# ---- block 1 ----
**src/rtl/if_id_pipe_reg_if.sv**
```systemverilog
// IF/ID stage bus: fetch-side valid/ready handshake with flush, and the
// decode-side valid/ready handshake carrying PC+1 and the instruction.
`ifndef INSTRUCTION_LEN
`define INSTRUCTION_LEN 32
`endif
`ifndef ADDRESS_LEN
`define ADDRESS_LEN 32
`endif

interface if_id_pipe_reg_if #(
  parameter int INSTR_W = `INSTRUCTION_LEN,
  parameter int ADDR_W  = `ADDRESS_LEN
);
  logic               in_valid;
  logic               in_ready;
  logic [ADDR_W-1:0]  in_pc_plus1;
  logic [INSTR_W-1:0] in_instruction;
  logic               flush;
  logic               out_valid;
  logic               out_ready;
  logic [ADDR_W-1:0]  out_pc_plus1;
  logic [INSTR_W-1:0] out_instruction;

  // Surrounding pipeline: drives fetch data, flush and decode ready.
  modport master (
    output in_valid, in_pc_plus1, in_instruction, flush, out_ready,
    input  in_ready, out_valid, out_pc_plus1, out_instruction
  );

  // Pipeline register itself.
  modport slave (
    input  in_valid, in_pc_plus1, in_instruction, flush, out_ready,
    output in_ready, out_valid, out_pc_plus1, out_instruction
  );
endinterface

```
**src/rtl/if_id_pipe_reg.sv**
```systemverilog
// IF/ID pipeline register with valid/ready handshake, a one-entry skid
// buffer (so in_ready comes straight from a flop) and a squashing flush.
// An empty or squashed stage presents NOP_INSTR toward decode.
`ifndef INSTRUCTION_LEN
`define INSTRUCTION_LEN 32
`endif
`ifndef ADDRESS_LEN
`define ADDRESS_LEN 32
`endif

module if_id_pipe_reg #(
  parameter int                 INSTR_W   = `INSTRUCTION_LEN,
  parameter int                 ADDR_W    = `ADDRESS_LEN,
  parameter logic [INSTR_W-1:0] NOP_INSTR = {INSTR_W{1'b0}}
) (
  input  logic           clk,
  input  logic           rst,
  if_id_pipe_reg_if.slave bus
);

  // Main entry (drives decode) and skid entry (overflow while decode stalls).
  logic               m_valid_r;
  logic [ADDR_W-1:0]  m_pc_r;
  logic [INSTR_W-1:0] m_instr_r;
  logic               s_valid_r;
  logic [ADDR_W-1:0]  s_pc_r;
  logic [INSTR_W-1:0] s_instr_r;

  // Output-side registers, precomputed from next state so outputs are flops.
  logic               in_ready_r;
  logic [INSTR_W-1:0] out_instr_r;

  logic               m_valid_nxt_s;
  logic [ADDR_W-1:0]  m_pc_nxt_s;
  logic [INSTR_W-1:0] m_instr_nxt_s;
  logic               s_valid_nxt_s;
  logic [ADDR_W-1:0]  s_pc_nxt_s;
  logic [INSTR_W-1:0] s_instr_nxt_s;

  logic               accept_s;
  logic               drain_s;

  assign accept_s = bus.in_valid & in_ready_r;
  assign drain_s  = m_valid_r & bus.out_ready;

  // Next-state selection for the main and skid entries.
  always_comb begin
    m_valid_nxt_s = m_valid_r;
    m_pc_nxt_s    = m_pc_r;
    m_instr_nxt_s = m_instr_r;
    s_valid_nxt_s = s_valid_r;
    s_pc_nxt_s    = s_pc_r;
    s_instr_nxt_s = s_instr_r;

    if (bus.flush) begin
      // Squash everything held and anything offered this cycle.
      m_valid_nxt_s = 1'b0;
      m_pc_nxt_s    = {ADDR_W{1'b0}};
      m_instr_nxt_s = NOP_INSTR;
      s_valid_nxt_s = 1'b0;
    end else if (!m_valid_r || drain_s) begin
      // Main slot frees up this cycle.
      if (s_valid_r) begin
        // Older skid entry goes first; in_ready was low so nothing new arrives.
        m_valid_nxt_s = 1'b1;
        m_pc_nxt_s    = s_pc_r;
        m_instr_nxt_s = s_instr_r;
        s_valid_nxt_s = 1'b0;
      end else if (accept_s) begin
        m_valid_nxt_s = 1'b1;
        m_pc_nxt_s    = bus.in_pc_plus1;
        m_instr_nxt_s = bus.in_instruction;
      end else if (drain_s) begin
        // Data is left in place; the output mux shows NOP_INSTR while empty.
        m_valid_nxt_s = 1'b0;
      end else begin
        m_valid_nxt_s = m_valid_r;
      end
    end else begin
      // Main is stalled: a newly accepted entry parks in the skid.
      if (accept_s) begin
        s_valid_nxt_s = 1'b1;
        s_pc_nxt_s    = bus.in_pc_plus1;
        s_instr_nxt_s = bus.in_instruction;
      end else begin
        s_valid_nxt_s = s_valid_r;
      end
    end
  end

  // State and registered-output update with synchronous reset.
  always_ff @(posedge clk) begin
    if (rst) begin
      m_valid_r   <= 1'b0;
      m_pc_r      <= {ADDR_W{1'b0}};
      m_instr_r   <= NOP_INSTR;
      s_valid_r   <= 1'b0;
      s_pc_r      <= {ADDR_W{1'b0}};
      s_instr_r   <= {INSTR_W{1'b0}};
      in_ready_r  <= 1'b1;
      out_instr_r <= NOP_INSTR;
    end else begin
      m_valid_r   <= m_valid_nxt_s;
      m_pc_r      <= m_pc_nxt_s;
      m_instr_r   <= m_instr_nxt_s;
      s_valid_r   <= s_valid_nxt_s;
      s_pc_r      <= s_pc_nxt_s;
      s_instr_r   <= s_instr_nxt_s;
      in_ready_r  <= ~s_valid_nxt_s;
      out_instr_r <= m_valid_nxt_s ? m_instr_nxt_s : NOP_INSTR;
    end
  end

  assign bus.in_ready        = in_ready_r;
  assign bus.out_valid       = m_valid_r;
  assign bus.out_pc_plus1    = m_pc_r;
  assign bus.out_instruction = out_instr_r;

endmodule
```
**src/flat_wrapper.sv**
```systemverilog
// flat-port wrapper written by rule: the top's interface ports become plain ports
module if_id_pipe_reg_flat 
#(
  parameter int                 INSTR_W   = `INSTRUCTION_LEN,
  parameter int                 ADDR_W    = `ADDRESS_LEN,
  parameter logic [INSTR_W-1:0] NOP_INSTR = {INSTR_W{1'b0}}
)
  (clk, rst, bus_in_valid, bus_in_pc_plus1, bus_in_instruction, bus_flush, bus_out_ready, bus_in_ready, bus_out_valid, bus_out_pc_plus1, bus_out_instruction);
  if_id_pipe_reg_if #(.INSTR_W(INSTR_W), .ADDR_W(ADDR_W)) bus_i ();
  input  logic clk;
  input  logic rst;
  input wire logic [$bits(bus_i.in_valid)-1:0] bus_in_valid;
  input wire logic [$bits(bus_i.in_pc_plus1)-1:0] bus_in_pc_plus1;
  input wire logic [$bits(bus_i.in_instruction)-1:0] bus_in_instruction;
  input wire logic [$bits(bus_i.flush)-1:0] bus_flush;
  input wire logic [$bits(bus_i.out_ready)-1:0] bus_out_ready;
  output wire logic [$bits(bus_i.in_ready)-1:0] bus_in_ready;
  output wire logic [$bits(bus_i.out_valid)-1:0] bus_out_valid;
  output wire logic [$bits(bus_i.out_pc_plus1)-1:0] bus_out_pc_plus1;
  output wire logic [$bits(bus_i.out_instruction)-1:0] bus_out_instruction;
  assign bus_i.in_valid = bus_in_valid;
  assign bus_i.in_pc_plus1 = bus_in_pc_plus1;
  assign bus_i.in_instruction = bus_in_instruction;
  assign bus_i.flush = bus_flush;
  assign bus_i.out_ready = bus_out_ready;
  assign bus_in_ready = bus_i.in_ready;
  assign bus_out_valid = bus_i.out_valid;
  assign bus_out_pc_plus1 = bus_i.out_pc_plus1;
  assign bus_out_instruction = bus_i.out_instruction;
  if_id_pipe_reg #(.INSTR_W(INSTR_W), .ADDR_W(ADDR_W), .NOP_INSTR(NOP_INSTR)) u_core (.clk(clk), .rst(rst), .bus(bus_i));
endmodule
```
**config.mk**
```make
export PLATFORM = sky130hd
export DESIGN_NAME = if_id_pipe_reg_flat
export DESIGN_NICKNAME = d
export VERILOG_FILES = /design/src/rtl/if_id_pipe_reg_if.sv /design/src/rtl/if_id_pipe_reg.sv /design/src/flat_wrapper.sv
export SDC_FILE = /design/constraint.sdc
export NUM_CORES = 1
export LEC_CHECK = 0
export CELL_PAD_IN_SITES_DETAIL_PLACEMENT = 1
export CELL_PAD_IN_SITES_GLOBAL_PLACEMENT = 1
export CORE_MARGIN = 2
export CORE_UTILIZATION = 40
export DETAILED_ROUTE_END_ITERATION = 7
export GPL_ROUTABILITY_DRIVEN = 0
export PLACE_DENSITY = 0.85
export SLEW_MARGIN = 0
export SYNTH_ARGS = -nofsm -noshare
export SYNTH_HDL_FRONTEND = slang
export SYNTH_SLANG_ARGS = --single-unit
export TNS_END_PERCENT = 100
```
**constraint.sdc**
```tcl
create_clock -name clk -period 2.56 [get_ports clk]
set_input_delay 0.256 -clock clk [delete_from_list [all_inputs] [get_ports clk]]
set_output_delay 0.256 -clock clk [all_outputs]
set_load 0.005 [all_outputs]
```
Figure 1. Supply network (block 1).
Scale bar: 50 microns. Pins as bars on the die edge.
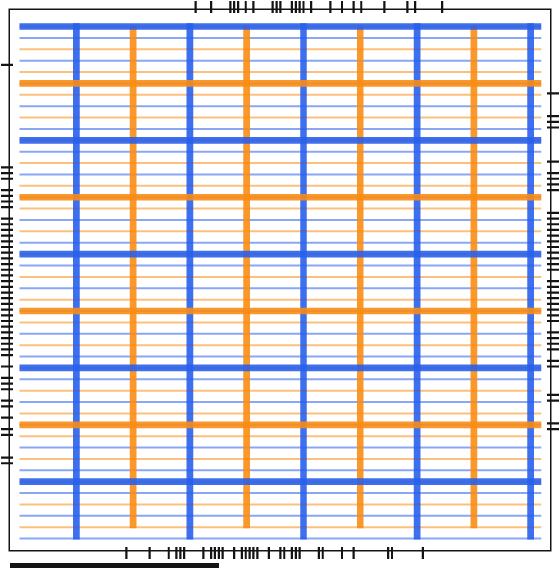
Key: orange = VDD; blue = VSS
9 straps on met4. The core has 45 rows. 46 met1 rails follow the rows.
worst supply voltage drop on vdd: 0.000487 V
vertical die size: 129 microns
die width: 129 microns

Figure 2. Cells coloured by class (block 1).
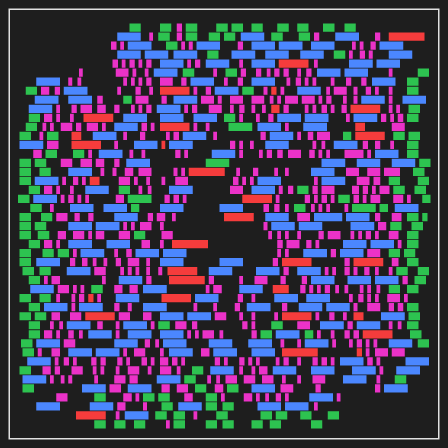
Key: green = remaining buffers and delay cells [cells 144, share of their area 18%]; blue = registers [cells 163, share of their area 41%]; red = clock drivers and dummy loads [cells 32, share of their area 8.1%]; magenta = remaining logic cells [cells 494, share of their area 33%]
Placeable Area: 0.0153 sq mm
Core Util, Final: 54.3%
final standard cell area without fillers: 0.00828 sq mm

==> metrics.csv <==
metric;value;unit
timing.critical_path.to_type;flop;
synthSimpleGateAreaFrac;16.7;%
cap_violations;0;
syn-mean-instance-area;8.78;sq um
seq_share;39.5;%
gr-max-usage-layer;met2;
routed_wirelength;18.2;mm
clockNetworkAreaShare;7.86;%
min_from;bus_in_pc_plus1[11];
hold_ws;0.412;ns
openroad.warnings;26;
rsz0062_at_grt;no;
timing.rr.start;u_core.s_valid_r;
timing.setup.critical_path_class;reg -> reg;
floorplan.die_area;0.0167;sq mm
final.min_clock_period;2.02;ns
post_cts_buffers;0;
dp_worst_setup_slack;0.392;ns
critical_path_s_slowest_cell;sky130_fd_sc_hd__dfxtp_4;
logic_family;simple AND/OR/NAND/NOR gates;
yosysCellCount;713;
yosys.area_share.aoi;14.5;%
status;completed;
floorplan.core_util;41.0;%
pwr.group.sequential;2.63;mW
met3_usage;5.41;%
timing.critical_path.to;u_core.bus.out_pc_plus1[27];
worstSetupStartpointType;flop;
bufAreaShareNonClock;17.7;%
cts-buffers-inserted;17;
Figure 3. Routed clock nets over the placement (block 1).
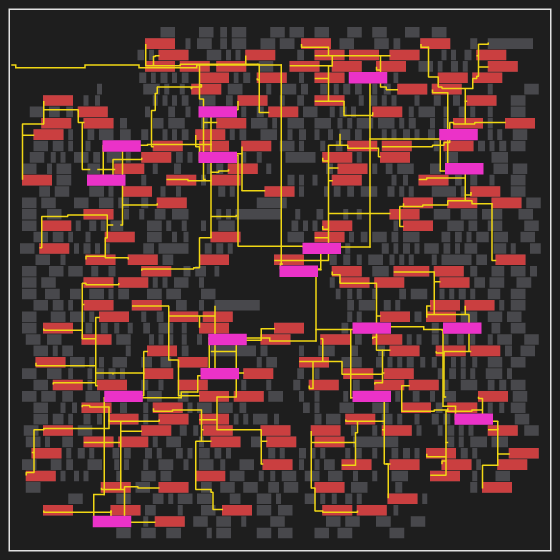
Key: magenta = clock-net drivers [count 17]; red = flip-flops [count 163]; yellow = clock wires [length 1980 microns]
There are 18 routed clock nets.
part of the total power dissipated in the clock network: 47.4%
Insertion Delay late pin: 0.43 ns
power consumed by the clock network: 2.80 mW

==> flip-flops by register name, indices dropped and copies added (netlist names) <==
signal	flops
u_core.bus.out_instruction	32
u_core.bus.out_pc_plus1	32
u_core.m_instr_r	32
u_core.s_instr_r	32
u_core.s_pc_r	32
u_core.bus.in_ready	1
u_core.bus.out_valid	1
u_core.s_valid_r	1
==> placed cells by master (no fill, tap or decap), types with 2 or more instances in the layout <==
master,n
sky130_fd_sc_hd__a211oi_1,32
sky130_fd_sc_hd__bufinv_16,5
sky130_fd_sc_hd__inv_1,2
sky130_fd_sc_hd__mux2i_1,32
sky130_fd_sc_hd__a21oi_1,128
sky130_fd_sc_hd__dfxtp_1,162
sky130_fd_sc_hd__nor2_1,34
sky130_fd_sc_hd__clkbuf_16,17
sky130_fd_sc_hd__mux2_2,31
sky130_fd_sc_hd__buf_12,4
sky130_fd_sc_hd__clkdlybuf4s50_1,133
sky130_fd_sc_hd__nand2_1,222
sky130_fd_sc_hd__clkinv_2,3
sky130_fd_sc_hd__clkinv_4,4
sky130_fd_sc_hd__buf_4,6

# ---- block 2 ----
Figure 4. Supply network (block 2).
Scale bar: 50 microns. Pins as bars on the die edge.
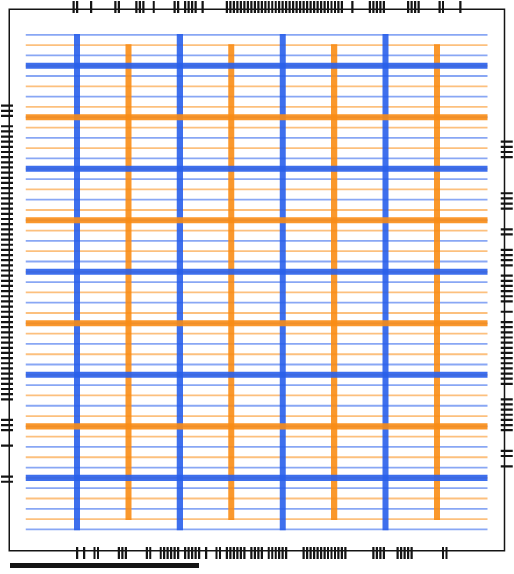
### src/rtl/crc32_slice4_engine.sv
// Slicing-by-4 reflected CRC-32 engine driving four external 256x32 lookup tables.
// Full words use all four lanes in one cycle; a 1-3 byte tail finishes byte-serially on lane 0.
//
// state | meaning
// IDLE  | no frame in progress, crc holds CRC_INIT
// RUN   | at least one non-last word of the frame absorbed
// TAIL  | draining the latched partial last word one byte per cycle
module crc32_slice4_engine #(
   parameter logic [31:0] CRC_INIT   = 32'hFFFF_FFFF,
   parameter logic [31:0] CRC_XOROUT = 32'hFFFF_FFFF
) (
   input  logic         clk,
   input  logic         rst,
   input  logic         s_valid,
   output logic         s_ready,
   input  logic [31:0]  s_data,
   input  logic         s_last,
   input  logic [1:0]   s_nbytes,
   output logic [31:0]  tbl_addr,
   input  logic [127:0] tbl_rdata,
   output logic         crc_valid,
   output logic [31:0]  crc_out,
   output logic         busy
);

   typedef enum logic [1:0] {
      IDLE = 2'd0,
      RUN  = 2'd1,
      TAIL = 2'd2
   } state_t;

   state_t      state, state_nx;
   logic [31:0] crc, crc_nx;
   logic [23:0] tail_word, tail_nx;
   logic [1:0]  tail_cnt, cnt_nx;
   logic [31:0] out_nx;
   logic        valid_nx;

   logic        accept;
   logic        partial;
   logic [31:0] x;
   logic [31:0] word_crc;
   logic [31:0] tail_crc;

   assign s_ready  = !rst && (state == IDLE || state == RUN);
   assign accept   = s_valid && s_ready;
   assign partial  = s_last && (s_nbytes != 2'd0);
   assign busy     = (state != IDLE);
   assign x        = crc ^ s_data;

   assign word_crc = tbl_rdata[127:96] ^ tbl_rdata[95:64] ^ tbl_rdata[63:32] ^ tbl_rdata[31:0];
   assign tail_crc = (crc >> 8) ^ tbl_rdata[31:0];

   // Lane 3 (table T3) takes the oldest byte, lane 0 (T0) the newest.
   always_comb begin
      tbl_addr = '0;
      if (state == TAIL) begin
         tbl_addr[7:0] = crc[7:0] ^ tail_word[7:0];
      end else if (accept && !partial) begin
         tbl_addr = {x[7:0], x[15:8], x[23:16], x[31:24]};
      end
   end

   always_comb begin
      state_nx = state;
      crc_nx   = crc;
      tail_nx  = tail_word;
      cnt_nx   = tail_cnt;
      out_nx   = crc_out;
      valid_nx = 1'b0;
      case (state)
         IDLE, RUN: begin
            if (accept) begin
               if (partial) begin
                  tail_nx  = s_data[23:0];
                  cnt_nx   = s_nbytes;
                  state_nx = TAIL;
               end else if (s_last) begin
                  out_nx   = word_crc ^ CRC_XOROUT;
                  valid_nx = 1'b1;
                  crc_nx   = CRC_INIT;
                  state_nx = IDLE;
               end else begin
                  crc_nx   = word_crc;
                  state_nx = RUN;
               end
            end
         end
         TAIL: begin
            tail_nx = tail_word >> 8;
            cnt_nx  = tail_cnt - 2'd1;
            if (tail_cnt == 2'd1) begin
               out_nx   = tail_crc ^ CRC_XOROUT;
               valid_nx = 1'b1;
               crc_nx   = CRC_INIT;
               state_nx = IDLE;
            end else begin
               crc_nx = tail_crc;
            end
         end
         default: begin
            crc_nx   = CRC_INIT;
            state_nx = IDLE;
         end
      endcase
   end

   always_ff @(posedge clk) begin
      if (rst) begin
         state     <= IDLE;
         crc       <= CRC_INIT;
         tail_word <= '0;
         tail_cnt  <= '0;
         crc_out   <= '0;
         crc_valid <= 1'b0;
      end else begin
         state     <= state_nx;
         crc       <= crc_nx;
         tail_word <= tail_nx;
         tail_cnt  <= cnt_nx;
         crc_out   <= out_nx;
         crc_valid <= valid_nx;
      end
   end

endmodule

### config.mk
export PLATFORM = sky130hd
export DESIGN_NAME = crc32_slice4_engine
export DESIGN_NICKNAME = d
export VERILOG_FILES = /design/src/rtl/crc32_slice4_engine.sv
export SDC_FILE = /design/constraint.sdc
export NUM_CORES = 1
export LEC_CHECK = 0
export ABC_AREA = 1
export CAP_MARGIN = 0
export CORE_ASPECT_RATIO = 1.1
export CORE_MARGIN = 4
export CORE_UTILIZATION = 43
export DETAILED_ROUTE_END_ITERATION = 10
export MAX_ROUTING_LAYER = met4
export PLACE_DENSITY_LB_ADDON = 0.05
export SLEW_MARGIN = 20
export SYNTH_ARGS = -nofsm -noshare
export SYNTH_HDL_FRONTEND = slang
export SYNTH_SLANG_ARGS = --single-unit
### constraint.sdc
create_clock -name clk -period 1.4 [get_ports clk]
set_input_delay 0.28 -clock clk [delete_from_list [all_inputs] [get_ports clk]]
set_output_delay 0.28 -clock clk [all_outputs]
set_load 0.02 [all_outputs]
==> metrics.csv <==
metric;value;unit
setup_viol;125;
number_of_global_route_vias_before_repair;8299;
crit_buf_inv;4;
inverters_excl_clock;254;
rsz0062_at_grt;yes;
clockNetworkAreaShare;2.54;%
worstSetupStartpointType;flop;
routed_wirelength;29.8;mm
synthTopCellsByCount;sky130_fd_sc_hd__nand2_1, sky130_fd_sc_hd__inv_1, sky130_fd_sc_hd__nor2_1;
dpl_cell_area;0.0106;sq mm
r2r_cells;11;
violations_in_the_final_reports;setup timing;
timing.critical_path.to;tbl_addr[4];
seq_share;14.7;%
finClkSkew;0.00946;ns
numPortBuffers;232;
cts.clk_slew.worst_paths;0.07;ns
final.setup.worst_slack;-0.440;ns
crit_start;state[1];
yosysCellCount;1290;
status;finished with violations;
dp_worst_setup_slack;-1.04;ns
static-leakage-power;6.48;nW
finalHoldViolations;0;
ys_chip_area;0.00708;sq mm
synthCells;1290;
postSynthNetCount;1457;
grt_start_max_net_pins;40;
finish.instance_area;0.0127;sq mm
detailroute.via_count;9228;
Notes on Figure 4 above:
Key: blue = VSS; orange = VDD
49 met1 rails follow the rows. 8 straps on met4. The core has 48 rows. 9 straps on met5. 233 signal pins sit on the boundary.
vertical die size: 143 microns
worst supply voltage drop on vdd: 0.000732 V
Placeable Area: 0.0159 sq mm

[cell families (layout without fill, tap and decap cells)]
group	Yosys count	count (layout)	synth area share [%]
adders and majority gates	1	1	0.177
AOI/OAI and AO/OA	103	103	7.46
and+or+nand+nor	726	727	41.3
xor gates and xnor gates	64	64	7.92
buffers and inverters	303	643	16.8
other	0	2	0
DFF	93	93	26.3
[sequential cells by signal, summed over array words and instances (netlist names)]
name / count
crc: 32
crc_out: 32
tail_word: 24
state: 2
tail_cnt: 2
crc_valid: 1
[repair_timing]
item                                    CTS  global route
setup buffers                            25            10
cloned                                   16             3
endpoints found under the setup margin  159           126
pin swaps                                48            39
hold buffers                              0             0
resized                                 369           157
[routing by layer]
| layer | up-vias | GRT usage (%) | wire length (microns) |
|---|---|---|---|
| li1 | 4541 | - | - |
| met3 | 93 | 5.71 | 2290 |
| met2 | 427 | 49.4 | 14600 |
| met4 | 0 | 12.2 | 1340 |
| met1 | 4167 | 35.2 | 11600 |
| met5 | - | - | 0 |
[power breakdown]
part / internal (mW) / total [mW] / switching [mW]
clock: 1.55 / 2.69 / 1.15
combinational: 1.75 / 3.64 / 1.89
sequential: 2.81 / 2.93 / 0.121

# ---- block 3 ----
$ cat src/rtl/display_pkg.sv
// Shared types and defaults for the multiplexed 7-segment display scanner.
package display_pkg;

  localparam int DEF_N_DIGITS  = 6;
  localparam int DEF_SCAN_DIV  = 50000;
  localparam int DEF_BLANK_CYC = 2;
  localparam int BCD_W         = 4;

  typedef enum logic [1:0] {
    S_OFF   = 2'd0,
    S_BLANK = 2'd1,
    S_DRIVE = 2'd2
  } scan_state_t;

endpackage

$ cat src/rtl/scan_tick_gen.sv
// Digit-slot timer: counts 0..SCAN_DIV-1 while running and flags the key slot positions.
module scan_tick_gen
  import display_pkg::*;
#(
  parameter int SCAN_DIV  = DEF_SCAN_DIV,
  parameter int BLANK_CYC = DEF_BLANK_CYC
) (
  input  logic clk,
  input  logic reset,
  input  logic run,
  output logic blank_end,
  output logic pre_end,
  output logic slot_end
);

  localparam int CNT_W = $clog2(SCAN_DIV);
  localparam logic [CNT_W-1:0] BLANK_LAST = CNT_W'(BLANK_CYC - 1);
  localparam logic [CNT_W-1:0] SLOT_PRE   = CNT_W'(SCAN_DIV - 2);
  localparam logic [CNT_W-1:0] SLOT_LAST  = CNT_W'(SCAN_DIV - 1);

  logic [CNT_W-1:0] cnt;

  // Held at zero while stopped so the first slot after enable starts cleanly.
  always_ff @(posedge clk or negedge reset) begin
    if (!reset) begin
      cnt <= '0;
    end else if (!run || cnt == SLOT_LAST) begin
      cnt <= '0;
    end else begin
      cnt <= cnt + 1'b1;
    end
  end

  assign blank_end = (cnt == BLANK_LAST);
  assign pre_end   = (cnt == SLOT_PRE);
  assign slot_end  = (cnt == SLOT_LAST);

endmodule

$ cat src/rtl/display_scan_ctrl.sv
// Multiplexed display scanner: per-digit BLANK/DRIVE slots, frame snapshot, blink gating.
module display_scan_ctrl
  import display_pkg::*;
#(
  parameter int N_DIGITS  = DEF_N_DIGITS,
  parameter int SCAN_DIV  = DEF_SCAN_DIV,
  parameter int BLANK_CYC = DEF_BLANK_CYC
) (
  input  logic                      clk,
  input  logic                      reset,
  input  logic                      enable,
  input  logic [BCD_W*N_DIGITS-1:0] digits_in,
  input  logic [N_DIGITS-1:0]       blink_mask,
  input  logic                      blink_tick,
  output logic [BCD_W-1:0]          bcd_out,
  output logic [N_DIGITS-1:0]       digit_en_n,
  output logic                      frame_done,
  output scan_state_t               dbg_state
);

  localparam int IDX_W = $clog2(N_DIGITS);
  localparam logic [IDX_W-1:0] LAST_IDX = IDX_W'(N_DIGITS - 1);

  scan_state_t               state;
  logic [IDX_W-1:0]          idx;
  logic [IDX_W-1:0]          idx_nx;
  logic [BCD_W*N_DIGITS-1:0] frame;
  logic                      phase;
  logic                      phase_nx;
  logic [N_DIGITS-1:0]       drive_en_n;
  logic                      run;
  logic                      blank_end;
  logic                      pre_end;
  logic                      slot_end;

  assign run       = enable && (state != S_OFF);
  assign phase_nx  = phase ^ blink_tick;
  assign idx_nx    = (idx == LAST_IDX) ? '0 : idx + 1'b1;
  assign dbg_state = state;

  scan_tick_gen #(
    .SCAN_DIV  (SCAN_DIV),
    .BLANK_CYC (BLANK_CYC)
  ) u_tick (
    .clk       (clk),
    .reset     (reset),
    .run       (run),
    .blank_end (blank_end),
    .pre_end   (pre_end),
    .slot_end  (slot_end)
  );

  // Blink uses the next phase so a tick on a slot boundary lands in the new slot.
  always_comb begin
    drive_en_n = '1;
    if (!(phase_nx && blink_mask[idx])) begin
      drive_en_n[idx] = 1'b0;
    end
  end

  always_ff @(posedge clk or negedge reset) begin
    if (!reset) begin
      state      <= S_OFF;
      idx        <= '0;
      phase      <= 1'b0;
      frame      <= '0;
      bcd_out    <= '0;
      digit_en_n <= '1;
      frame_done <= 1'b0;
    end else begin
      phase      <= phase_nx;
      frame_done <= 1'b0;
      if (!enable) begin
        state      <= S_OFF;
        idx        <= '0;
        digit_en_n <= '1;
      end else begin
        case (state)
          S_OFF: begin
            state   <= S_BLANK;
            idx     <= '0;
            frame   <= digits_in;
            bcd_out <= digits_in[BCD_W-1:0];
          end
          S_BLANK: begin
            if (blank_end) begin
              state      <= S_DRIVE;
              digit_en_n <= drive_en_n;
            end
          end
          S_DRIVE: begin
            if (slot_end) begin
              state      <= S_BLANK;
              idx        <= idx_nx;
              digit_en_n <= '1;
              // Digit 0 reads the live input because the snapshot lands on this same edge.
              if (idx_nx == '0) begin
                frame   <= digits_in;
                bcd_out <= digits_in[BCD_W-1:0];
              end else begin
                bcd_out <= frame[{idx_nx, 2'b00} +: BCD_W];
              end
            end else begin
              digit_en_n <= drive_en_n;
              frame_done <= (idx == LAST_IDX) && pre_end;
            end
          end
          default: begin
            state      <= S_OFF;
            digit_en_n <= '1;
          end
        endcase
      end
    end
  end

endmodule

$ cat config.mk
export PLATFORM = sky130hd
export DESIGN_NAME = display_scan_ctrl
export DESIGN_NICKNAME = d
export VERILOG_FILES = /design/src/rtl/display_pkg.sv /design/src/rtl/scan_tick_gen.sv /design/src/rtl/display_scan_ctrl.sv
export SDC_FILE = /design/constraint.sdc
export NUM_CORES = 1
export LEC_CHECK = 0
export ABC_AREA = 1
export CORE_AREA = 2 2 104 106
export CTS_BUF_LIST = sky130_fd_sc_hd__clkbuf_4 sky130_fd_sc_hd__clkbuf_8 sky130_fd_sc_hd__clkbuf_16
export CTS_CLUSTER_DIAMETER = 100
export CTS_CLUSTER_SIZE = 12
export DETAILED_ROUTE_END_ITERATION = 6
export DIE_AREA = 0 0 106 108
export GPL_TIMING_DRIVEN = 0
export PLACE_DENSITY = 0.57
export SLEW_MARGIN = 20
export SYNTH_ARGS = -nofsm -noshare
export SYNTH_HDL_FRONTEND = slang
export SYNTH_HIERARCHICAL = 1
export SYNTH_SLANG_ARGS = --single-unit
export TNS_END_PERCENT = 20
$ cat constraint.sdc
create_clock -name clk -period 2.4 [get_ports clk]
set_clock_uncertainty 0.1 [all_clocks]
set_input_delay 0.48 -clock clk [delete_from_list [all_inputs] [get_ports clk]]
set_output_delay 0.48 -clock clk [all_outputs]
set_load 0.02 [all_outputs]
Figure 5. Wiring by layer (block 3).
Scale bar: 20 microns.
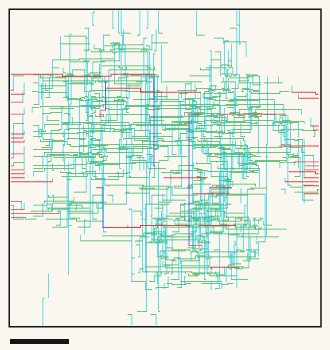
Key: green = M1 [wire length 3580 microns]; red = M3 [wire length 385 microns]; blue = M4 [wire length 99.3 microns]; cyan = M2 [wire length 3190 microns]
sum of routed wire length over all layers: 7.26 mm
routed len/inst: 12.5 microns
vias after detailed routing: 2598
Total Routing Usage GR: 13.4%

Figure 6. Routing congestion (block 3).
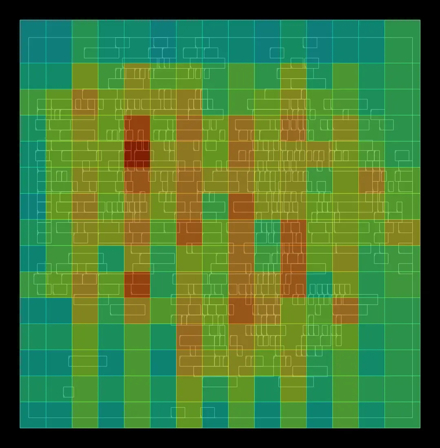
met1 track utilization from global routing: 17.7%
Core Util, Final: 39.1%
Most Used Layer, Global Route: met2
GR Util met3: 3.92%

==> metrics.csv <==
metric;value;unit
number_of_global_route_vias_before_repair;2551;
ant_nets;0;
power_per_cell_area;981;mW/mm^2
cts_root_buf;sky130_fd_sc_hd__clkbuf_8;
cp_top_family;simple AND/OR/NAND/NOR gates;
seqCellArea;0.00144;sq mm
slew_margin_rel;66.4;%
drc;0;
synth_async_sr_flop_share;100;%
crit_start;u_tick/cnt[0];
status;completed;
setup_viol;0;
post_cts_buffers;0;
floorplan.die_area;0.0114;sq mm
yosys.stat.seqShare;45.7;%
timing.critical_path.to_type;flop;
met1_length;3.58;mm
comb_area_share;37.6;%
synth-adder-area-share;2.79;%
ys_dominant_reg_cell;sky130_fd_sc_hd__dfrtp_1;
final.setup.worst_slack;0.164;ns
timing.setup.critical_path_class;reg -> reg;
timing.critical_path.to;frame[17];
static-leakage-power;1.80;nW
flop-count;57;
finalPower;3.93;mW
cap_violations;0;
tap-cell-count;136;
insertion_delay_late_pin;0.34;ns
final.min_clock_period;2.24;ns
crit_buf_inv;2;
die.size.y;108;microns
seq_share;35.9;%
gp_congestion;0.820;
critical_path_s_slowest_cell;sky130_fd_sc_hd__dfrtp_2;
reg2reg_setup_slack;0.16;ns
rsz0062_at_grt;no;
worst_ir_drop_vdd;0.000323;V
highest_count_logic_cell_in_the_final_layout;sky130_fd_sc_hd__nand2_1;
worst_pin_slew;0.499;ns
==> registers in the layout, summed over array words and instances (netlist names) <==
signal and count:
idx 3, phase 1, dbg_state 2, u_tick/cnt 16
bcd_out 4, frame 24, frame_done 1, digit_en_n 6
==> synth_stat cells, types with 3 or more instances <==
cell type	count	area, sq um
sky130_fd_sc_hd__nand3_1	15	75.1
sky130_fd_sc_hd__a21oi_1	21	105
sky130_fd_sc_hd__o211ai_1	3	22.5
sky130_fd_sc_hd__buf_6	3	33.8
sky130_fd_sc_hd__dfstp_2	6	158
sky130_fd_sc_hd__nor2_1	62	233
sky130_fd_sc_hd__dfrtp_1	51	1280
sky130_fd_sc_hd__mux2_4	14	210
sky130_fd_sc_hd__nand4_1	6	37.5
sky130_fd_sc_hd__o21ai_0	15	75.1
sky130_fd_sc_hd__inv_1	34	128
sky130_fd_sc_hd__nor3_1	4	20.0
sky130_fd_sc_hd__o21bai_1	3	22.5
sky130_fd_sc_hd__xor2_1	4	35.0
sky130_fd_sc_hd__nor2_2	3	18.8
sky130_fd_sc_hd__nand2_1	102	383
sky130_fd_sc_hd__ha_1	7	87.6
sky130_fd_sc_hd__or2_2	4	25.0

# ---- block 4 ----
<file path="src/rtl/rs_err_inject_ctrl.sv">
// rs_err_inject_ctrl: streams one RS codeword per start edge and XORs table-programmed errors onto chosen symbols
module rs_err_inject_ctrl #(
    parameter int SYM_W   = 4,
    parameter int N_SYM   = 15,
    parameter int MAX_ERR = 2,
    parameter int POS_W   = 4,
    parameter int FCNT_W  = 16,
    parameter int ADDR_W  = (MAX_ERR > 1) ? $clog2(MAX_ERR) : 1
) (
    input  logic                     clk,
    input  logic                     rst_n,
    input  logic                     start_req,
    input  logic [SYM_W-1:0]         data_in,
    input  logic                     cfg_we,
    input  logic [ADDR_W-1:0]        cfg_addr,
    input  logic [POS_W+SYM_W:0]     cfg_wdata,
    output logic [SYM_W-1:0]         data_out,
    output logic                     sym_valid,
    output logic                     dec_start,
    output logic                     err,
    output logic                     frame_done,
    output logic                     busy,
    output logic                     cfg_err,
    output logic [POS_W:0]           err_count,
    output logic [FCNT_W-1:0]        frame_cnt
);
    typedef enum logic [1:0] {IDLE, RUN, DONE} state_t;
    state_t state, state_nx;
    logic start_req_q, start_rise, run, last, wr_ok;
    logic [POS_W-1:0] sym_idx;
    logic [SYM_W-1:0] mask;
    logic             tbl_en  [MAX_ERR];
    logic [POS_W-1:0] tbl_pos [MAX_ERR];
    logic [SYM_W-1:0] tbl_pat [MAX_ERR];
    assign start_rise = start_req & ~start_req_q;
    assign last       = sym_idx == POS_W'(N_SYM - 1);
    assign wr_ok      = cfg_we && state == IDLE && 32'(cfg_addr) < MAX_ERR;
    // state register and start-edge history
    always_ff @(posedge clk or negedge rst_n) begin
        if (!rst_n) begin
            state       <= IDLE;
            start_req_q <= 1'b0;
        end else begin
            state       <= state_nx;
            start_req_q <= start_req;
        end
    end
    // next state: starts are only honoured in IDLE, DONE lasts one cycle
    always_comb begin
        state_nx = state == IDLE ? (start_rise ? RUN : IDLE) :
                   state == RUN  ? (last ? DONE : RUN) : IDLE;
    end
    // state-derived controls
    always_comb begin
        busy = state != IDLE;
        run  = state == RUN;
    end
    // error mask for the current symbol; out-of-range positions never match sym_idx
    always_comb begin
        mask = '0;
        for (int e = 0; e < MAX_ERR; e++)
            if (tbl_en[e] && tbl_pos[e] == sym_idx) mask ^= tbl_pat[e];
    end
    // error table, writable only while idle
    always_ff @(posedge clk or negedge rst_n) begin
        if (!rst_n) begin
            for (int e = 0; e < MAX_ERR; e++) begin
                tbl_en[e]  <= 1'b0;
                tbl_pos[e] <= '0;
                tbl_pat[e] <= '0;
            end
            cfg_err <= 1'b0;
        end else begin
            for (int e = 0; e < MAX_ERR; e++)
                if (wr_ok && 32'(cfg_addr) == e) {tbl_en[e], tbl_pos[e], tbl_pat[e]} <= cfg_wdata;
            cfg_err <= cfg_we & ~wr_ok;
        end
    end
    // registered symbol path, frame markers and counters
    always_ff @(posedge clk or negedge rst_n) begin
        if (!rst_n) begin
            data_out   <= '0;
            sym_valid  <= 1'b0;
            err        <= 1'b0;
            dec_start  <= 1'b0;
            frame_done <= 1'b0;
            sym_idx    <= '0;
            err_count  <= '0;
            frame_cnt  <= '0;
        end else begin
            data_out   <= run ? data_in ^ mask : '0;
            sym_valid  <= run;
            err        <= run && mask != '0;
            dec_start  <= run && sym_idx == '0;
            frame_done <= run && last;
            sym_idx    <= run ? sym_idx + 1'b1 : '0;
            if (state == IDLE && start_rise) err_count <= '0;
            else if (run && mask != '0) err_count <= err_count + 1'b1;
            if (state == DONE) frame_cnt <= frame_cnt + 1'b1;
        end
    end
endmodule

</file>
<file path="config.mk">
export PLATFORM = sky130hd
export DESIGN_NAME = rs_err_inject_ctrl
export DESIGN_NICKNAME = d
export VERILOG_FILES = /design/src/rtl/rs_err_inject_ctrl.sv
export SDC_FILE = /design/constraint.sdc
export NUM_CORES = 1
export LEC_CHECK = 0
export CAP_MARGIN = 25
export CORE_UTILIZATION = 51
export DETAILED_ROUTE_END_ITERATION = 7
export PLACE_DENSITY_LB_ADDON = 0.3
export SYNTH_ARGS = -nofsm -noshare
export SYNTH_HDL_FRONTEND = slang
export SYNTH_SLANG_ARGS = --single-unit
</file>
<file path="constraint.sdc">
create_clock -name clk -period 2.6 [get_ports clk]
set_input_delay 0.52 -clock clk [delete_from_list [all_inputs] [get_ports clk]]
set_output_delay 0.52 -clock clk [all_outputs]
set_load 0.02 [all_outputs]
</file>
Figure 7. Routing congestion (block 4).
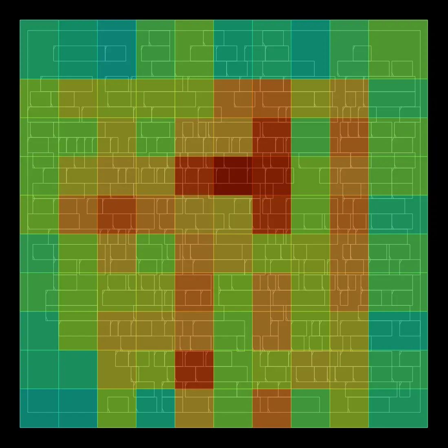
met1 track utilization from global routing: 26.9%
Most Used Layer, Global Route: met2
GR Util met3: 4.70%
GR met2 Demand/Resource: 34.4%

Figure 8. Wiring by layer (block 4).
Scale bar: 20 microns.
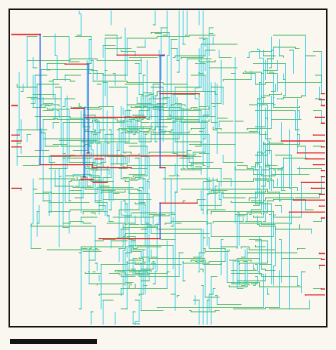
Key: green = M1 [wire length 2160 microns]; blue = M4 [wire length 101 microns]; red = M3 [wire length 210 microns]; cyan = M2 [wire length 2380 microns]
sum of routed wire length over all layers: 4.85 mm
vias after detailed routing: 1850
Total Routing Usage GR: 20.9%

==> metrics.csv <==
metric;value;unit
power_per_cell_area;955;mW/mm^2
critical_path_s_slowest_cell;sky130_fd_sc_hd__or4_1;
cts.sinks;55;
fin_nets;296;
static-leakage-power;1.37;nW
number_of_filler_instances_in_the_final_layout;374;
totalNegativeSetupSlack;0;ns
status;completed;
finish.instance_area;0.00323;sq mm
hold_ws;0.196;ns
first_pass_grt_wire_length;8.29;mm
largestRegisters;frame_cnt: 16 flops, tbl_pat: 8 flops, tbl_pos: 8 flops;
sequentialPowerShare;44.8;%
dp_worst_setup_slack;0.312;ns
io-pin-count;49;
finalCoreUtilization;67.8;%
nClkBuffers;8;
postSynthNetCount;241;
yosys.area.top_type;sky130_fd_sc_hd__dfrtp_1;
ys_dominant_reg_cell;sky130_fd_sc_hd__dfrtp_1;
ys_chip_area;0.00254;sq mm
yosysMostFrequentCell;sky130_fd_sc_hd__dfrtp_1;
largest_register_ff_count;16;
clock_power_share;16.2;%
inverters_excl_clock;6;
seqCellArea;0.00138;sq mm
worstSetupStartpointType;flop;
ctsResizeCount;0;
path_max_fanout;7;
critical_path.cell_chain;nor2b_1 -> a221o_2 -> or4_1 -> a32oi_1 -> o21a_2 -> mux2i_1;
floorplan.die.width;72.6;microns
ratio_of_cells_with_drive_above_1_in_the_final_layout;11.7;%
post_cts_buffers;0;
yosysCellCount;218;
-- final timing paths --
check,startpoint,end,slack [ns],cells past startpoint
max,sym_idx[1],err_count[0],0.25,6
min,rst_n,frame_cnt[3],0.20,1
max reg2reg,sym_idx[1],err_count[0],0.25,6
min reg2reg,frame_cnt[15],frame_cnt[15],0.47,1
max in group asynchronous,rst_n,sym_idx[0],1.85,2
min in group clk,frame_cnt[15],frame_cnt[15],0.47,1
-- power by group through the flow --
stage,Clock [mW],Sequential (mW),Combinational [mW]
after floorplan,0,1.42,0.712
after global placement,0,1.38,1.17
after detailed placement,0,1.39,1.20
after CTS,0.519,1.38,1.21
after global routing,0.551,1.42,1.31
final,0.499,1.38,1.20
-- cells by family (layout without fill, tap and decap cells) --
logic type               Yosys count  after routing  share of synthesized area, %
AND/OR/NAND/NOR                   80             80                          17.1
buffers and inverters              9             65                          1.33
XOR/XNOR                          29             29                          9.99
multiplexers                      21             21                          9.10
adder cells (fa/ha/maj)            5              5                          2.46
flip-flops                        55             55                          54.1
AND-OR/OR-AND                     19             19                          5.91

# ---- block 5 ----
$ cat src/rtl/hwag_div_sched_pkg.sv
// Shared constants for the divider scheduler: FSM encoding, default sizes and an all-ones helper.
package hwag_div_sched_pkg;

    localparam int unsigned DefNch        = 4;
    localparam int unsigned DefWidth      = 24;
    localparam int unsigned DefTimeoutCyc = 64;

    localparam logic [1:0] StIdle  = 2'd0;
    localparam logic [1:0] StIssue = 2'd1;
    localparam logic [1:0] StWait  = 2'd2;
    localparam logic [1:0] StStore = 2'd3;

    function automatic logic [63:0] all_ones(input int unsigned width);
        if (width >= 64) return '1;
        return (64'd1 << width) - 64'd1;
    endfunction

endpackage

$ cat src/rtl/hwag_rr_pick.sv
// Combinational round-robin picker: searches from last_i+1 upward, wrapping modulo NCH.
module hwag_rr_pick #(
    parameter int unsigned NCH = 4,
    parameter int unsigned IW  = 2
) (
    input  logic [NCH-1:0] req_i,
    input  logic [IW-1:0]  last_i,
    output logic [IW-1:0]  gnt_o,
    output logic           valid_o
);

    int unsigned idx;

    always_comb begin
        gnt_o   = '0;
        valid_o = 1'b0;
        idx     = 0;
        for (int unsigned k = 1; k <= NCH; k++) begin
            idx = (32'(last_i) + k) % NCH;
            if (!valid_o && req_i[idx[IW-1:0]]) begin
                valid_o = 1'b1;
                gnt_o   = idx[IW-1:0];
            end
        end
    end

endmodule

$ cat src/rtl/hwag_div_sched.sv
// Round-robin scheduler sharing one integer divider among NCH requesters.
// Optional divider watchdog enabled by defining HWAG_DIV_SCHED_TIMEOUT_EN.
module hwag_div_sched
    import hwag_div_sched_pkg::*;
#(
    parameter int unsigned NCH         = DefNch,
    parameter int unsigned WIDTH       = DefWidth,
    parameter int unsigned TIMEOUT_CYC = DefTimeoutCyc
) (
    input  logic                 clk_i,
    input  logic                 nrst_i,
    input  logic [NCH-1:0]       req_i,
    input  logic [NCH*WIDTH-1:0] dividend_i,
    input  logic [NCH*WIDTH-1:0] divider_i,
    output logic [NCH-1:0]       pending_o,
    output logic [NCH-1:0]       done_o,
    output logic [NCH*WIDTH-1:0] quot_o,
    output logic [NCH*WIDTH-1:0] rem_o,
    output logic [NCH-1:0]       dz_o,
    output logic [NCH-1:0]       tmo_o,
    output logic                 div_start_o,
    output logic [WIDTH-1:0]     div_dividend_o,
    output logic [WIDTH-1:0]     div_divider_o,
    input  logic [WIDTH-1:0]     div_result_i,
    input  logic [WIDTH-1:0]     div_remainder_i,
    input  logic                 div_rdy_i
);

    localparam int unsigned IW = $clog2(NCH);
    localparam logic [WIDTH-1:0] AllOnes = WIDTH'(all_ones(WIDTH));

    logic [WIDTH-1:0]     op_dvd_q [NCH];
    logic [WIDTH-1:0]     op_dvs_q [NCH];
    logic [1:0]           state_q, state_d;
    logic [IW-1:0]        last_q, gnt_q, pick_idx;
    logic                 pick_vld;
    logic [NCH-1:0]       pending_q, pending_d, done_q, dz_q;
    logic                 rereq_q, rereq_d, guard_q, zero_q;
    logic [WIDTH-1:0]     dvd_q, dvs_q, res_quot, res_rem;
    logic [NCH*WIDTH-1:0] quot_q, rem_q;
`ifdef HWAG_DIV_SCHED_TIMEOUT_EN
    logic [31:0]          wd_q;
    logic [NCH-1:0]       tmo_q;
    logic                 abort_q, store_tmo;
`endif

    // Only queued channels are offered; nothing is in service while in IDLE.
    hwag_rr_pick #(
        .NCH (NCH),
        .IW  (IW)
    ) u_pick (
        .req_i   (pending_q),
        .last_i  (last_q),
        .gnt_o   (pick_idx),
        .valid_o (pick_vld)
    );

    always_comb begin
        state_d   = state_q;
        pending_d = pending_q | req_i;
        rereq_d   = rereq_q | req_i[gnt_q];
`ifdef HWAG_DIV_SCHED_TIMEOUT_EN
        store_tmo = 1'b0;
`endif
        unique case (state_q)
            StIdle: begin
                // A req on the picked channel in its pick cycle must still be serviced.
                rereq_d = pick_vld && req_i[pick_idx];
                if (pick_vld) state_d = (op_dvs_q[pick_idx] == '0) ? StStore : StIssue;
            end
            StIssue: state_d = StWait;
            StWait: begin
                if (!guard_q && div_rdy_i) begin
                    state_d = StStore;
`ifdef HWAG_DIV_SCHED_TIMEOUT_EN
                end else if (wd_q == 32'(TIMEOUT_CYC - 1)) begin
                    state_d   = StStore;
                    store_tmo = 1'b1;
`endif
                end
            end
            StStore: begin
                state_d          = StIdle;
                pending_d[gnt_q] = rereq_q | req_i[gnt_q];
            end
            default: state_d = StIdle;
        endcase
    end

    always_comb begin
        res_quot = div_result_i;
        res_rem  = div_remainder_i;
        if (zero_q) begin
            res_quot = AllOnes;
            res_rem  = dvd_q;
`ifdef HWAG_DIV_SCHED_TIMEOUT_EN
        end else if (abort_q) begin
            res_quot = AllOnes;
            res_rem  = '0;
`endif
        end
    end

    always_ff @(posedge clk_i) begin
        if (!nrst_i) begin
            state_q   <= StIdle;
            last_q    <= IW'(NCH - 1);
            gnt_q     <= '0;
            pending_q <= '0;
            rereq_q   <= 1'b0;
            guard_q   <= 1'b0;
            zero_q    <= 1'b0;
            dvd_q     <= '0;
            dvs_q     <= '0;
            done_q    <= '0;
            dz_q      <= '0;
            quot_q    <= '0;
            rem_q     <= '0;
            for (int i = 0; i < NCH; i++) begin
                op_dvd_q[i] <= '0;
                op_dvs_q[i] <= '0;
            end
`ifdef HWAG_DIV_SCHED_TIMEOUT_EN
            wd_q    <= '0;
            tmo_q   <= '0;
            abort_q <= 1'b0;
`endif
        end else begin
            state_q   <= state_d;
            pending_q <= pending_d;
            rereq_q   <= rereq_d;
            guard_q   <= (state_q == StIssue);
            done_q    <= '0;
            for (int i = 0; i < NCH; i++) begin
                if (req_i[i]) begin
                    op_dvd_q[i] <= dividend_i[i*WIDTH +: WIDTH];
                    op_dvs_q[i] <= divider_i[i*WIDTH +: WIDTH];
                end
            end
            if (state_q == StIdle && pick_vld) begin
                gnt_q  <= pick_idx;
                last_q <= pick_idx;
                dvd_q  <= op_dvd_q[pick_idx];
                dvs_q  <= op_dvs_q[pick_idx];
                zero_q <= (op_dvs_q[pick_idx] == '0);
            end
            if (state_q == StStore) begin
                done_q[gnt_q]                     <= 1'b1;
                dz_q[gnt_q]                       <= zero_q;
                quot_q[32'(gnt_q)*WIDTH +: WIDTH] <= res_quot;
                rem_q[32'(gnt_q)*WIDTH +: WIDTH]  <= res_rem;
            end
`ifdef HWAG_DIV_SCHED_TIMEOUT_EN
            wd_q <= (state_q == StWait) ? wd_q + 32'd1 : '0;
            if (state_q == StIdle) abort_q <= 1'b0;
            else if (state_q == StWait && store_tmo) abort_q <= 1'b1;
            if (state_q == StStore) tmo_q[gnt_q] <= abort_q;
`endif
        end
    end

    assign pending_o      = pending_q;
    assign done_o         = done_q;
    assign dz_o           = dz_q;
    assign quot_o         = quot_q;
    assign rem_o          = rem_q;
    assign div_start_o    = (state_q == StIssue);
    assign div_dividend_o = dvd_q;
    assign div_divider_o  = dvs_q;
`ifdef HWAG_DIV_SCHED_TIMEOUT_EN
    assign tmo_o = tmo_q;
`else
    assign tmo_o = '0;
`endif

endmodule

$ cat config.mk
export PLATFORM = sky130hd
export DESIGN_NAME = hwag_div_sched
export DESIGN_NICKNAME = d
export VERILOG_FILES = /design/src/rtl/hwag_div_sched_pkg.sv /design/src/rtl/hwag_rr_pick.sv /design/src/rtl/hwag_div_sched.sv
export SDC_FILE = /design/constraint.sdc
export NUM_CORES = 1
export LEC_CHECK = 0
export ABC_AREA = 1
export CELL_PAD_IN_SITES_DETAIL_PLACEMENT = 0
export CELL_PAD_IN_SITES_GLOBAL_PLACEMENT = 1
export CORE_MARGIN = 4
export CORE_UTILIZATION = 39
export DETAILED_ROUTE_END_ITERATION = 10
export GPL_TIMING_DRIVEN = 0
export PLACE_DENSITY = 0.95
export SLEW_MARGIN = 40
export SYNTH_ARGS = -nofsm -noshare
export SYNTH_HDL_FRONTEND = slang
export SYNTH_SLANG_ARGS = --single-unit
$ cat constraint.sdc
create_clock -name clk_i -period 8.6 [get_ports clk_i]
set_clock_uncertainty 0.15 [all_clocks]
set_input_delay 1.72 -clock clk_i [delete_from_list [all_inputs] [get_ports clk_i]]
set_output_delay 1.72 -clock clk_i [all_outputs]
set_load 0.005 [all_outputs]
Figure 9. Supply network (block 5).
Scale bar: 50 microns. Pins as bars on the die edge.
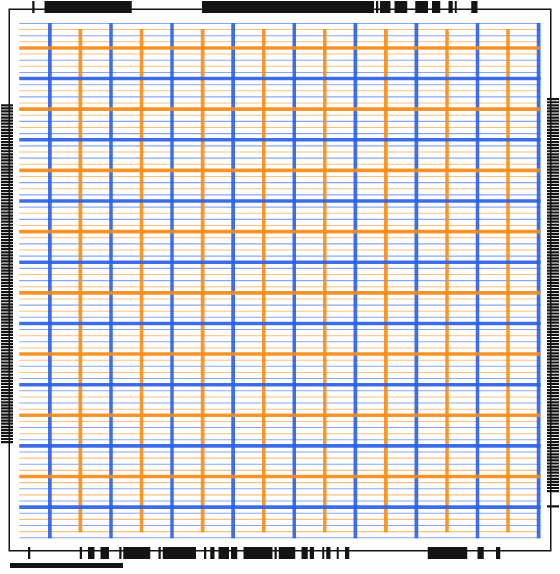
Key: orange = VDD; blue = VSS
The core has 84 rows. 17 straps on met4.
worst supply voltage drop on vdd: 0.000147 V
die width: 240 microns
vertical die size: 240 microns
Placeable Area: 0.0529 sq mm

==> metrics.csv <==
metric;value;unit
final.setup.worst_slack;3.33;ns
timing.rr.start;gnt_q[0];
number_of_global_route_vias_before_repair;19600;
rsz0062_at_grt;no;
status;completed;
cts_tree;built;
number_of_filler_instances_in_the_final_layout;5018;
synthSimpleGateAreaFrac;21.8;%
totalNegativeSetupSlack;0;ns
critical_path.cell_chain;clkbuf_1 -> inv_1 -> clkbuf_1 -> clkbuf_1 -> ha_1 -> buf_2 -> inv_1 -> nor2_1 -> nand2_1 -> nor2_1 -> nand2_1 -> inv_1 -> clkbuf_1 -> nand3_1 -> a21oi_1;
synthTopCellsByCount;sky130_fd_sc_hd__nand2_1, sky130_fd_sc_hd__inv_1, sky130_fd_sc_hd__nor2_1;
synth_async_sr_flop_share;0;%
syn-mean-instance-area;7.69;sq um
worstSetupStartpointType;flop;
critical_path_s_slowest_cell;sky130_fd_sc_hd__clkbuf_1;
ctsResizeCount;0;
finalCoreUtilization;54.2;%
static-leakage-power;11.8;nW
post_synth_num_cell_types;41;
timing.critical_path.to_type;flop;
min_from;dz_o[2];
seqCellArea;0.0110;sq mm
yosysMostFrequentCell;sky130_fd_sc_hd__nand2_1;
crit_start;gnt_q[0];
crit_buf_inv;8;
ant_nets;0;
cts.clk_slew.worst_paths;0.06;ns
ys_chip_area;0.0210;sq mm
max_clock_freq;0.190;GHz
gp_congestion;0.980;
ratio_of_cells_with_drive_above_1_in_the_final_layout;4.70;%
number_of_non_filler_instances_in_the_completed_layout;4009;
slew_margin_rel;40.1;%
hold_ws;0.312;ns
mi_logic_area;0.00770;sq mm
ys_dominant_reg_cell;sky130_fd_sc_hd__dfxtp_1;
wl_per_cell;21.1;microns
cts_root_buf;sky130_fd_sc_hd__clkbuf_16;
detailroute.via_count;20700;
Figure 10. Cells coloured by class (block 5).
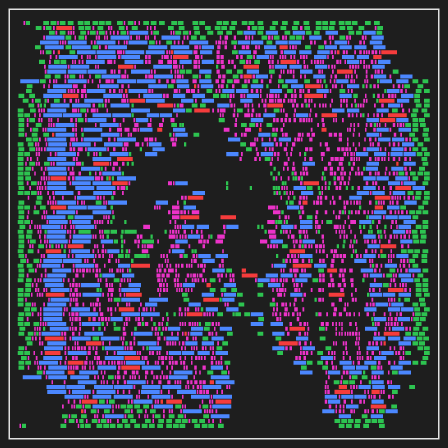
Key: green = remaining buffers and delay cells [cells 688, share of their area 21%]; blue = registers [cells 453, share of their area 40%]; magenta = remaining logic cells [cells 2090, share of their area 33%]; red = clock drivers and dummy loads [cells 86, share of their area 6.1%]
final standard cell area without fillers: 0.0287 sq mm
register share of the cell area: 38.4%

## routing by layer
layer / GRT usage (%) / vias up / part of all wire, %
li1: - / 9858 / -
met1: 35.2 / 9604 / 39
met2: 48.9 / 1045 / 49
met3: 4.11 / 194 / 7.8
met4: 11.0 / 2 / 4.1
met5: 0 / - / 0.013
## cells by family after synthesis
logic type      Yosys count
compound gates          518
xor+xnor                  1
fa+ha+maj                12
buf+inv                 597
flops                   453
mux                       6
other cells               1
simple gates           1138
## flip-flops by register name, summed over array words and instances, names as in the netlist
name	flops
done_o	4
guard_q	1
quot_o	96
rereq_q	1
div_divider_o	24
op_dvs_q	96
state_q	2
zero_q	1
gnt_q	2
rem_o	96
dz_o	4
op_dvd_q	96
pending_o	4
last_q	2
div_dividend_o	24
## power by group
group	total [mW]	internal, mW	switching, mW
logic	3.74	1.18	2.56
registers	2.59	2.45	0.135
clock network	2.24	1.35	0.894
## area by class of cell
type	count	share of cell area, %
well taps	688	3.00
clock inverters	28	1.38
diodes	4	0.0349
clock buffers	58	4.53
repair buffers	502	17.7
inverters	411	5.39
multi-input cells	1679	26.9
flip-flops and latches	453	38.4
plain buffers	186	2.72

# ---- block 6 ----
Figure 11. Supply network (block 6).
Scale bar: 50 microns. Pins as bars on the die edge.
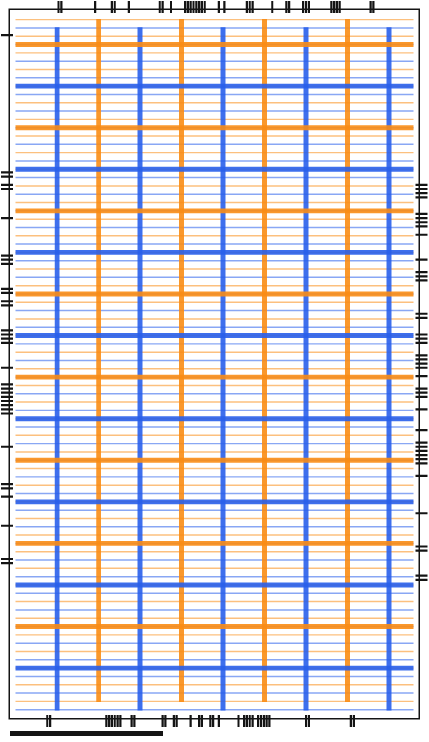
Figure 12. Cells coloured by class (block 6).
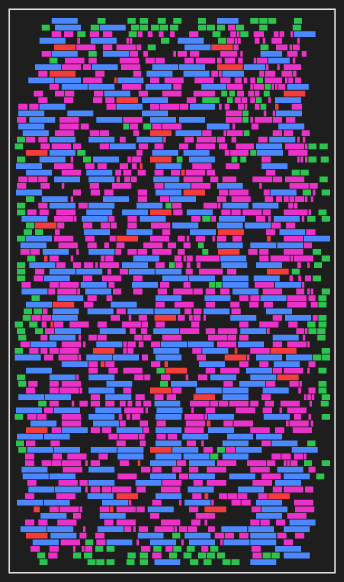
File: src/rtl/issue_buffer.sv
// issue_buffer: circular FIFO between fetch and dual-lane decode. It presents the oldest
// one or two entries show-ahead and pairs them only when the younger one is independent.
module issue_buffer #(
    parameter int DATA_WIDTH = 32,
    parameter int DEPTH      = 8
) (
    input  logic                    clk,
    input  logic                    rst,
    input  logic [DATA_WIDTH-1:0]   FetchInstr0_i,
    input  logic [DATA_WIDTH-1:0]   FetchInstr1_i,
    input  logic [1:0]              FetchCount_i,
    output logic                    FetchReady_o,
    input  logic                    Flush_i,
    input  logic                    IssueReady_i,
    output logic [DATA_WIDTH-1:0]   InstrA_o,
    output logic [DATA_WIDTH-1:0]   InstrB_o,
    output logic                    ValidA_o,
    output logic                    ValidB_o,
    output logic [$clog2(DEPTH):0]  Count_o
);
    localparam int AW = $clog2(DEPTH);
    localparam logic [DATA_WIDTH-1:0] NOP = DATA_WIDTH'(32'h0000_0013);

    logic [DATA_WIDTH-1:0] r_mem [DEPTH];
    logic [AW-1:0]         r_rd, r_wr;
    logic [AW:0]           r_count;
    logic [AW-1:0]         w_rd1, w_wr1;
    logic [DATA_WIDTH-1:0] w_a, w_b;
    logic [6:0]            w_opa, w_opb;
    logic                  w_a_writes, w_raw, w_ctrl, w_mem2, w_hazard;
    logic [1:0]            w_push, w_pop;

    assign w_rd1 = r_rd + AW'(1);
    assign w_wr1 = r_wr + AW'(1);
    assign w_a   = r_mem[r_rd];
    assign w_b   = r_mem[w_rd1];
    assign w_opa = w_a[6:0];
    assign w_opb = w_b[6:0];

    // Stores and branches carry no destination even though bits [11:7] are non-zero.
    assign w_a_writes = (w_opa != 7'b0100011) && (w_opa != 7'b1100011);
    assign w_raw      = w_a_writes && (w_a[11:7] != 5'd0) &&
                        ((w_b[19:15] == w_a[11:7]) || (w_b[24:20] == w_a[11:7]));
    assign w_ctrl     = (w_opa == 7'b1100011) || (w_opa == 7'b1101111) || (w_opa == 7'b1100111);
    assign w_mem2     = ((w_opa == 7'b0000011) || (w_opa == 7'b0100011)) &&
                        ((w_opb == 7'b0000011) || (w_opb == 7'b0100011));
    assign w_hazard   = w_raw || w_ctrl || w_mem2;

    assign ValidA_o     = r_count != '0;
    assign ValidB_o     = (r_count >= (AW+1)'(2)) && !w_hazard;
    assign InstrA_o     = ValidA_o ? w_a : NOP;
    assign InstrB_o     = ValidB_o ? w_b : NOP;
    assign Count_o      = r_count;
    assign FetchReady_o = r_count <= (AW+1)'(DEPTH - 2);

    assign w_push = FetchReady_o ? (FetchCount_i[1] ? 2'd2 : {1'b0, FetchCount_i[0]}) : 2'd0;
    assign w_pop  = IssueReady_i ? ({1'b0, ValidA_o} + {1'b0, ValidB_o}) : 2'd0;

    always_ff @(posedge clk) begin
        if (!Flush_i && w_push != 2'd0) r_mem[r_wr]  <= FetchInstr0_i;
        if (!Flush_i && w_push == 2'd2) r_mem[w_wr1] <= FetchInstr1_i;
    end

    always_ff @(posedge clk or negedge rst) begin
        if (!rst) begin
            r_rd    <= '0;
            r_wr    <= '0;
            r_count <= '0;
        end else if (Flush_i) begin
            r_rd    <= '0;
            r_wr    <= '0;
            r_count <= '0;
        end else begin
            r_rd    <= r_rd + AW'(w_pop);
            r_wr    <= r_wr + AW'(w_push);
            r_count <= r_count + (AW+1)'(w_push) - (AW+1)'(w_pop);
        end
    end
endmodule

File: config.mk
export PLATFORM = sky130hd
export DESIGN_NAME = issue_buffer
export DESIGN_NICKNAME = d
export VERILOG_FILES = /design/src/rtl/issue_buffer.sv
export SDC_FILE = /design/constraint.sdc
export NUM_CORES = 1
export LEC_CHECK = 0
export CELL_PAD_IN_SITES_DETAIL_PLACEMENT = 0
export CELL_PAD_IN_SITES_GLOBAL_PLACEMENT = 1
export CORE_ASPECT_RATIO = 1.75
export CORE_MARGIN = 1.5
export CORE_UTILIZATION = 54
export CTS_BUF_LIST = sky130_fd_sc_hd__clkbuf_16
export DETAILED_ROUTE_END_ITERATION = 10
export PLACE_DENSITY_LB_ADDON = 0.1
export SYNTH_ARGS = -nofsm -noshare
export SYNTH_HDL_FRONTEND = slang
export SYNTH_SLANG_ARGS = --single-unit
File: constraint.sdc
create_clock -name clk -period 11.57 [get_ports clk]
set_input_delay 2.314 -clock clk [delete_from_list [all_inputs] [get_ports clk]]
set_output_delay 2.314 -clock clk [all_outputs]
set_load 0.02 [all_outputs]
==> metrics.csv <==
metric;value;unit
multiInputCombCellCount;674;
largestClassByArea;registers;
clockNetworkAreaShare;4.61;%
grt_antenna_before_repair;1;
critical_path_s_slowest_cell;sky130_fd_sc_hd__ha_4;
drt_pre_antenna_iters;5;
worst_ir_drop_vdd;0.000181;V
cts_root_buf;sky130_fd_sc_hd__clkbuf_16;
number_of_filler_instances_in_the_final_layout;2244;
detailroute.via_count;9989;
diodes;1;
final.setup.worst_slack;3.23;ns
highest_count_logic_cell_in_the_final_layout;sky130_fd_sc_hd__mux2_2;
overflow;0;
critical_path.cell_chain;ha_4 -> buf_4 -> mux4_2 -> nor3_1 -> nor2_1 -> or4_4 -> a2111oi_4 -> nor2_2 -> o21ai_4 -> buf_4 -> o21bai_1 -> clkdlybuf4s50_1;
status;completed;
detail_route.iter0.violations;637;
cts-buffers-inserted;26;
Notes on Figure 11 above:
Key: orange = VDD; blue = VSS
84 met1 rails follow the rows. 16 straps on met5. 9 straps on met4.
die width: 134 microns
Placeable Area: 0.0294 sq mm
vertical die size: 232 microns

Notes on Figure 12 above:
Key: green = remaining buffers and delay cells [cells 163, share of their area 8.7%]; blue = registers [cells 266, share of their area 43%]; red = clock drivers and dummy loads [cells 46, share of their area 4.7%]; magenta = remaining logic cells [cells 689, share of their area 43%]
Core Util, Final: 64.0%
register share of the cell area: 42.3%
final standard cell area without fillers: 0.0188 sq mm

## tightest hold or removal path, stage by stage (launching register included)
cell,delay [ns]
sky130_fd_sc_hd__dfrtp_1,0.43
sky130_fd_sc_hd__ha_1,0.15
sky130_fd_sc_hd__nor2b_1,0.12
## power by group
| group | switching, mW | internal, mW | leakage (nW) |
|---|---|---|---|
| registers | 0.0607 | 1.18 | 2.45 |
| clock network | 0.372 | 0.510 | 0.440 |
| logic | 1.20 | 0.969 | 3.29 |
| total | 1.64 | 2.66 | 6.18 |
## kinds of logic (layout without fill, tap and decap cells)
logic type / after synthesis / after routing / synth area share, %
compound gates: 36 / 36 / 1.92
fa+ha+maj: 15 / 15 / 1.35
simple gates: 172 / 172 / 5.31
flops: 266 / 266 / 49.2
xor+xnor: 18 / 18 / 1.07
other cells: 0 / 1 / 0
buf+inv: 94 / 224 / 2.94
mux: 433 / 433 / 38.2
## flip-flops by register name, summed over array words and instances (netlist names)
| signal | count |
|---|---|
| Count_o | 4 |
| r_mem | 256 |
| r_rd | 3 |
| r_wr | 3 |
## metal layers
metal	track usage, %	vias up	routed length, microns
met3	3.50	103	2370
met4	12.6	0	1710
met2	52.9	381	23600
li1	-	4331	-
met1	34.9	5174	16500
met5	0	-	0

# ---- block 7 ----
Figure 13. Supply network (block 7).
Scale bar: 10 microns. Pins as bars on the die edge.
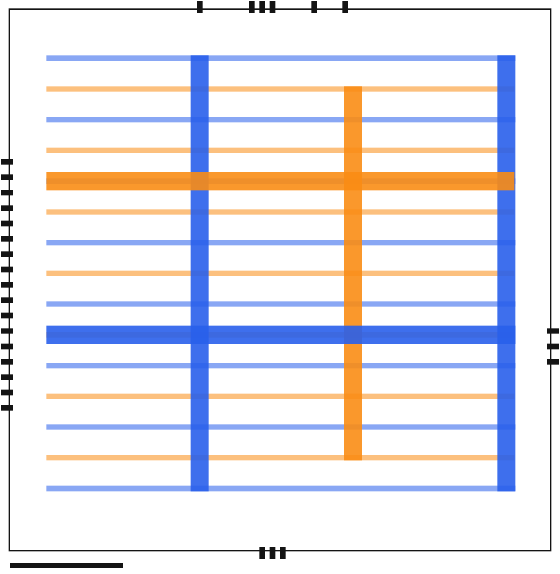
Figure 14. Cells coloured by class (block 7).
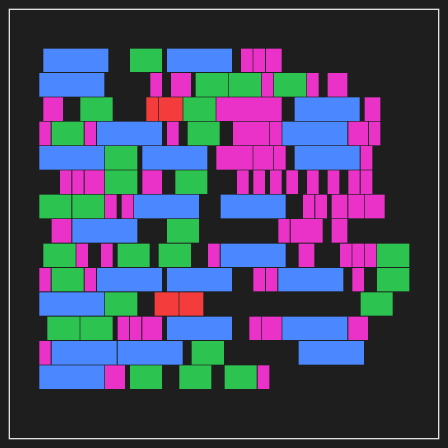
## src/rtl/demux_rr.sv

```systemverilog
`default_nettype none
// ============================================================================
//  Module   : demux_rr
//  Purpose  : Receive side of the lane-interleave link. Splits one serialized
//             valid/data stream alternately onto lane 0 and lane 1 through
//             registered outputs. Alternation restarts at lane 0 after reset.
//  Options  : DEMUX_CNT_EN - adds per-lane wrapping word counters
//             (cnt_0_c / cnt_1_c) and the CNT_W parameter.
//  Revision : 1.0 - initial release
// ============================================================================
module demux_rr #(
  parameter int WIDTH = 8
`ifdef DEMUX_CNT_EN
  ,
  parameter int CNT_W = 8
`endif
) (
  input  logic             clk2f,
  input  logic             reset,
  input  logic [WIDTH-1:0] data_in_c,
  input  logic             valid_in_c,
  output logic [WIDTH-1:0] data_out_0_c,
  output logic             valid_out_0_c,
  output logic [WIDTH-1:0] data_out_1_c,
  output logic             valid_out_1_c
`ifdef DEMUX_CNT_EN
  ,
  output logic [CNT_W-1:0] cnt_0_c,
  output logic [CNT_W-1:0] cnt_1_c
`endif
);

  // One-hot encoding; any other pattern is treated as illegal.
  typedef enum logic [5:0] {
    ST_RESET  = 6'b000001,
    ST_INIT   = 6'b000010,
    ST_RX_0   = 6'b000100,
    ST_RX_1   = 6'b001000,
    ST_W_LST0 = 6'b010000,
    ST_W_LST1 = 6'b100000
  } state_t;

  state_t r_state;
  state_t w_state_nxt;
  logic   w_take_0;
  logic   w_take_1;

  // State register; reset parks the FSM in ST_RESET.
  always_ff @(posedge clk2f) begin
    if (reset) begin
      r_state <= ST_RESET;
    end else begin
      r_state <= w_state_nxt;
    end
  end

  // Next-state and lane steering. The first edge out of reset only moves to
  // ST_INIT, so a word presented on that edge is deliberately dropped.
  always_comb begin
    w_state_nxt = ST_RESET;
    w_take_0    = 1'b0;
    w_take_1    = 1'b0;
    case (r_state)
      ST_RESET: begin
        w_state_nxt = ST_INIT;
      end
      ST_INIT: begin
        if (valid_in_c) begin
          w_take_0    = 1'b1;
          w_state_nxt = ST_RX_0;
        end else begin
          w_state_nxt = ST_INIT;
        end
      end
      ST_RX_0: begin
        if (valid_in_c) begin
          w_take_1    = 1'b1;
          w_state_nxt = ST_RX_1;
        end else begin
          w_state_nxt = ST_W_LST0;
        end
      end
      ST_RX_1: begin
        if (valid_in_c) begin
          w_take_0    = 1'b1;
          w_state_nxt = ST_RX_0;
        end else begin
          w_state_nxt = ST_W_LST1;
        end
      end
      ST_W_LST0: begin
        if (valid_in_c) begin
          w_take_1    = 1'b1;
          w_state_nxt = ST_RX_1;
        end else begin
          w_state_nxt = ST_W_LST0;
        end
      end
      ST_W_LST1: begin
        if (valid_in_c) begin
          w_take_0    = 1'b1;
          w_state_nxt = ST_RX_0;
        end else begin
          w_state_nxt = ST_W_LST1;
        end
      end
      default: begin
        w_state_nxt = ST_RESET;
      end
    endcase
  end

  // Registered lane outputs; data is forced to zero when the lane is idle.
  always_ff @(posedge clk2f) begin
    if (reset) begin
      valid_out_0_c <= 1'b0;
      valid_out_1_c <= 1'b0;
      data_out_0_c  <= '0;
      data_out_1_c  <= '0;
    end else begin
      valid_out_0_c <= w_take_0;
      valid_out_1_c <= w_take_1;
      data_out_0_c  <= w_take_0 ? data_in_c : '0;
      data_out_1_c  <= w_take_1 ? data_in_c : '0;
    end
  end

`ifdef DEMUX_CNT_EN
  // Per-lane word counters, stepping on the edge that raises the lane valid.
  always_ff @(posedge clk2f) begin
    if (reset) begin
      cnt_0_c <= '0;
      cnt_1_c <= '0;
    end else begin
      if (w_take_0) begin
        cnt_0_c <= cnt_0_c + CNT_W'(1);
      end
      if (w_take_1) begin
        cnt_1_c <= cnt_1_c + CNT_W'(1);
      end
    end
  end
`endif

endmodule
`default_nettype wire

```

## config.mk

```make
export PLATFORM = sky130hd
export DESIGN_NAME = demux_rr
export DESIGN_NICKNAME = d
export VERILOG_FILES = /design/src/rtl/demux_rr.sv
export SDC_FILE = /design/constraint.sdc
export NUM_CORES = 1
export LEC_CHECK = 0
export ABC_AREA = 1
export CORE_MARGIN = 3
export CORE_UTILIZATION = 45
export CTS_CLUSTER_SIZE = 20
export DETAILED_ROUTE_END_ITERATION = 10
export GPL_TIMING_DRIVEN = 0
export PLACE_DENSITY = 0.89
export SETUP_SLACK_MARGIN = 0.3
export SLEW_MARGIN = 10
export SYNTH_ARGS = -nofsm -noshare
export SYNTH_HDL_FRONTEND = slang
export SYNTH_SLANG_ARGS = --single-unit
```

## constraint.sdc

```tcl
create_clock -name clk2f -period 2.1 [get_ports clk2f]
set_input_delay 0.21 -clock clk2f [delete_from_list [all_inputs] [get_ports clk2f]]
set_output_delay 0.21 -clock clk2f [all_outputs]
set_load 0.01 [all_outputs]
```

==> metrics.csv <==
metric;value;unit
bufAreaShareNonClock;25.2;%
power.group.top;registers;
worst_ir_drop_vdd;0.000564;V
r2r_cells;5;
worstPathArrival;1.25;ns
internal_power;556;uW
htree_num_levels;1;
reg2reg_setup_slack;1.00;ns
ctsResizeCount;0;
synthCells;89;
post-place-cells;133;
gp_congestion;0.814;
synth-edff-count;0;
cap_violations;0;
fin_nets;133;
finalHoldViolations;0;
openroad.warnings;26;
cts-buffers-inserted;3;
globalRouteTotalUtil;16.2;%
yosysMostFrequentCell;sky130_fd_sc_hd__dfxtp_1;
yosysCellCount;89;
status;completed;
ratio_of_cells_with_drive_above_1_in_the_final_layout;17.4;%
timing.critical_path.to;valid_out_1_c;
seq_share;41.4;%
cts_root_buf;sky130_fd_sc_hd__clkbuf_4;
post-route-period-util;69.3;%
worst_pin_slew;0.287;ns
## Picture notes: Figure 13
Key: orange = VDD; blue = VSS
2 straps on met5. The core has 14 rows. 3 straps on met4. 15 met1 rails follow the rows.
vertical die size: 47.8 microns
die width: 47.8 microns

## Picture notes: Figure 14
Key: blue = registers [cells 23, share of their area 42%]; red = clock drivers and dummy loads [cells 4, share of their area 2.4%]; green = remaining buffers and delay cells [cells 28, share of their area 26%]; magenta = remaining logic cells [cells 66, share of their area 30%]
Core Rows: 14
final standard cell area without fillers: 0.00111 sq mm

-- layout by cell type, fill, tap and decap left out --
master / instances
sky130_fd_sc_hd__clkbuf_4: 3
sky130_fd_sc_hd__nand2_1: 6
sky130_fd_sc_hd__clkbuf_1: 1
sky130_fd_sc_hd__nand2_4: 2
sky130_fd_sc_hd__nor2_8: 1
sky130_fd_sc_hd__nor2_1: 18
sky130_fd_sc_hd__clkdlybuf4s50_1: 28
sky130_fd_sc_hd__nand3_1: 5
sky130_fd_sc_hd__nand2_2: 1
sky130_fd_sc_hd__and3_1: 1
sky130_fd_sc_hd__nand3_2: 1
sky130_fd_sc_hd__nor2_2: 11
sky130_fd_sc_hd__inv_1: 17
sky130_fd_sc_hd__dfxtp_1: 23
sky130_fd_sc_hd__inv_2: 2
sky130_fd_sc_hd__a21oi_1: 1
-- worst min path at each step --
stage	endpoint	slack, ns
global route	data_out_0_c[1]	0.47
global placement	r_state[1]	0.62
floorplan	r_state[4]	0.28
finish	data_out_0_c[0]	0.45
detailed placement	r_state[1]	0.69
CTS	data_out_0_c[0]	0.45
-- sequential cells by signal, summed over array words and instances (netlist names) --
name and cells:
data_out_0_c 8, valid_out_1_c 1, r_state 5, data_out_1_c 8
valid_out_0_c 1

# ---- block 8 ----
===== src/rtl/vga_sync_fifo_pkg.sv =====
// vga_sync_fifo_pkg: shared read-mode encodings and geometry check for the programmable VGA FIFO.
package vga_sync_fifo_pkg;
    localparam int FIFO_MODE_REG  = 0;
    localparam int FIFO_MODE_FWFT = 1;

    function automatic bit depth_ok(input int depth, input int d_n);
        return (d_n >= 1) && (depth == (1 << d_n));
    endfunction
endpackage


===== src/rtl/vga_sync_fifo_ram.sv =====
// vga_sync_fifo_ram: N x DEPTH storage, synchronous write, asynchronous read.
module vga_sync_fifo_ram #(
    parameter int N     = 16,
    parameter int DEPTH = 16,
    parameter int D_N   = 4
) (
    input  logic           clk,
    input  logic           we,
    input  logic [D_N-1:0] waddr,
    input  logic [N-1:0]   wdata,
    input  logic [D_N-1:0] raddr,
    output logic [N-1:0]   rdata
);
    logic [N-1:0] mem_q [DEPTH];

    always_ff @(posedge clk) begin
        if (we) mem_q[waddr] <= wdata;
    end

    assign rdata = mem_q[raddr];
endmodule


===== src/rtl/vga_sync_fifo_prog.sv =====
// vga_sync_fifo_prog: single-clock FIFO with occupancy count, programmable thresholds,
// selectable show-ahead/registered read and sticky overflow/underflow flags.
module vga_sync_fifo_prog
    import vga_sync_fifo_pkg::*;
#(
    parameter int N     = 16,
    parameter int DEPTH = 16,
    parameter int D_N   = 4,
    parameter int FWFT  = 1
) (
    input  logic         iCLOCK,
    input  logic         inRESET,
    input  logic         iREMOVE,
    input  logic         iERR_CLEAR,
    input  logic [D_N:0] iAF_LEVEL,
    input  logic [D_N:0] iAE_LEVEL,
    output logic [D_N:0] oCOUNT,
    input  logic         iWR_EN,
    input  logic [N-1:0] iWR_DATA,
    output logic         oWR_FULL,
    output logic         oWR_ALMOST_FULL,
    input  logic         iRD_EN,
    output logic [N-1:0] oRD_DATA,
    output logic         oRD_VALID,
    output logic         oRD_EMPTY,
    output logic         oRD_ALMOST_EMPTY,
    output logic         oOVERFLOW,
    output logic         oUNDERFLOW
);
    localparam logic [D_N:0] DEPTH_W = (D_N+1)'(DEPTH);

    if (!depth_ok(DEPTH, D_N)) begin : g_bad_depth
        $error("vga_sync_fifo_prog: DEPTH must equal 2**D_N");
    end

    logic [D_N:0] wr_ptr_q, wr_ptr_d, rd_ptr_q, rd_ptr_d, count;
    logic         ovf_q, ovf_d, udf_q, udf_d, vld_q, vld_d;
    logic [N-1:0] dout_q, dout_d, ram_rdata;
    logic         full, empty, wr_acc, rd_acc;

    assign count = wr_ptr_q - rd_ptr_q;
    assign full  = count == DEPTH_W;
    assign empty = count == '0;

    always_comb begin
        wr_acc   = iWR_EN & ~full;
        rd_acc   = iRD_EN & ~empty;
        wr_ptr_d = iREMOVE ? '0 : wr_ptr_q + {{D_N{1'b0}}, wr_acc};
        rd_ptr_d = iREMOVE ? '0 : rd_ptr_q + {{D_N{1'b0}}, rd_acc};
        ovf_d    = ~iREMOVE & ((iWR_EN & full) | (ovf_q & ~iERR_CLEAR));
        udf_d    = ~iREMOVE & ((iRD_EN & empty) | (udf_q & ~iERR_CLEAR));
        vld_d    = ~iREMOVE & rd_acc;
        dout_d   = vld_d ? ram_rdata : dout_q;
    end

    always_ff @(posedge iCLOCK or negedge inRESET) begin
        if (!inRESET) begin
            wr_ptr_q <= '0;
            rd_ptr_q <= '0;
            ovf_q    <= 1'b0;
            udf_q    <= 1'b0;
            vld_q    <= 1'b0;
            dout_q   <= '0;
        end else begin
            wr_ptr_q <= wr_ptr_d;
            rd_ptr_q <= rd_ptr_d;
            ovf_q    <= ovf_d;
            udf_q    <= udf_d;
            vld_q    <= vld_d;
            dout_q   <= dout_d;
        end
    end

    vga_sync_fifo_ram #(.N(N), .DEPTH(DEPTH), .D_N(D_N)) u_ram (
        .clk  (iCLOCK),
        .we   (wr_acc & ~iREMOVE),
        .waddr(wr_ptr_q[D_N-1:0]),
        .wdata(iWR_DATA),
        .raddr(rd_ptr_q[D_N-1:0]),
        .rdata(ram_rdata)
    );

    // Thresholds beyond the reachable count range saturate naturally.
    assign oCOUNT           = count;
    assign oWR_FULL         = full;
    assign oRD_EMPTY        = empty;
    assign oWR_ALMOST_FULL  = count >= iAF_LEVEL;
    assign oRD_ALMOST_EMPTY = count <= iAE_LEVEL;
    assign oOVERFLOW        = ovf_q;
    assign oUNDERFLOW       = udf_q;
    assign oRD_DATA         = (FWFT == FIFO_MODE_FWFT) ? ram_rdata : dout_q;
    assign oRD_VALID        = (FWFT == FIFO_MODE_FWFT) ? ~empty : vld_q;
endmodule


===== config.mk =====
export PLATFORM = sky130hd
export DESIGN_NAME = vga_sync_fifo_prog
export DESIGN_NICKNAME = d
export VERILOG_FILES = /design/src/rtl/vga_sync_fifo_pkg.sv /design/src/rtl/vga_sync_fifo_ram.sv /design/src/rtl/vga_sync_fifo_prog.sv
export SDC_FILE = /design/constraint.sdc
export NUM_CORES = 1
export LEC_CHECK = 0
export CAP_MARGIN = 20
export CORE_UTILIZATION = 35
export DETAILED_ROUTE_END_ITERATION = 10
export PLACE_DENSITY_LB_ADDON = 0.15
export SLEW_MARGIN = 20
export SYNTH_ARGS = -nofsm -noshare
export SYNTH_HDL_FRONTEND = slang
export SYNTH_HIERARCHICAL = 1
export SYNTH_SLANG_ARGS = --single-unit

===== constraint.sdc =====
create_clock -name iCLOCK -period 6.05 [get_ports iCLOCK]
set_input_delay 1.21 -clock iCLOCK [delete_from_list [all_inputs] [get_ports iCLOCK]]
set_output_delay 1.21 -clock iCLOCK [all_outputs]
set_load 0.03 [all_outputs]

Figure 15. Supply network (block 8).
Scale bar: 50 microns. Pins as bars on the die edge.
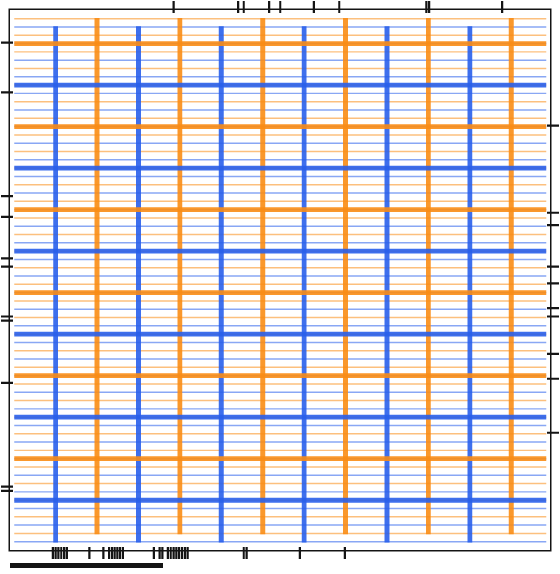
Key: orange = VDD; blue = VSS
64 met1 rails follow the rows. 12 straps on met5.
Placeable Area: 0.0299 sq mm
vertical die size: 177 microns
worst supply voltage drop on vdd: 0.000249 V
die width: 177 microns

==> metrics.csv <==
metric;value;unit
postSynthNetCount;572;
htree_num_levels;1;
cts.clk_slew.worst_paths;0.06;ns
postSynthRegisterBits;268;
hold_path_end;oUNDERFLOW;
synthDominantCellAreaShare;71.8;%
synth.area.top_cells;sky130_fd_sc_hd__edfxtp_1, sky130_fd_sc_hd__mux4_2, sky130_fd_sc_hd__dfrtp_1, sky130_fd_sc_hd__mux4_1, sky130_fd_sc_hd__a22oi_1;
via_per_inst;5.16;
clock_power_share;30.9;%
yosys.stat.seqShare;74.6;%
sw_share;29.1;%
rsz0062_at_grt;no;
insertion_delay_late_pin;0.53;ns
timing.setup.critical_path_class;reg -> out;
detail_route.iter0.violations;359;
rr_endpoint;u_ram/mem_q[9][2];
synth-edff-count;256;
status;completed;
dpl_cell_area;0.0119;sq mm
power_per_cell_area;413;mW/mm^2
overflow;0;
post_cts_buffers;0;
worst_pin_slew;1.09;ns
power.group.top;registers;
synthCells;521;
synthTopCellsByCount;sky130_fd_sc_hd__edfxtp_1, sky130_fd_sc_hd__mux4_2, sky130_fd_sc_hd__a22oi_1;
floorplan.die_area;0.0313;sq mm
slew_margin_rel;27.5;%
setup_viol;0;
io-pin-count;60;
yosysWarnings;6;
Figure 16. Cells coloured by class (block 8).
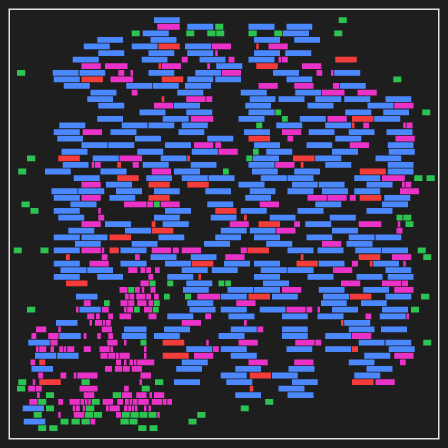
Key: magenta = remaining logic cells [cells 231, share of their area 22%]; green = remaining buffers and delay cells [cells 79, share of their area 6.0%]; red = clock drivers and dummy loads [cells 49, share of their area 7.1%]; blue = registers [cells 268, share of their area 65%]
Core Util, Final: 42.7%
Core Rows: 63
final standard cell area without fillers: 0.0128 sq mm
register share of the cell area: 62.6%

[cells by family (layout without fill, tap and decap cells)]
family,count (synthesis),after routing,share of synthesized area (%)
DFF,268,268,74.6
and+or+nand+nor,75,75,3.65
muxes,64,64,13.8
AOI/OAI and AO/OA,44,44,2.99
buffers and inverters,41,147,1.86
adders and majority gates,19,19,2.29
xor gates and xnor gates,10,10,0.818
[final cells by class]
type / instances / share of cell area (%)
inverters: 19 / 0.559
clock buffers: 33 / 5.80
multi-input cells: 212 / 20.4
well taps: 390 / 3.82
flip-flops and latches: 268 / 62.6
clock inverters: 16 / 1.04
repair buffers: 79 / 5.80
[registers in the layout (all words and copies together), names as in the netlist]
name and cells:
u_ram/mem_q 256, rd_ptr_q 5, wr_ptr_q 5, oOVERFLOW 1, oUNDERFLOW 1
[per-layer routing]
layer,routed length [microns],part of all wire (%)
met1,10400,44
met3,892,3.8
met4,628,2.7
met5,0,0
met2,11700,50
[through the flow]
stage	worst slack, ns	util [%]	power [mW]
after detailed placement	1.35	39.8	3.71
after global routing	0.587	42.7	5.51
final	0.824	42.7	5.28
after CTS	0.758	42.7	5.35
after global placement	1.37	39.7	3.70
after floorplan	1.37	-	3.24

# ---- block 9 ----
### config.mk
export PLATFORM = sky130hd
export DESIGN_NAME = voice_allocator
export DESIGN_NICKNAME = d
export VERILOG_FILES = /design/src/rtl/voice_allocator.sv
export SDC_FILE = /design/constraint.sdc
export NUM_CORES = 1
export LEC_CHECK = 0
export CELL_PAD_IN_SITES_DETAIL_PLACEMENT = 1
export CELL_PAD_IN_SITES_GLOBAL_PLACEMENT = 2
export CORE_ASPECT_RATIO = 1.25
export CORE_UTILIZATION = 31
export CTS_CLUSTER_SIZE = 20
export DETAILED_ROUTE_END_ITERATION = 7
export HOLD_SLACK_MARGIN = 0.05
export PLACE_DENSITY_LB_ADDON = 0.1
export SYNTH_ARGS = -nofsm -noshare
export SYNTH_HDL_FRONTEND = slang
export SYNTH_SLANG_ARGS = --single-unit
### constraint.sdc
create_clock -name clock_50_000_000 -period 3.7 [get_ports clock_50_000_000]
set_clock_uncertainty 0.05 [all_clocks]
set_input_delay 0.74 -clock clock_50_000_000 [delete_from_list [all_inputs] [get_ports clock_50_000_000]]
set_output_delay 0.74 -clock clock_50_000_000 [all_outputs]
set_load 0.01 [all_outputs]
### src/rtl/voice_allocator.sv
// Polyphonic voice allocator: maps note ON/OFF events onto NUM_VOICES voices.
// Each ON first retriggers a voice already holding the note, else reuses the oldest released voice, else steals the oldest voice.
module voice_allocator #(
   parameter int NUM_VOICES = 4,
   parameter int DATA_WIDTH = 7
) (
   input  logic                             clock_50_000_000,
   input  logic                             reset_l,
   input  logic                             note_ready,
   input  logic                             note_on,
   input  logic [DATA_WIDTH-1:0]            note_number,
   input  logic [DATA_WIDTH-1:0]            note_velocity,
   output logic                             note_drop,
   output logic                             busy,
   output logic [NUM_VOICES-1:0]            voice_gate,
   output logic [NUM_VOICES-1:0]            voice_clear,
   output logic [NUM_VOICES*DATA_WIDTH-1:0] voice_note,
   output logic [NUM_VOICES*DATA_WIDTH-1:0] voice_velocity
);

   localparam int IW = (NUM_VOICES > 1) ? $clog2(NUM_VOICES) : 1;

   localparam logic [1:0] S_IDLE   = 2'd0;
   localparam logic [1:0] S_LOOKUP = 2'd1;
   localparam logic [1:0] S_APPLY  = 2'd2;

   logic [1:0]            state;
   logic                  slot_valid;
   logic                  slot_on;
   logic [DATA_WIDTH-1:0] slot_number;
   logic [DATA_WIDTH-1:0] slot_velocity;
   logic                  ev_on;
   logic [DATA_WIDTH-1:0] ev_number;
   logic [DATA_WIDTH-1:0] ev_velocity;
   logic                  tgt_valid;
   logic [IW-1:0]         tgt;
   logic [NUM_VOICES-1:0] used;
   logic [IW-1:0]         rank [NUM_VOICES];

   logic                  consume;
   logic                  hit_found;
   logic [IW-1:0]         hit_idx;
   logic                  rel_found;
   logic [IW-1:0]         rel_idx;
   logic [IW-1:0]         rel_rank;
   logic [IW-1:0]         old_idx;
   logic                  nxt_valid;
   logic [IW-1:0]         nxt_tgt;

   assign consume = (state == S_IDLE) && slot_valid;
   assign busy    = (state != S_IDLE) || slot_valid;

   // A strobe may load the slot on the same edge the FSM empties it.
   always_ff @(posedge clock_50_000_000 or negedge reset_l) begin
      if (!reset_l) begin
         slot_valid    <= 1'b0;
         slot_on       <= 1'b0;
         slot_number   <= '0;
         slot_velocity <= '0;
         note_drop     <= 1'b0;
      end else begin
         note_drop <= note_ready && slot_valid && !consume;
         if (note_ready && (!slot_valid || consume)) begin
            slot_valid    <= 1'b1;
            slot_on       <= note_on && (note_velocity != '0);
            slot_number   <= note_number;
            slot_velocity <= note_velocity;
         end else if (consume) begin
            slot_valid <= 1'b0;
         end
      end
   end

   always_comb begin
      hit_found = 1'b0;
      hit_idx   = '0;
      rel_found = 1'b0;
      rel_idx   = '0;
      rel_rank  = '0;
      old_idx   = '0;
      for (int v = 0; v < NUM_VOICES; v++) begin
         if (!hit_found && used[v] && (voice_note[v*DATA_WIDTH +: DATA_WIDTH] == ev_number)) begin
            hit_found = 1'b1;
            hit_idx   = IW'(v);
         end
         if (used[v] && !voice_gate[v] && (!rel_found || (rank[v] > rel_rank))) begin
            rel_found = 1'b1;
            rel_idx   = IW'(v);
            rel_rank  = rank[v];
         end
         if (rank[v] == IW'(NUM_VOICES - 1)) begin
            old_idx = IW'(v);
         end
      end
      if (ev_on) begin
         nxt_valid = 1'b1;
         nxt_tgt   = hit_found ? hit_idx : (rel_found ? rel_idx : old_idx);
      end else begin
         nxt_valid = hit_found && voice_gate[hit_idx];
         nxt_tgt   = hit_idx;
      end
   end

   always_ff @(posedge clock_50_000_000 or negedge reset_l) begin
      if (!reset_l) begin
         state       <= S_IDLE;
         ev_on       <= 1'b0;
         ev_number   <= '0;
         ev_velocity <= '0;
         tgt_valid   <= 1'b0;
         tgt         <= '0;
      end else begin
         case (state)
            S_IDLE: begin
               if (slot_valid) begin
                  ev_on       <= slot_on;
                  ev_number   <= slot_number;
                  ev_velocity <= slot_velocity;
                  state       <= S_LOOKUP;
               end
            end
            S_LOOKUP: begin
               tgt_valid <= nxt_valid;
               tgt       <= nxt_tgt;
               state     <= S_APPLY;
            end
            S_APPLY: state <= S_IDLE;
            default: state <= S_IDLE;
         endcase
      end
   end

   // Voice 0 starts as the oldest so that fresh voices fill in index order.
   always_ff @(posedge clock_50_000_000 or negedge reset_l) begin
      if (!reset_l) begin
         voice_gate     <= '0;
         voice_clear    <= '0;
         voice_note     <= '0;
         voice_velocity <= '0;
         used           <= '0;
         for (int v = 0; v < NUM_VOICES; v++) begin
            rank[v] <= IW'(NUM_VOICES - 1 - v);
         end
      end else begin
         voice_clear <= '0;
         if ((state == S_APPLY) && tgt_valid) begin
            if (ev_on) begin
               voice_note[tgt*DATA_WIDTH +: DATA_WIDTH]     <= ev_number;
               voice_velocity[tgt*DATA_WIDTH +: DATA_WIDTH] <= ev_velocity;
               voice_gate[tgt]  <= 1'b1;
               used[tgt]        <= 1'b1;
               voice_clear[tgt] <= 1'b1;
               for (int v = 0; v < NUM_VOICES; v++) begin
                  if (IW'(v) == tgt) begin
                     rank[v] <= '0;
                  end else if (rank[v] < rank[tgt]) begin
                     rank[v] <= rank[v] + 1'b1;
                  end
               end
            end else begin
               voice_gate[tgt] <= 1'b0;
            end
         end
      end
   end

endmodule

Figure 17. Supply network (block 9).
Scale bar: 20 microns. Pins as bars on the die edge.
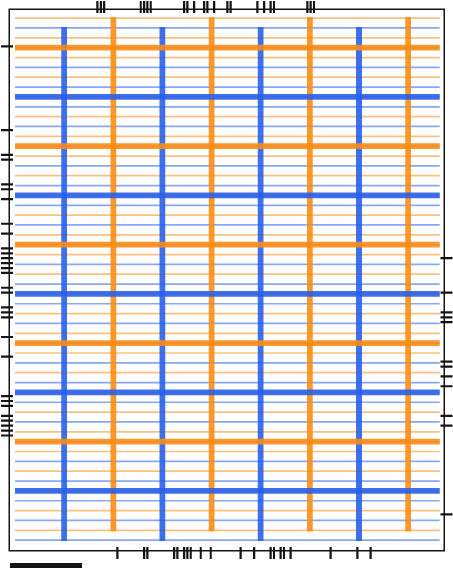
Key: blue = VSS; orange = VDD
54 met1 rails follow the rows. 10 straps on met5. 84 signal pins sit on the boundary.
worst supply voltage drop on vdd: 0.000294 V
vertical die size: 149 microns
Placeable Area: 0.0169 sq mm
die width: 120 microns

Figure 18. Cells coloured by class (block 9).
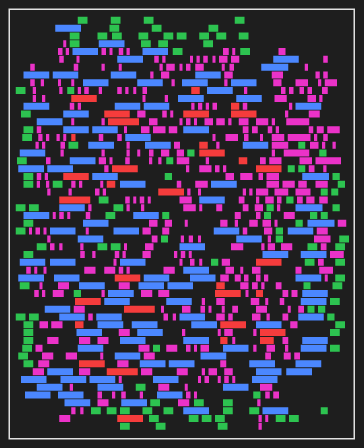
Key: blue = registers [cells 113, share of their area 40%]; green = remaining buffers and delay cells [cells 114, share of their area 15%]; red = clock drivers and dummy loads [cells 32, share of their area 9.1%]; magenta = remaining logic cells [cells 391, share of their area 36%]
Core Rows: 53
register share of the cell area: 38.6%

Figure 19. Routed clock nets over the placement (block 9).
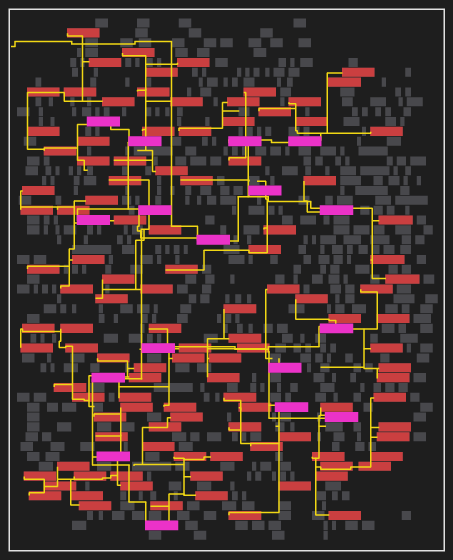
Key: magenta = clock-net drivers [count 17]; red = flip-flops [count 113]; yellow = clock wires [length 1670 microns]
Position of the flops: all over the die.
Insertion Delay late pin: 0.42 ns
power consumed by the clock network: 1.77 mW
part of the total power dissipated in the clock network: 34.2%

==> metrics.csv <==
metric;value;unit
ant_nets;0;
reg2reg_setup_slack;-0.03;ns
drv_slew;0;
post_cts_buffers;5;
drt_pre_antenna_iters;4;
number_of_non_filler_instances_in_the_completed_layout;870;
finalCoreUtilization;43.4;%
postSynthRegisterBits;113;
highest_count_logic_cell_in_the_final_layout;sky130_fd_sc_hd__nand2_1;
final.setup.worst_slack;-0.0312;ns
finalPower;5.17;mW
number_of_global_route_vias_before_repair;4555;
setup_viol;1;
status;finished with violations;
fin_nets;676;
power.net_switching;1.72;mW
mi_logic_area;0.00249;sq mm
synthDominantCellAreaShare;50.8;%
violations_in_the_final_reports;setup timing;
syn_to_final_growth;36.7;%
ys_chip_area;0.00537;sq mm
post-route-period-util;101;%
sequentialPowerShare;37.2;%
static-leakage-power;3.18;nW
yosysMostFrequentCell;sky130_fd_sc_hd__nand2_1;
r2r_cells;23;
openroad.warnings;35;
grt.met1_usage;21.6;%
highest_layer;met4;
power_per_cell_area;705;mW/mm^2
dp_worst_setup_slack;-0.539;ns
htree_num_levels;4;
cp_top_family;AND-OR/OR-AND gates;
area by class of cell:
class	count	area share [%]
tap	220	3.75
clock inverter	14	2.75
clock buffer	18	5.99
multi-input combinational	380	33.9
sequential	113	38.6
inverter	11	0.563
timing repair buffer	114	14.5
sequential cells by signal, indices dropped and copies added (netlist names), named ones only:
name and count:
voice_velocity 28, voice_clear 4, used 4, voice_note 28, rank 8, slot_velocity 7, tgt 2, ev_velocity 7
slot_number 7, ev_on 1, tgt_valid 1, note_drop 1, slot_on 1, state 2, ev_number 7, slot_valid 1
kinds of logic after synthesis:
family                     count (synthesis)  share of synthesized area, %
and+or+nand+nor                          198                          16.5
DFF                                      113                          52.8
AOI/OAI and AO/OA                         98                          10.1
buffers and inverters                     36                          3.33
muxes                                     35                          7.76
xor gates and xnor gates                  28                          4.57
adders and majority gates                 21                          4.90
power by group through the flow:
| stage | Clock (mW) | Sequential, mW | Combinational [mW] |
|---|---|---|---|
| after floorplan | 0 | 1.76 | 0.986 |
| after global placement | 0 | 1.95 | 1.42 |
| after detailed placement | 0 | 1.96 | 1.46 |
| after CTS | 1.81 | 1.95 | 1.49 |
| after global routing | 1.87 | 1.99 | 1.64 |
| final | 1.77 | 1.92 | 1.48 |

# ---- block 10 ----
`config.mk`:
```
export PLATFORM = sky130hd
export DESIGN_NAME = rr_hold_arbiter_flat
export DESIGN_NICKNAME = d
export VERILOG_FILES = /design/src/rtl/rr_hold_arbiter_pkg.sv /design/src/rtl/rr_hold_arbiter_if.sv /design/src/rtl/rr_hold_arbiter_pick.sv /design/src/rtl/rr_hold_arbiter.sv /design/src/flat_wrapper.sv
export SDC_FILE = /design/constraint.sdc
export NUM_CORES = 1
export LEC_CHECK = 0
export CAP_MARGIN = 20
export CORE_MARGIN = 2
export CORE_UTILIZATION = 48
export DETAILED_ROUTE_END_ITERATION = 6
export PLACE_DENSITY = 0.74
export SKIP_CTS_REPAIR_TIMING = 1
export SLEW_MARGIN = 15
export SYNTH_ARGS = -nofsm -noshare
export SYNTH_HDL_FRONTEND = slang
export SYNTH_SLANG_ARGS = --single-unit
export TNS_END_PERCENT = 1
```
`constraint.sdc`:
```
create_clock -name clk -period 1.6 [get_ports clk]
set_input_delay 0.24 -clock clk [delete_from_list [all_inputs] [get_ports clk]]
set_output_delay 0.24 -clock clk [all_outputs]
set_load 0.03 [all_outputs]
```
`src/rtl/rr_hold_arbiter_pkg.sv`:
```
`default_nettype none
// ============================================================================
//  Module      : rr_hold_arbiter_pkg
//  Description : Shared types and helpers for the round-robin hold arbiter.
//  Revision    : 1.0 - initial release
// ============================================================================
package rr_hold_arbiter_pkg;

    // Widest requester vector the index helper can encode.
    localparam int unsigned c_max_n = 32;

    typedef enum logic [0:0] {
        IDLE = 1'b0,
        BUSY = 1'b1
    } arb_state_e;

    function automatic int unsigned idx_width(input int unsigned n);
        return (n < 2) ? 1 : $clog2(n);
    endfunction

    // OR-reduction encoder: exact for one-hot input, 0 for all-zero input.
    function automatic int unsigned onehot_to_idx(input logic [c_max_n-1:0] oh);
        int unsigned idx;
        idx = 0;
        for (int unsigned i = 0; i < c_max_n; i++) begin
            if (oh[i]) begin
                idx = idx | i;
            end
        end
        return idx;
    endfunction

endpackage : rr_hold_arbiter_pkg
`default_nettype wire

```
`src/rtl/rr_hold_arbiter_if.sv`:
```
`default_nettype none
// ============================================================================
//  Module      : rr_hold_arbiter_if
//  Description : Request/grant bundle between requesters and the arbiter.
//  Revision    : 1.0 - initial release
// ============================================================================
interface rr_hold_arbiter_if
    import rr_hold_arbiter_pkg::*;
#(
    parameter int N = 4
);
    localparam int IW = idx_width(N);

    logic [N-1:0]  req;
    logic [N-1:0]  grant;
    logic          grant_valid;
    logic [IW-1:0] grant_id;

    modport master (
        output req,
        input  grant,
        input  grant_valid,
        input  grant_id
    );

    modport slave (
        input  req,
        output grant,
        output grant_valid,
        output grant_id
    );

endinterface : rr_hold_arbiter_if
`default_nettype wire

```
`src/rtl/rr_hold_arbiter_pick.sv`:
```
`default_nettype none
// ============================================================================
//  Module      : rr_hold_arbiter_pick
//  Description : Combinational round-robin pick: lowest request at or above
//                ptr, else lowest request overall, after removing excluded bits.
//  Revision    : 1.0 - initial release
// ============================================================================
module rr_hold_arbiter_pick
    import rr_hold_arbiter_pkg::*;
#(
    parameter int N = 4,
    localparam int IW = idx_width(N)
) (
    input  logic [N-1:0]  req,
    input  logic [IW-1:0] ptr,
    input  logic [N-1:0]  exclude,
    output logic          found,
    output logic [IW-1:0] pick_id,
    output logic [N-1:0]  pick_onehot
);

    logic [N-1:0]       w_cand;
    logic [N-1:0]       w_thresh;
    logic [N-1:0]       w_masked;
    logic [N-1:0]       w_oh_masked;
    logic [N-1:0]       w_oh_any;
    logic [c_max_n-1:0] w_oh_ext;

    always_comb begin
        w_cand      = req & ~exclude;
        w_thresh    = '0;
        w_oh_masked = '0;
        w_oh_any    = '0;
        for (int i = 0; i < N; i++) begin
            w_thresh[i] = (IW'(i) >= ptr);
        end
        w_masked = w_cand & w_thresh;
        // Scan downwards so the last hit written is the lowest set bit.
        for (int i = N - 1; i >= 0; i--) begin
            if (w_masked[i]) begin
                w_oh_masked    = '0;
                w_oh_masked[i] = 1'b1;
            end
            if (w_cand[i]) begin
                w_oh_any    = '0;
                w_oh_any[i] = 1'b1;
            end
        end
        pick_onehot = (|w_masked) ? w_oh_masked : w_oh_any;
        found       = |w_cand;
        w_oh_ext    = c_max_n'(pick_onehot);
        pick_id     = IW'(onehot_to_idx(w_oh_ext));
    end

endmodule : rr_hold_arbiter_pick
`default_nettype wire

```
`src/rtl/rr_hold_arbiter.sv`:
```
`default_nettype none
// ============================================================================
//  Module      : rr_hold_arbiter
//  Description : Round-robin arbiter with grant hold and bounded ownership.
//  Revision    : 1.0 - initial release
// ============================================================================
module rr_hold_arbiter
    import rr_hold_arbiter_pkg::*;
#(
    parameter int N        = 4,
    parameter int MAX_HOLD = 8,
    localparam int IW = idx_width(N),
    localparam int HW = (MAX_HOLD < 1) ? 1 : $clog2(MAX_HOLD + 1)
) (
    input  logic             clk,
    input  logic             rst,
    rr_hold_arbiter_if.slave bus
);

    localparam logic [HW-1:0] c_max_hold = HW'(MAX_HOLD);
    localparam logic [HW-1:0] c_cnt_one  = HW'(1);
    localparam logic [IW-1:0] c_last_id  = IW'(N - 1);

    arb_state_e    r_state, w_state_nxt;
    logic [IW-1:0] r_ptr, w_ptr_nxt;
    logic [HW-1:0] r_hold_cnt, w_hold_cnt_nxt;
    logic [N-1:0]  r_grant, w_grant_nxt;
    logic [IW-1:0] r_grant_id, w_grant_id_nxt;
    logic          r_grant_valid, w_grant_valid_nxt;

    logic [N-1:0]  w_exclude;
    logic          w_found;
    logic [IW-1:0] w_pick_id;
    logic [N-1:0]  w_pick_onehot;
    logic          w_owner_req;
    logic          w_others_req;
    logic          w_preempt;
    logic          w_take;
    logic [IW-1:0] w_ptr_after;
    logic [HW-1:0] w_hold_inc;

    // While busy the owner is never a candidate; on release its bit is already 0.
    assign w_exclude = (r_state == BUSY) ? r_grant : '0;

    rr_hold_arbiter_pick #(
        .N (N)
    ) u_pick (
        .req         (bus.req),
        .ptr         (r_ptr),
        .exclude     (w_exclude),
        .found       (w_found),
        .pick_id     (w_pick_id),
        .pick_onehot (w_pick_onehot)
    );

    assign w_owner_req  = |(bus.req & r_grant);
    assign w_others_req = |(bus.req & ~r_grant);
    assign w_preempt    = (MAX_HOLD != 0) && (r_hold_cnt == c_max_hold) && w_others_req;
    assign w_ptr_after  = (w_pick_id == c_last_id) ? '0 : w_pick_id + IW'(1);
    assign w_hold_inc   = ((MAX_HOLD == 0) || (r_hold_cnt == c_max_hold))
                          ? r_hold_cnt : r_hold_cnt + c_cnt_one;
    assign w_take       = w_found && ((r_state == IDLE) || !w_owner_req || w_preempt);

    always_ff @(posedge clk) begin
        if (rst) begin
            r_state       <= IDLE;
            r_ptr         <= '0;
            r_hold_cnt    <= '0;
            r_grant       <= '0;
            r_grant_id    <= '0;
            r_grant_valid <= 1'b0;
        end else begin
            r_state       <= w_state_nxt;
            r_ptr         <= w_ptr_nxt;
            r_hold_cnt    <= w_hold_cnt_nxt;
            r_grant       <= w_grant_nxt;
            r_grant_id    <= w_grant_id_nxt;
            r_grant_valid <= w_grant_valid_nxt;
        end
    end

    always_comb begin
        w_state_nxt       = r_state;
        w_ptr_nxt         = r_ptr;
        w_hold_cnt_nxt    = r_hold_cnt;
        w_grant_nxt       = r_grant;
        w_grant_id_nxt    = r_grant_id;
        w_grant_valid_nxt = r_grant_valid;

        if (w_take) begin
            w_state_nxt       = BUSY;
            w_grant_nxt       = w_pick_onehot;
            w_grant_id_nxt    = w_pick_id;
            w_grant_valid_nxt = 1'b1;
            w_hold_cnt_nxt    = c_cnt_one;
            w_ptr_nxt         = w_ptr_after;
        end else if ((r_state == BUSY) && w_owner_req) begin
            w_hold_cnt_nxt = w_hold_inc;
        end else if (r_state == BUSY) begin
            // Owner released with nobody else waiting.
            w_state_nxt       = IDLE;
            w_grant_nxt       = '0;
            w_grant_id_nxt    = '0;
            w_grant_valid_nxt = 1'b0;
            w_hold_cnt_nxt    = '0;
        end
    end

    assign bus.grant       = r_grant;
    assign bus.grant_id    = r_grant_id;
    assign bus.grant_valid = r_grant_valid;

endmodule : rr_hold_arbiter
`default_nettype wire

```
`src/flat_wrapper.sv`:
```
// flat-port wrapper written by rule: the top's interface ports become plain ports
module rr_hold_arbiter_flat import rr_hold_arbiter_pkg::*;
#(
    parameter int N        = 4,
    parameter int MAX_HOLD = 8,
    localparam int IW = idx_width(N),
    localparam int HW = (MAX_HOLD < 1) ? 1 : $clog2(MAX_HOLD + 1)
)
  (clk, rst, bus_req, bus_grant, bus_grant_valid, bus_grant_id);
  rr_hold_arbiter_if #(.N(N)) bus_i ();
  input  logic clk;
  input  logic rst;
  input wire logic [$bits(bus_i.req)-1:0] bus_req;
  output wire logic [$bits(bus_i.grant)-1:0] bus_grant;
  output wire logic [$bits(bus_i.grant_valid)-1:0] bus_grant_valid;
  output wire logic [$bits(bus_i.grant_id)-1:0] bus_grant_id;
  assign bus_i.req = bus_req;
  assign bus_grant = bus_i.grant;
  assign bus_grant_valid = bus_i.grant_valid;
  assign bus_grant_id = bus_i.grant_id;
  rr_hold_arbiter #(.N(N), .MAX_HOLD(MAX_HOLD)) u_core (.clk(clk), .rst(rst), .bus(bus_i));
endmodule
```
==> metrics.csv <==
metric;value;unit
grt_antenna_before_repair;0;
first_pass_grt_wire_length;3.82;mm
diodes;0;
fin_nets;139;
placed_wire_length_estimate;1.76;mm
syn_to_final_growth;36.6;%
yosys.area.top_type;sky130_fd_sc_hd__dfxtp_1;
status;completed;
synth-edff-count;0;
highest_count_logic_cell_in_the_final_layout;sky130_fd_sc_hd__buf_4;
max_clock_freq;0.646;GHz
finClkSkew;0.00701;ns
ys_chip_area;967;sq um
io-pin-count;13;
worstSetupStartpointType;flop;
detailroute.via_count;864;
critical_path_s_slowest_cell;sky130_fd_sc_hd__dfxtp_4;
cp_num_cells;6;
openroad.warnings;28;
sequentialPowerShare;37.7;%
via_per_inst;5.50;
yosysMostFrequentCell;sky130_fd_sc_hd__dfxtp_1;
r2r_cells;6;
most-common-layout-cells;sky130_fd_sc_hd__buf_4, sky130_fd_sc_hd__nand2_1, sky130_fd_sc_hd__a21oi_1;
synth_async_sr_flop_share;0;%
detail_route.iter0.violations;19;
dpl_cell_area;0.00120;sq mm
timing.setup.critical_path_class;reg -> reg;
dp_worst_setup_slack;-0.319;ns
yosysCellCount;102;
[area by class of cell]
class                      instances  area (sq um)  area share, %
multi-input combinational         83           698           52.8
tap                               27          33.8           2.56
inverter                           3          11.3          0.852
timing repair buffer              26           249           18.8
clock buffer                       4          36.3           2.75
sequential                        14           293           22.2
[worst register-to-register path: cells and delay by family, from the launching register on]
kind,cells,cell delay (ns)
AOI/OAI and AO/OA,4,0.81
DFF,1,0.38
buffers and inverters,1,0.15
and+or+nand+nor,1,0.14
[cells by family (layout without fill, tap and decap cells)]
logic type / Yosys count / in the layout / share of synthesized area (%)
and+or+nand+nor: 37 / 37 / 22.6
buffers and inverters: 5 / 33 / 3.23
AOI/OAI and AO/OA: 44 / 44 / 42.6
adders and majority gates: 2 / 2 / 2.59
DFF: 14 / 14 / 29.0
[layer usage]
layer | track usage (%) | vias up
met2 | 36.3 | 24
met3 | 2.76 | 2
li1 | - | 434
met4 | 6.19 | 0
met1 | 25.0 | 404
met5 | 0 | -
[registers in the layout, summed over array words and instances (netlist names)]
signal and cells:
u_core.bus.grant 4, u_core.bus.grant_valid 1, u_core.r_state 1, u_core.r_hold_cnt 4, u_core.r_ptr 2, u_core.bus.grant_id 2
Figure 20. Routed clock nets over the placement (block 10).
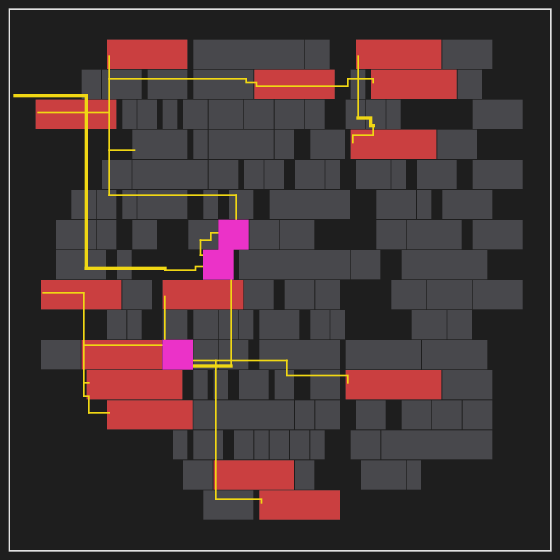
Key: red = flip-flops [count 14]; magenta = clock-net drivers [count 3]; yellow = clock wires [length 192 microns]
There are 4 routed clock nets.
part of the total power dissipated in the clock network: 22.7%
power consumed by the clock network: 261 uW

Figure 21. Supply network (block 10).
Scale bar: 10 microns. Pins as bars on the die edge.
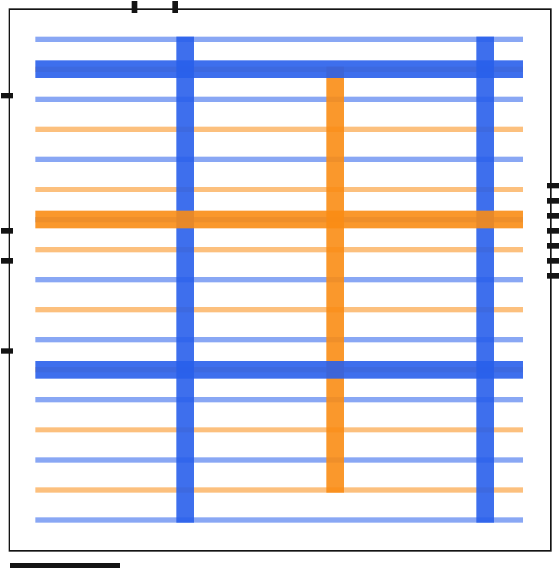
Key: orange = VDD; blue = VSS
The core has 16 rows. 3 straps on met5. 17 met1 rails follow the rows.
die width: 48.9 microns
vertical die size: 48.9 microns
worst supply voltage drop on vdd: 0.000670 V


# ---- block 11 ----
<file path="src/rtl/regfile_pkg.sv">
// Shared register-file types: address/data widths and the writeback request
// record used by the register file, decode and the writeback arbiter.
package regfile_pkg;

  localparam int REG_ADDR_W = 5;
  localparam int REG_DATA_W = 32;

  localparam logic [REG_ADDR_W-1:0] REG_ZERO = 5'd0;

  typedef struct packed {
    logic [REG_ADDR_W-1:0] addr;
    logic [REG_DATA_W-1:0] data;
  } wb_req_t;

endpackage

</file>
<file path="src/rtl/rr_arbiter.sv">
// Round-robin arbiter: one-hot grant among requesters, search starting one
// past the last committed grant. The pointer only moves when the caller
// says the grant was a real one (advance), so throw-away grants do not
// disturb fairness.
module rr_arbiter #(
  parameter int NSRC = 3
) (
  input  logic                      clock,
  input  logic                      reset,
  input  logic [NSRC-1:0]           req,
  input  logic                      enable,
  input  logic                      advance,
  output logic [NSRC-1:0]           grant,
  output logic [$clog2(NSRC)-1:0]   last_grant
);

  localparam int LG_W = $clog2(NSRC);

  logic [LG_W-1:0] cand;
  logic [LG_W-1:0] grant_idx;
  logic            found;

  // Pick the first requester after last_grant, wrapping modulo NSRC.
  always_comb begin
    // NOTE: every variable written here gets a default first so no latch is inferred.
    grant     = '0;
    grant_idx = '0;
    cand      = '0;
    found     = 1'b0;
    for (int off = 1; off <= NSRC; off++) begin
      cand = LG_W'((int'(last_grant) + off) % NSRC);
      if (enable && !found && req[cand]) begin
        grant[cand] = 1'b1;
        grant_idx   = cand;
        found       = 1'b1;
      end
    end
  end

  // Commit the pointer on a real grant; after reset source 0 is first.
  always_ff @(posedge clock) begin
    // NOTE: sequential state uses non-blocking assignments only.
    if (reset) begin
      last_grant <= LG_W'(NSRC - 1);
    end else if (found && advance) begin
      last_grant <= grant_idx;
    end
  end

endmodule

</file>
<file path="src/rtl/regfile_wb_arb.sv">
// Writeback front end for the 32x32 register file: round-robin arbitration
// of execution-unit writebacks, a small write FIFO, a registered single
// write port, and combinational pending-write queries for decode.
module regfile_wb_arb
  import regfile_pkg::*;
#(
  parameter int NSRC  = 3,
  parameter int DEPTH = 4
) (
  input  logic                         clock,
  input  logic                         reset,
  input  logic [NSRC-1:0]              src_valid,
  input  logic [NSRC*REG_ADDR_W-1:0]   src_addr,
  input  logic [NSRC*REG_DATA_W-1:0]   src_data,
  output logic [NSRC-1:0]              src_ready,
  input  logic                         hold,
  output logic [REG_ADDR_W-1:0]        Waddr,
  output logic [REG_DATA_W-1:0]        Data_In,
  output logic                         W_en,
  input  logic [REG_ADDR_W-1:0]        chk_addr1,
  input  logic [REG_ADDR_W-1:0]        chk_addr2,
  output logic                         chk_hit1,
  output logic                         chk_hit2,
  output logic                         empty,
  output logic                         full
);

  localparam int PTR_W = $clog2(DEPTH);
  localparam int CNT_W = $clog2(DEPTH + 1);
  localparam int LG_W  = $clog2(NSRC);

  wb_req_t          mem [DEPTH];
  logic [PTR_W-1:0] wr_ptr, rd_ptr, slot;
  logic [CNT_W-1:0] count;

  logic [NSRC-1:0]  grant;
  logic [LG_W-1:0]  rr_ptr_unused;
  wb_req_t          sel_req;
  logic             pop, can_accept, granted, nonzero, bypass, push_fifo;

  // Drain whenever something is queued and the port is not borrowed.
  assign pop        = (count != '0) && !hold;
  // Room now, or room made by this cycle's pop; nothing is granted in reset.
  assign can_accept = !reset && ((count < CNT_W'(DEPTH)) || pop);

  rr_arbiter #(.NSRC(NSRC)) u_arb (
    .clock      (clock),
    .reset      (reset),
    .req        (src_valid),
    .enable     (can_accept),
    .advance    (nonzero),
    .grant      (grant),
    .last_grant (rr_ptr_unused)
  );

  assign src_ready = grant;
  assign granted   = |grant;
  assign nonzero   = sel_req.addr != REG_ZERO;
  // An empty, undrained-by-hold queue lets the winner go straight to the port.
  assign bypass    = granted && nonzero && (count == '0) && !hold;
  assign push_fifo = granted && nonzero && !bypass;
  assign empty     = (count == '0);
  assign full      = (count == CNT_W'(DEPTH));

  // Select the granted source's request from the flat input buses.
  always_comb begin
    sel_req = '0;
    for (int i = 0; i < NSRC; i++) begin
      if (grant[i]) begin
        sel_req.addr = src_addr[i*REG_ADDR_W +: REG_ADDR_W];
        sel_req.data = src_data[i*REG_DATA_W +: REG_DATA_W];
      end
    end
  end

  // Queue storage; validity is tracked by count, so contents need no reset.
  always_ff @(posedge clock) begin
    // NOTE: the storage array is deliberately not reset; stale slots are never read.
    if (push_fifo) begin
      mem[wr_ptr] <= sel_req;
    end
  end

  // Queue pointers and occupancy.
  always_ff @(posedge clock) begin
    if (reset) begin
      wr_ptr <= '0;
      rd_ptr <= '0;
      count  <= '0;
    end else begin
      if (push_fifo) wr_ptr <= wr_ptr + PTR_W'(1);
      if (pop)       rd_ptr <= rd_ptr + PTR_W'(1);
      count <= count + CNT_W'(push_fifo) - CNT_W'(pop);
    end
  end

  // Registered write port: head entry first, else the bypassed request.
  always_ff @(posedge clock) begin
    if (reset) begin
      W_en    <= 1'b0;
      Waddr   <= '0;
      Data_In <= '0;
    end else if (pop) begin
      W_en    <= 1'b1;
      Waddr   <= mem[rd_ptr].addr;
      Data_In <= mem[rd_ptr].data;
    end else if (bypass) begin
      W_en    <= 1'b1;
      Waddr   <= sel_req.addr;
      Data_In <= sel_req.data;
    end else begin
      W_en    <= 1'b0;
    end
  end

  // Pending-write lookup over queued entries plus the write on the port now.
  always_comb begin
    slot     = '0;
    chk_hit1 = W_en && (Waddr == chk_addr1);
    chk_hit2 = W_en && (Waddr == chk_addr2);
    for (int k = 0; k < DEPTH; k++) begin
      slot = rd_ptr + PTR_W'(k);
      if (CNT_W'(k) < count) begin
        if (mem[slot].addr == chk_addr1) chk_hit1 = 1'b1;
        if (mem[slot].addr == chk_addr2) chk_hit2 = 1'b1;
      end
    end
    chk_hit1 = chk_hit1 && (chk_addr1 != REG_ZERO);
    chk_hit2 = chk_hit2 && (chk_addr2 != REG_ZERO);
  end

endmodule

</file>
<file path="config.mk">
export PLATFORM = sky130hd
export DESIGN_NAME = regfile_wb_arb
export DESIGN_NICKNAME = d
export VERILOG_FILES = /design/src/rtl/regfile_pkg.sv /design/src/rtl/rr_arbiter.sv /design/src/rtl/regfile_wb_arb.sv
export SDC_FILE = /design/constraint.sdc
export NUM_CORES = 1
export LEC_CHECK = 0
export CORE_ASPECT_RATIO = 1.25
export CORE_MARGIN = 5
export CORE_UTILIZATION = 50
export CTS_BUF_LIST = sky130_fd_sc_hd__clkbuf_4
export DETAILED_ROUTE_END_ITERATION = 6
export GPL_TIMING_DRIVEN = 0
export PLACE_DENSITY = 0.84
export SLEW_MARGIN = 5
export SYNTH_ARGS = -nofsm -noshare
export SYNTH_HDL_FRONTEND = slang
export SYNTH_SLANG_ARGS = --single-unit
</file>
<file path="constraint.sdc">
create_clock -name clock -period 6.7 [get_ports clock]
set_clock_uncertainty 0.15 [all_clocks]
set_input_delay 1.34 -clock clock [delete_from_list [all_inputs] [get_ports clock]]
set_output_delay 1.34 -clock clock [all_outputs]
set_load 0.02 [all_outputs]
</file>
Figure 22. Supply network (block 11).
Scale bar: 50 microns. Pins as bars on the die edge.
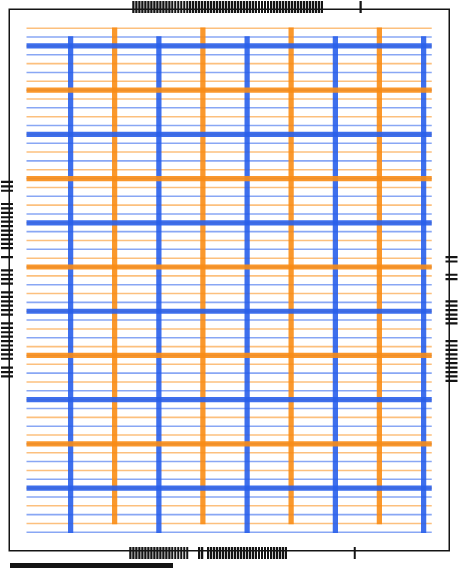
Key: blue = VSS; orange = VDD
172 signal pins sit on the boundary. 11 straps on met5. The core has 57 rows.
worst supply voltage drop on vdd: 0.000207 V
vertical die size: 166 microns

==> metrics.csv <==
metric;value;unit
layout.non_clock_buffers;227;
totalNegativeSetupSlack;0;ns
synthCells;777;
top_register;mem;
comb_area_share;32.5;%
final.setup.worst_slack;0.750;ns
pwr.group.sequential;2.12;mW
status;completed;
largestClassByArea;registers;
synthDominantCellAreaShare;45.6;%
diodes;1;
number_of_filler_instances_in_the_final_layout;1468;
worstPathArrival;4.46;ns
grt_antenna_before_repair;1;
final.min_clock_period;5.95;ns
power.group.top;combinational logic;
detailroute.wirelength.met2;13.5;mm
highest_layer;met4;
combPwrFrac;46.0;%
dpl_cell_area;0.0118;sq mm
tap-cell-count;265;
cp_top_family;buffers and inverters;
htree_num_levels;4;
Figure 23. Cells coloured by class (block 11).
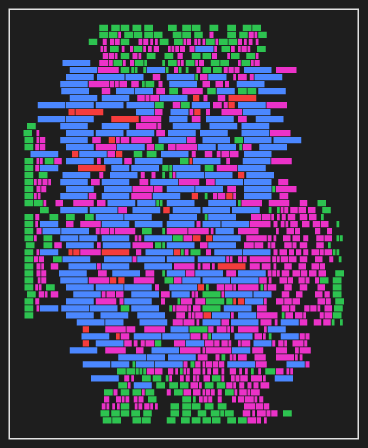
Key: magenta = remaining logic cells [cells 517, share of their area 34%]; green = remaining buffers and delay cells [cells 227, share of their area 17%]; red = clock drivers and dummy loads [cells 32, share of their area 3.1%]; blue = registers [cells 197, share of their area 46%]
Core Util, Final: 62.9%
Placeable Area: 0.0193 sq mm
final standard cell area without fillers: 0.0122 sq mm
Core Rows: 57

worst max path at each step:
stage,depth (start not counted),slack [ns],startpoint,end
3_3_place_gp,12,-1.17,src_valid[2],mem[1][14]
4_1_cts,8,0.81,src_valid[2],src_ready[0]
3_5_place_dp,18,0.67,src_valid[2],count[2]
6_report,8,0.75,src_valid[2],src_ready[0]
2_1_floorplan,12,1.10,src_valid[1],mem[0][0]
5_1_grt,8,0.58,src_valid[2],src_ready[0]
placed cells by master (no fill, tap or decap), drive strengths merged, types with 2 or more instances in the layout:
cell,n
a31o,35
nor2b,3
a211oi,2
o21ai,10
nor2,63
ha,12
xor2,18
mux2i,43
inv,28
a311oi,4
mux4,42
o22ai,3
clkinv,6
nand4,5
nor4,7
dfxtp,49
buf,26
or2,2
mux2,7
clkbuf,59
nand2b,3
bufinv,6
a2111oi,2
a21o,2
xnor2,35
nand3,40
a21oi,18
or4,2
edfxtp,148
nand2,46
clkdlybuf4s50,160
o31ai,2
nor3,35
a31oi,35
clkinvlp,2
kinds of logic after synthesis:
family	synth area share, %
xor gates and xnor gates	4.76
adders and majority gates	1.75
muxes	14.9
DFF	55.7
and+or+nand+nor	9.65
buffers and inverters	4.08
AOI/OAI and AO/OA	9.15


==> notes/layouts.md <==
Pictures saved along the way, in no particular order.

Wiring by layer.
(a)
Scale bar: 50 microns.
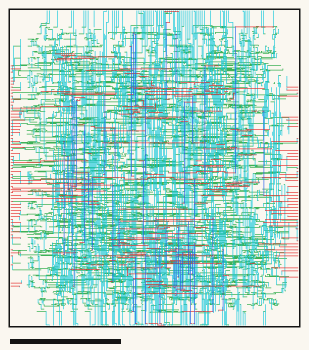
(b)
Scale bar: 50 microns.
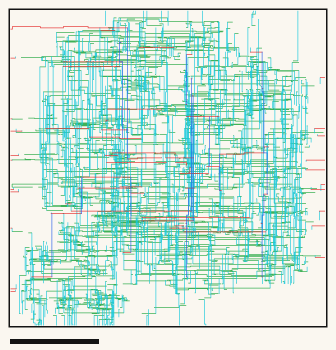
(c)
Scale bar: 50 microns.
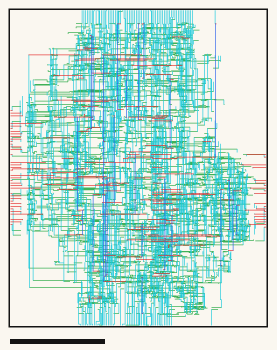
(d)
Scale bar: 20 microns.
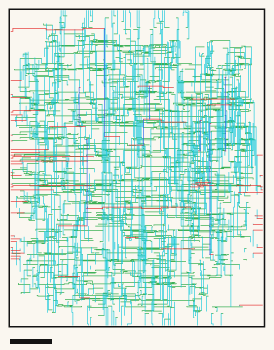
(e)
Scale bar: 50 microns.
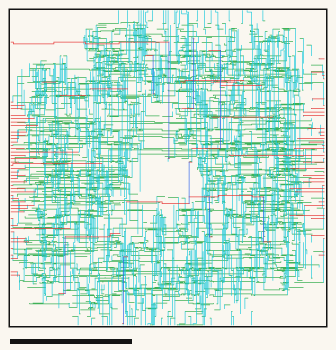
(f)
Scale bar: 10 microns.
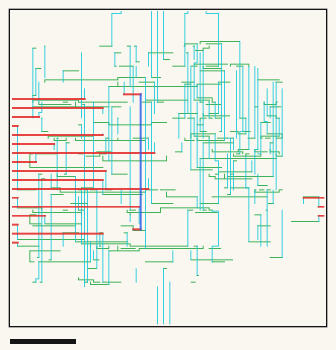
Block 11 is (c).
Block 7 is (f).
Block 2 is (a).
Block 1 is (e).
Block 8 is (b).
Block 9 is (d).
Of these, smallest die: (f)
Of these, most wire: (a)

Key to (e):
Key: blue = M4 [wire length 234 microns]; green = M1 [wire length 7940 microns]; red = M3 [wire length 791 microns]; cyan = M2 [wire length 9260 microns]


==> notes/layouts.md <==
Pictures saved along the way, in no particular order.

Routed clock nets over the placement.
Plate I
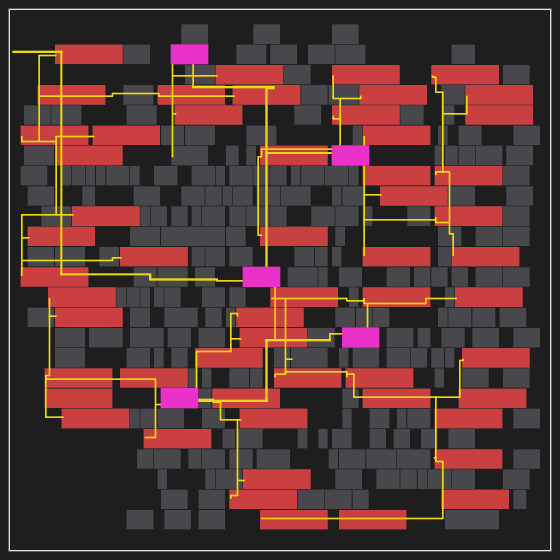
Plate II
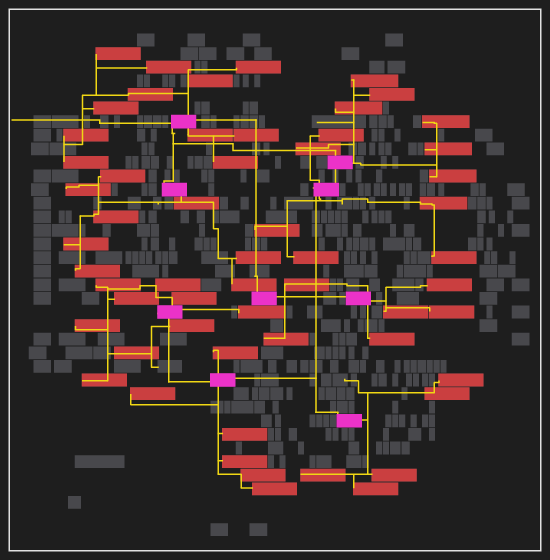
Plate III
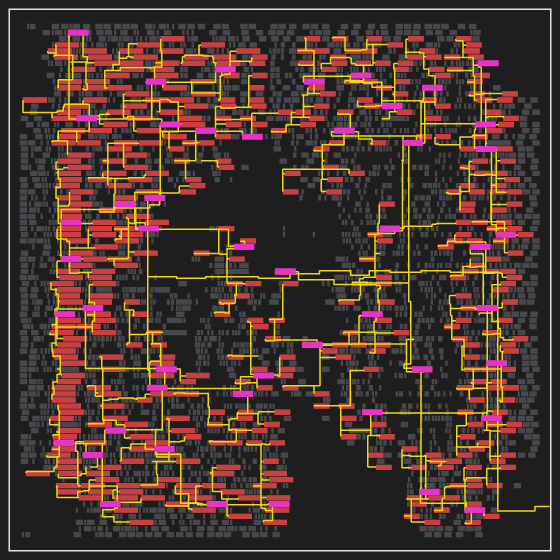
Plate IV
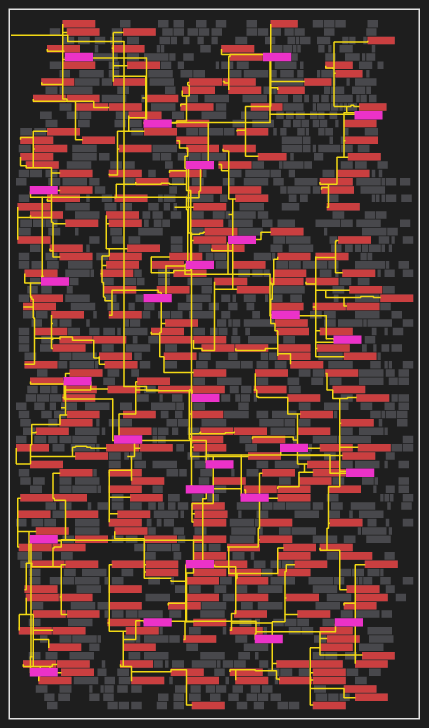
Plate V
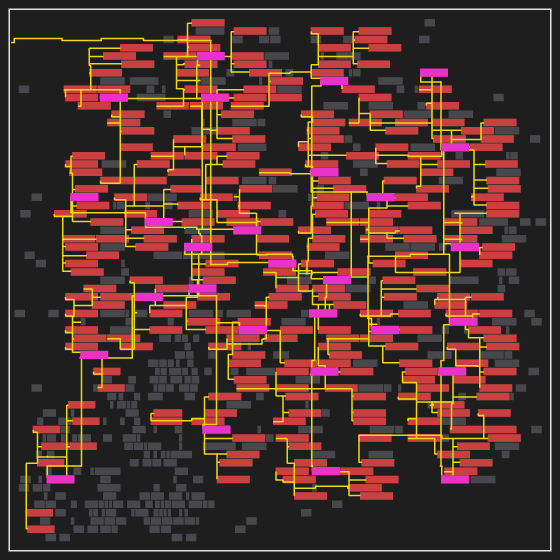
Plate VI
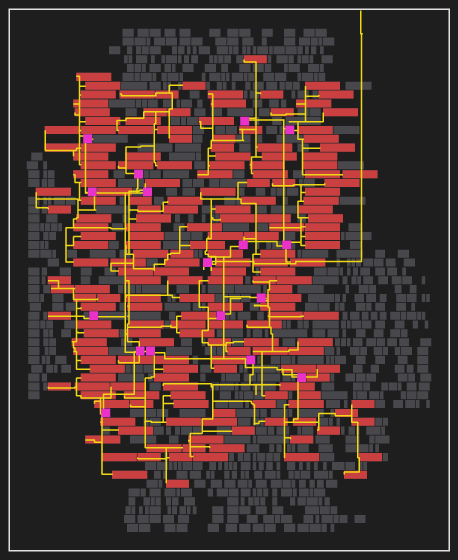
The one with the most sequential cells is Plate III.
Plate V -> block 8
Plate III -> block 5
Plate VI -> block 11
Plate I -> block 4
Plate IV -> block 6
Plate II -> block 3

Power figures rest on the tool's default switching activity, not on a simulated workload.
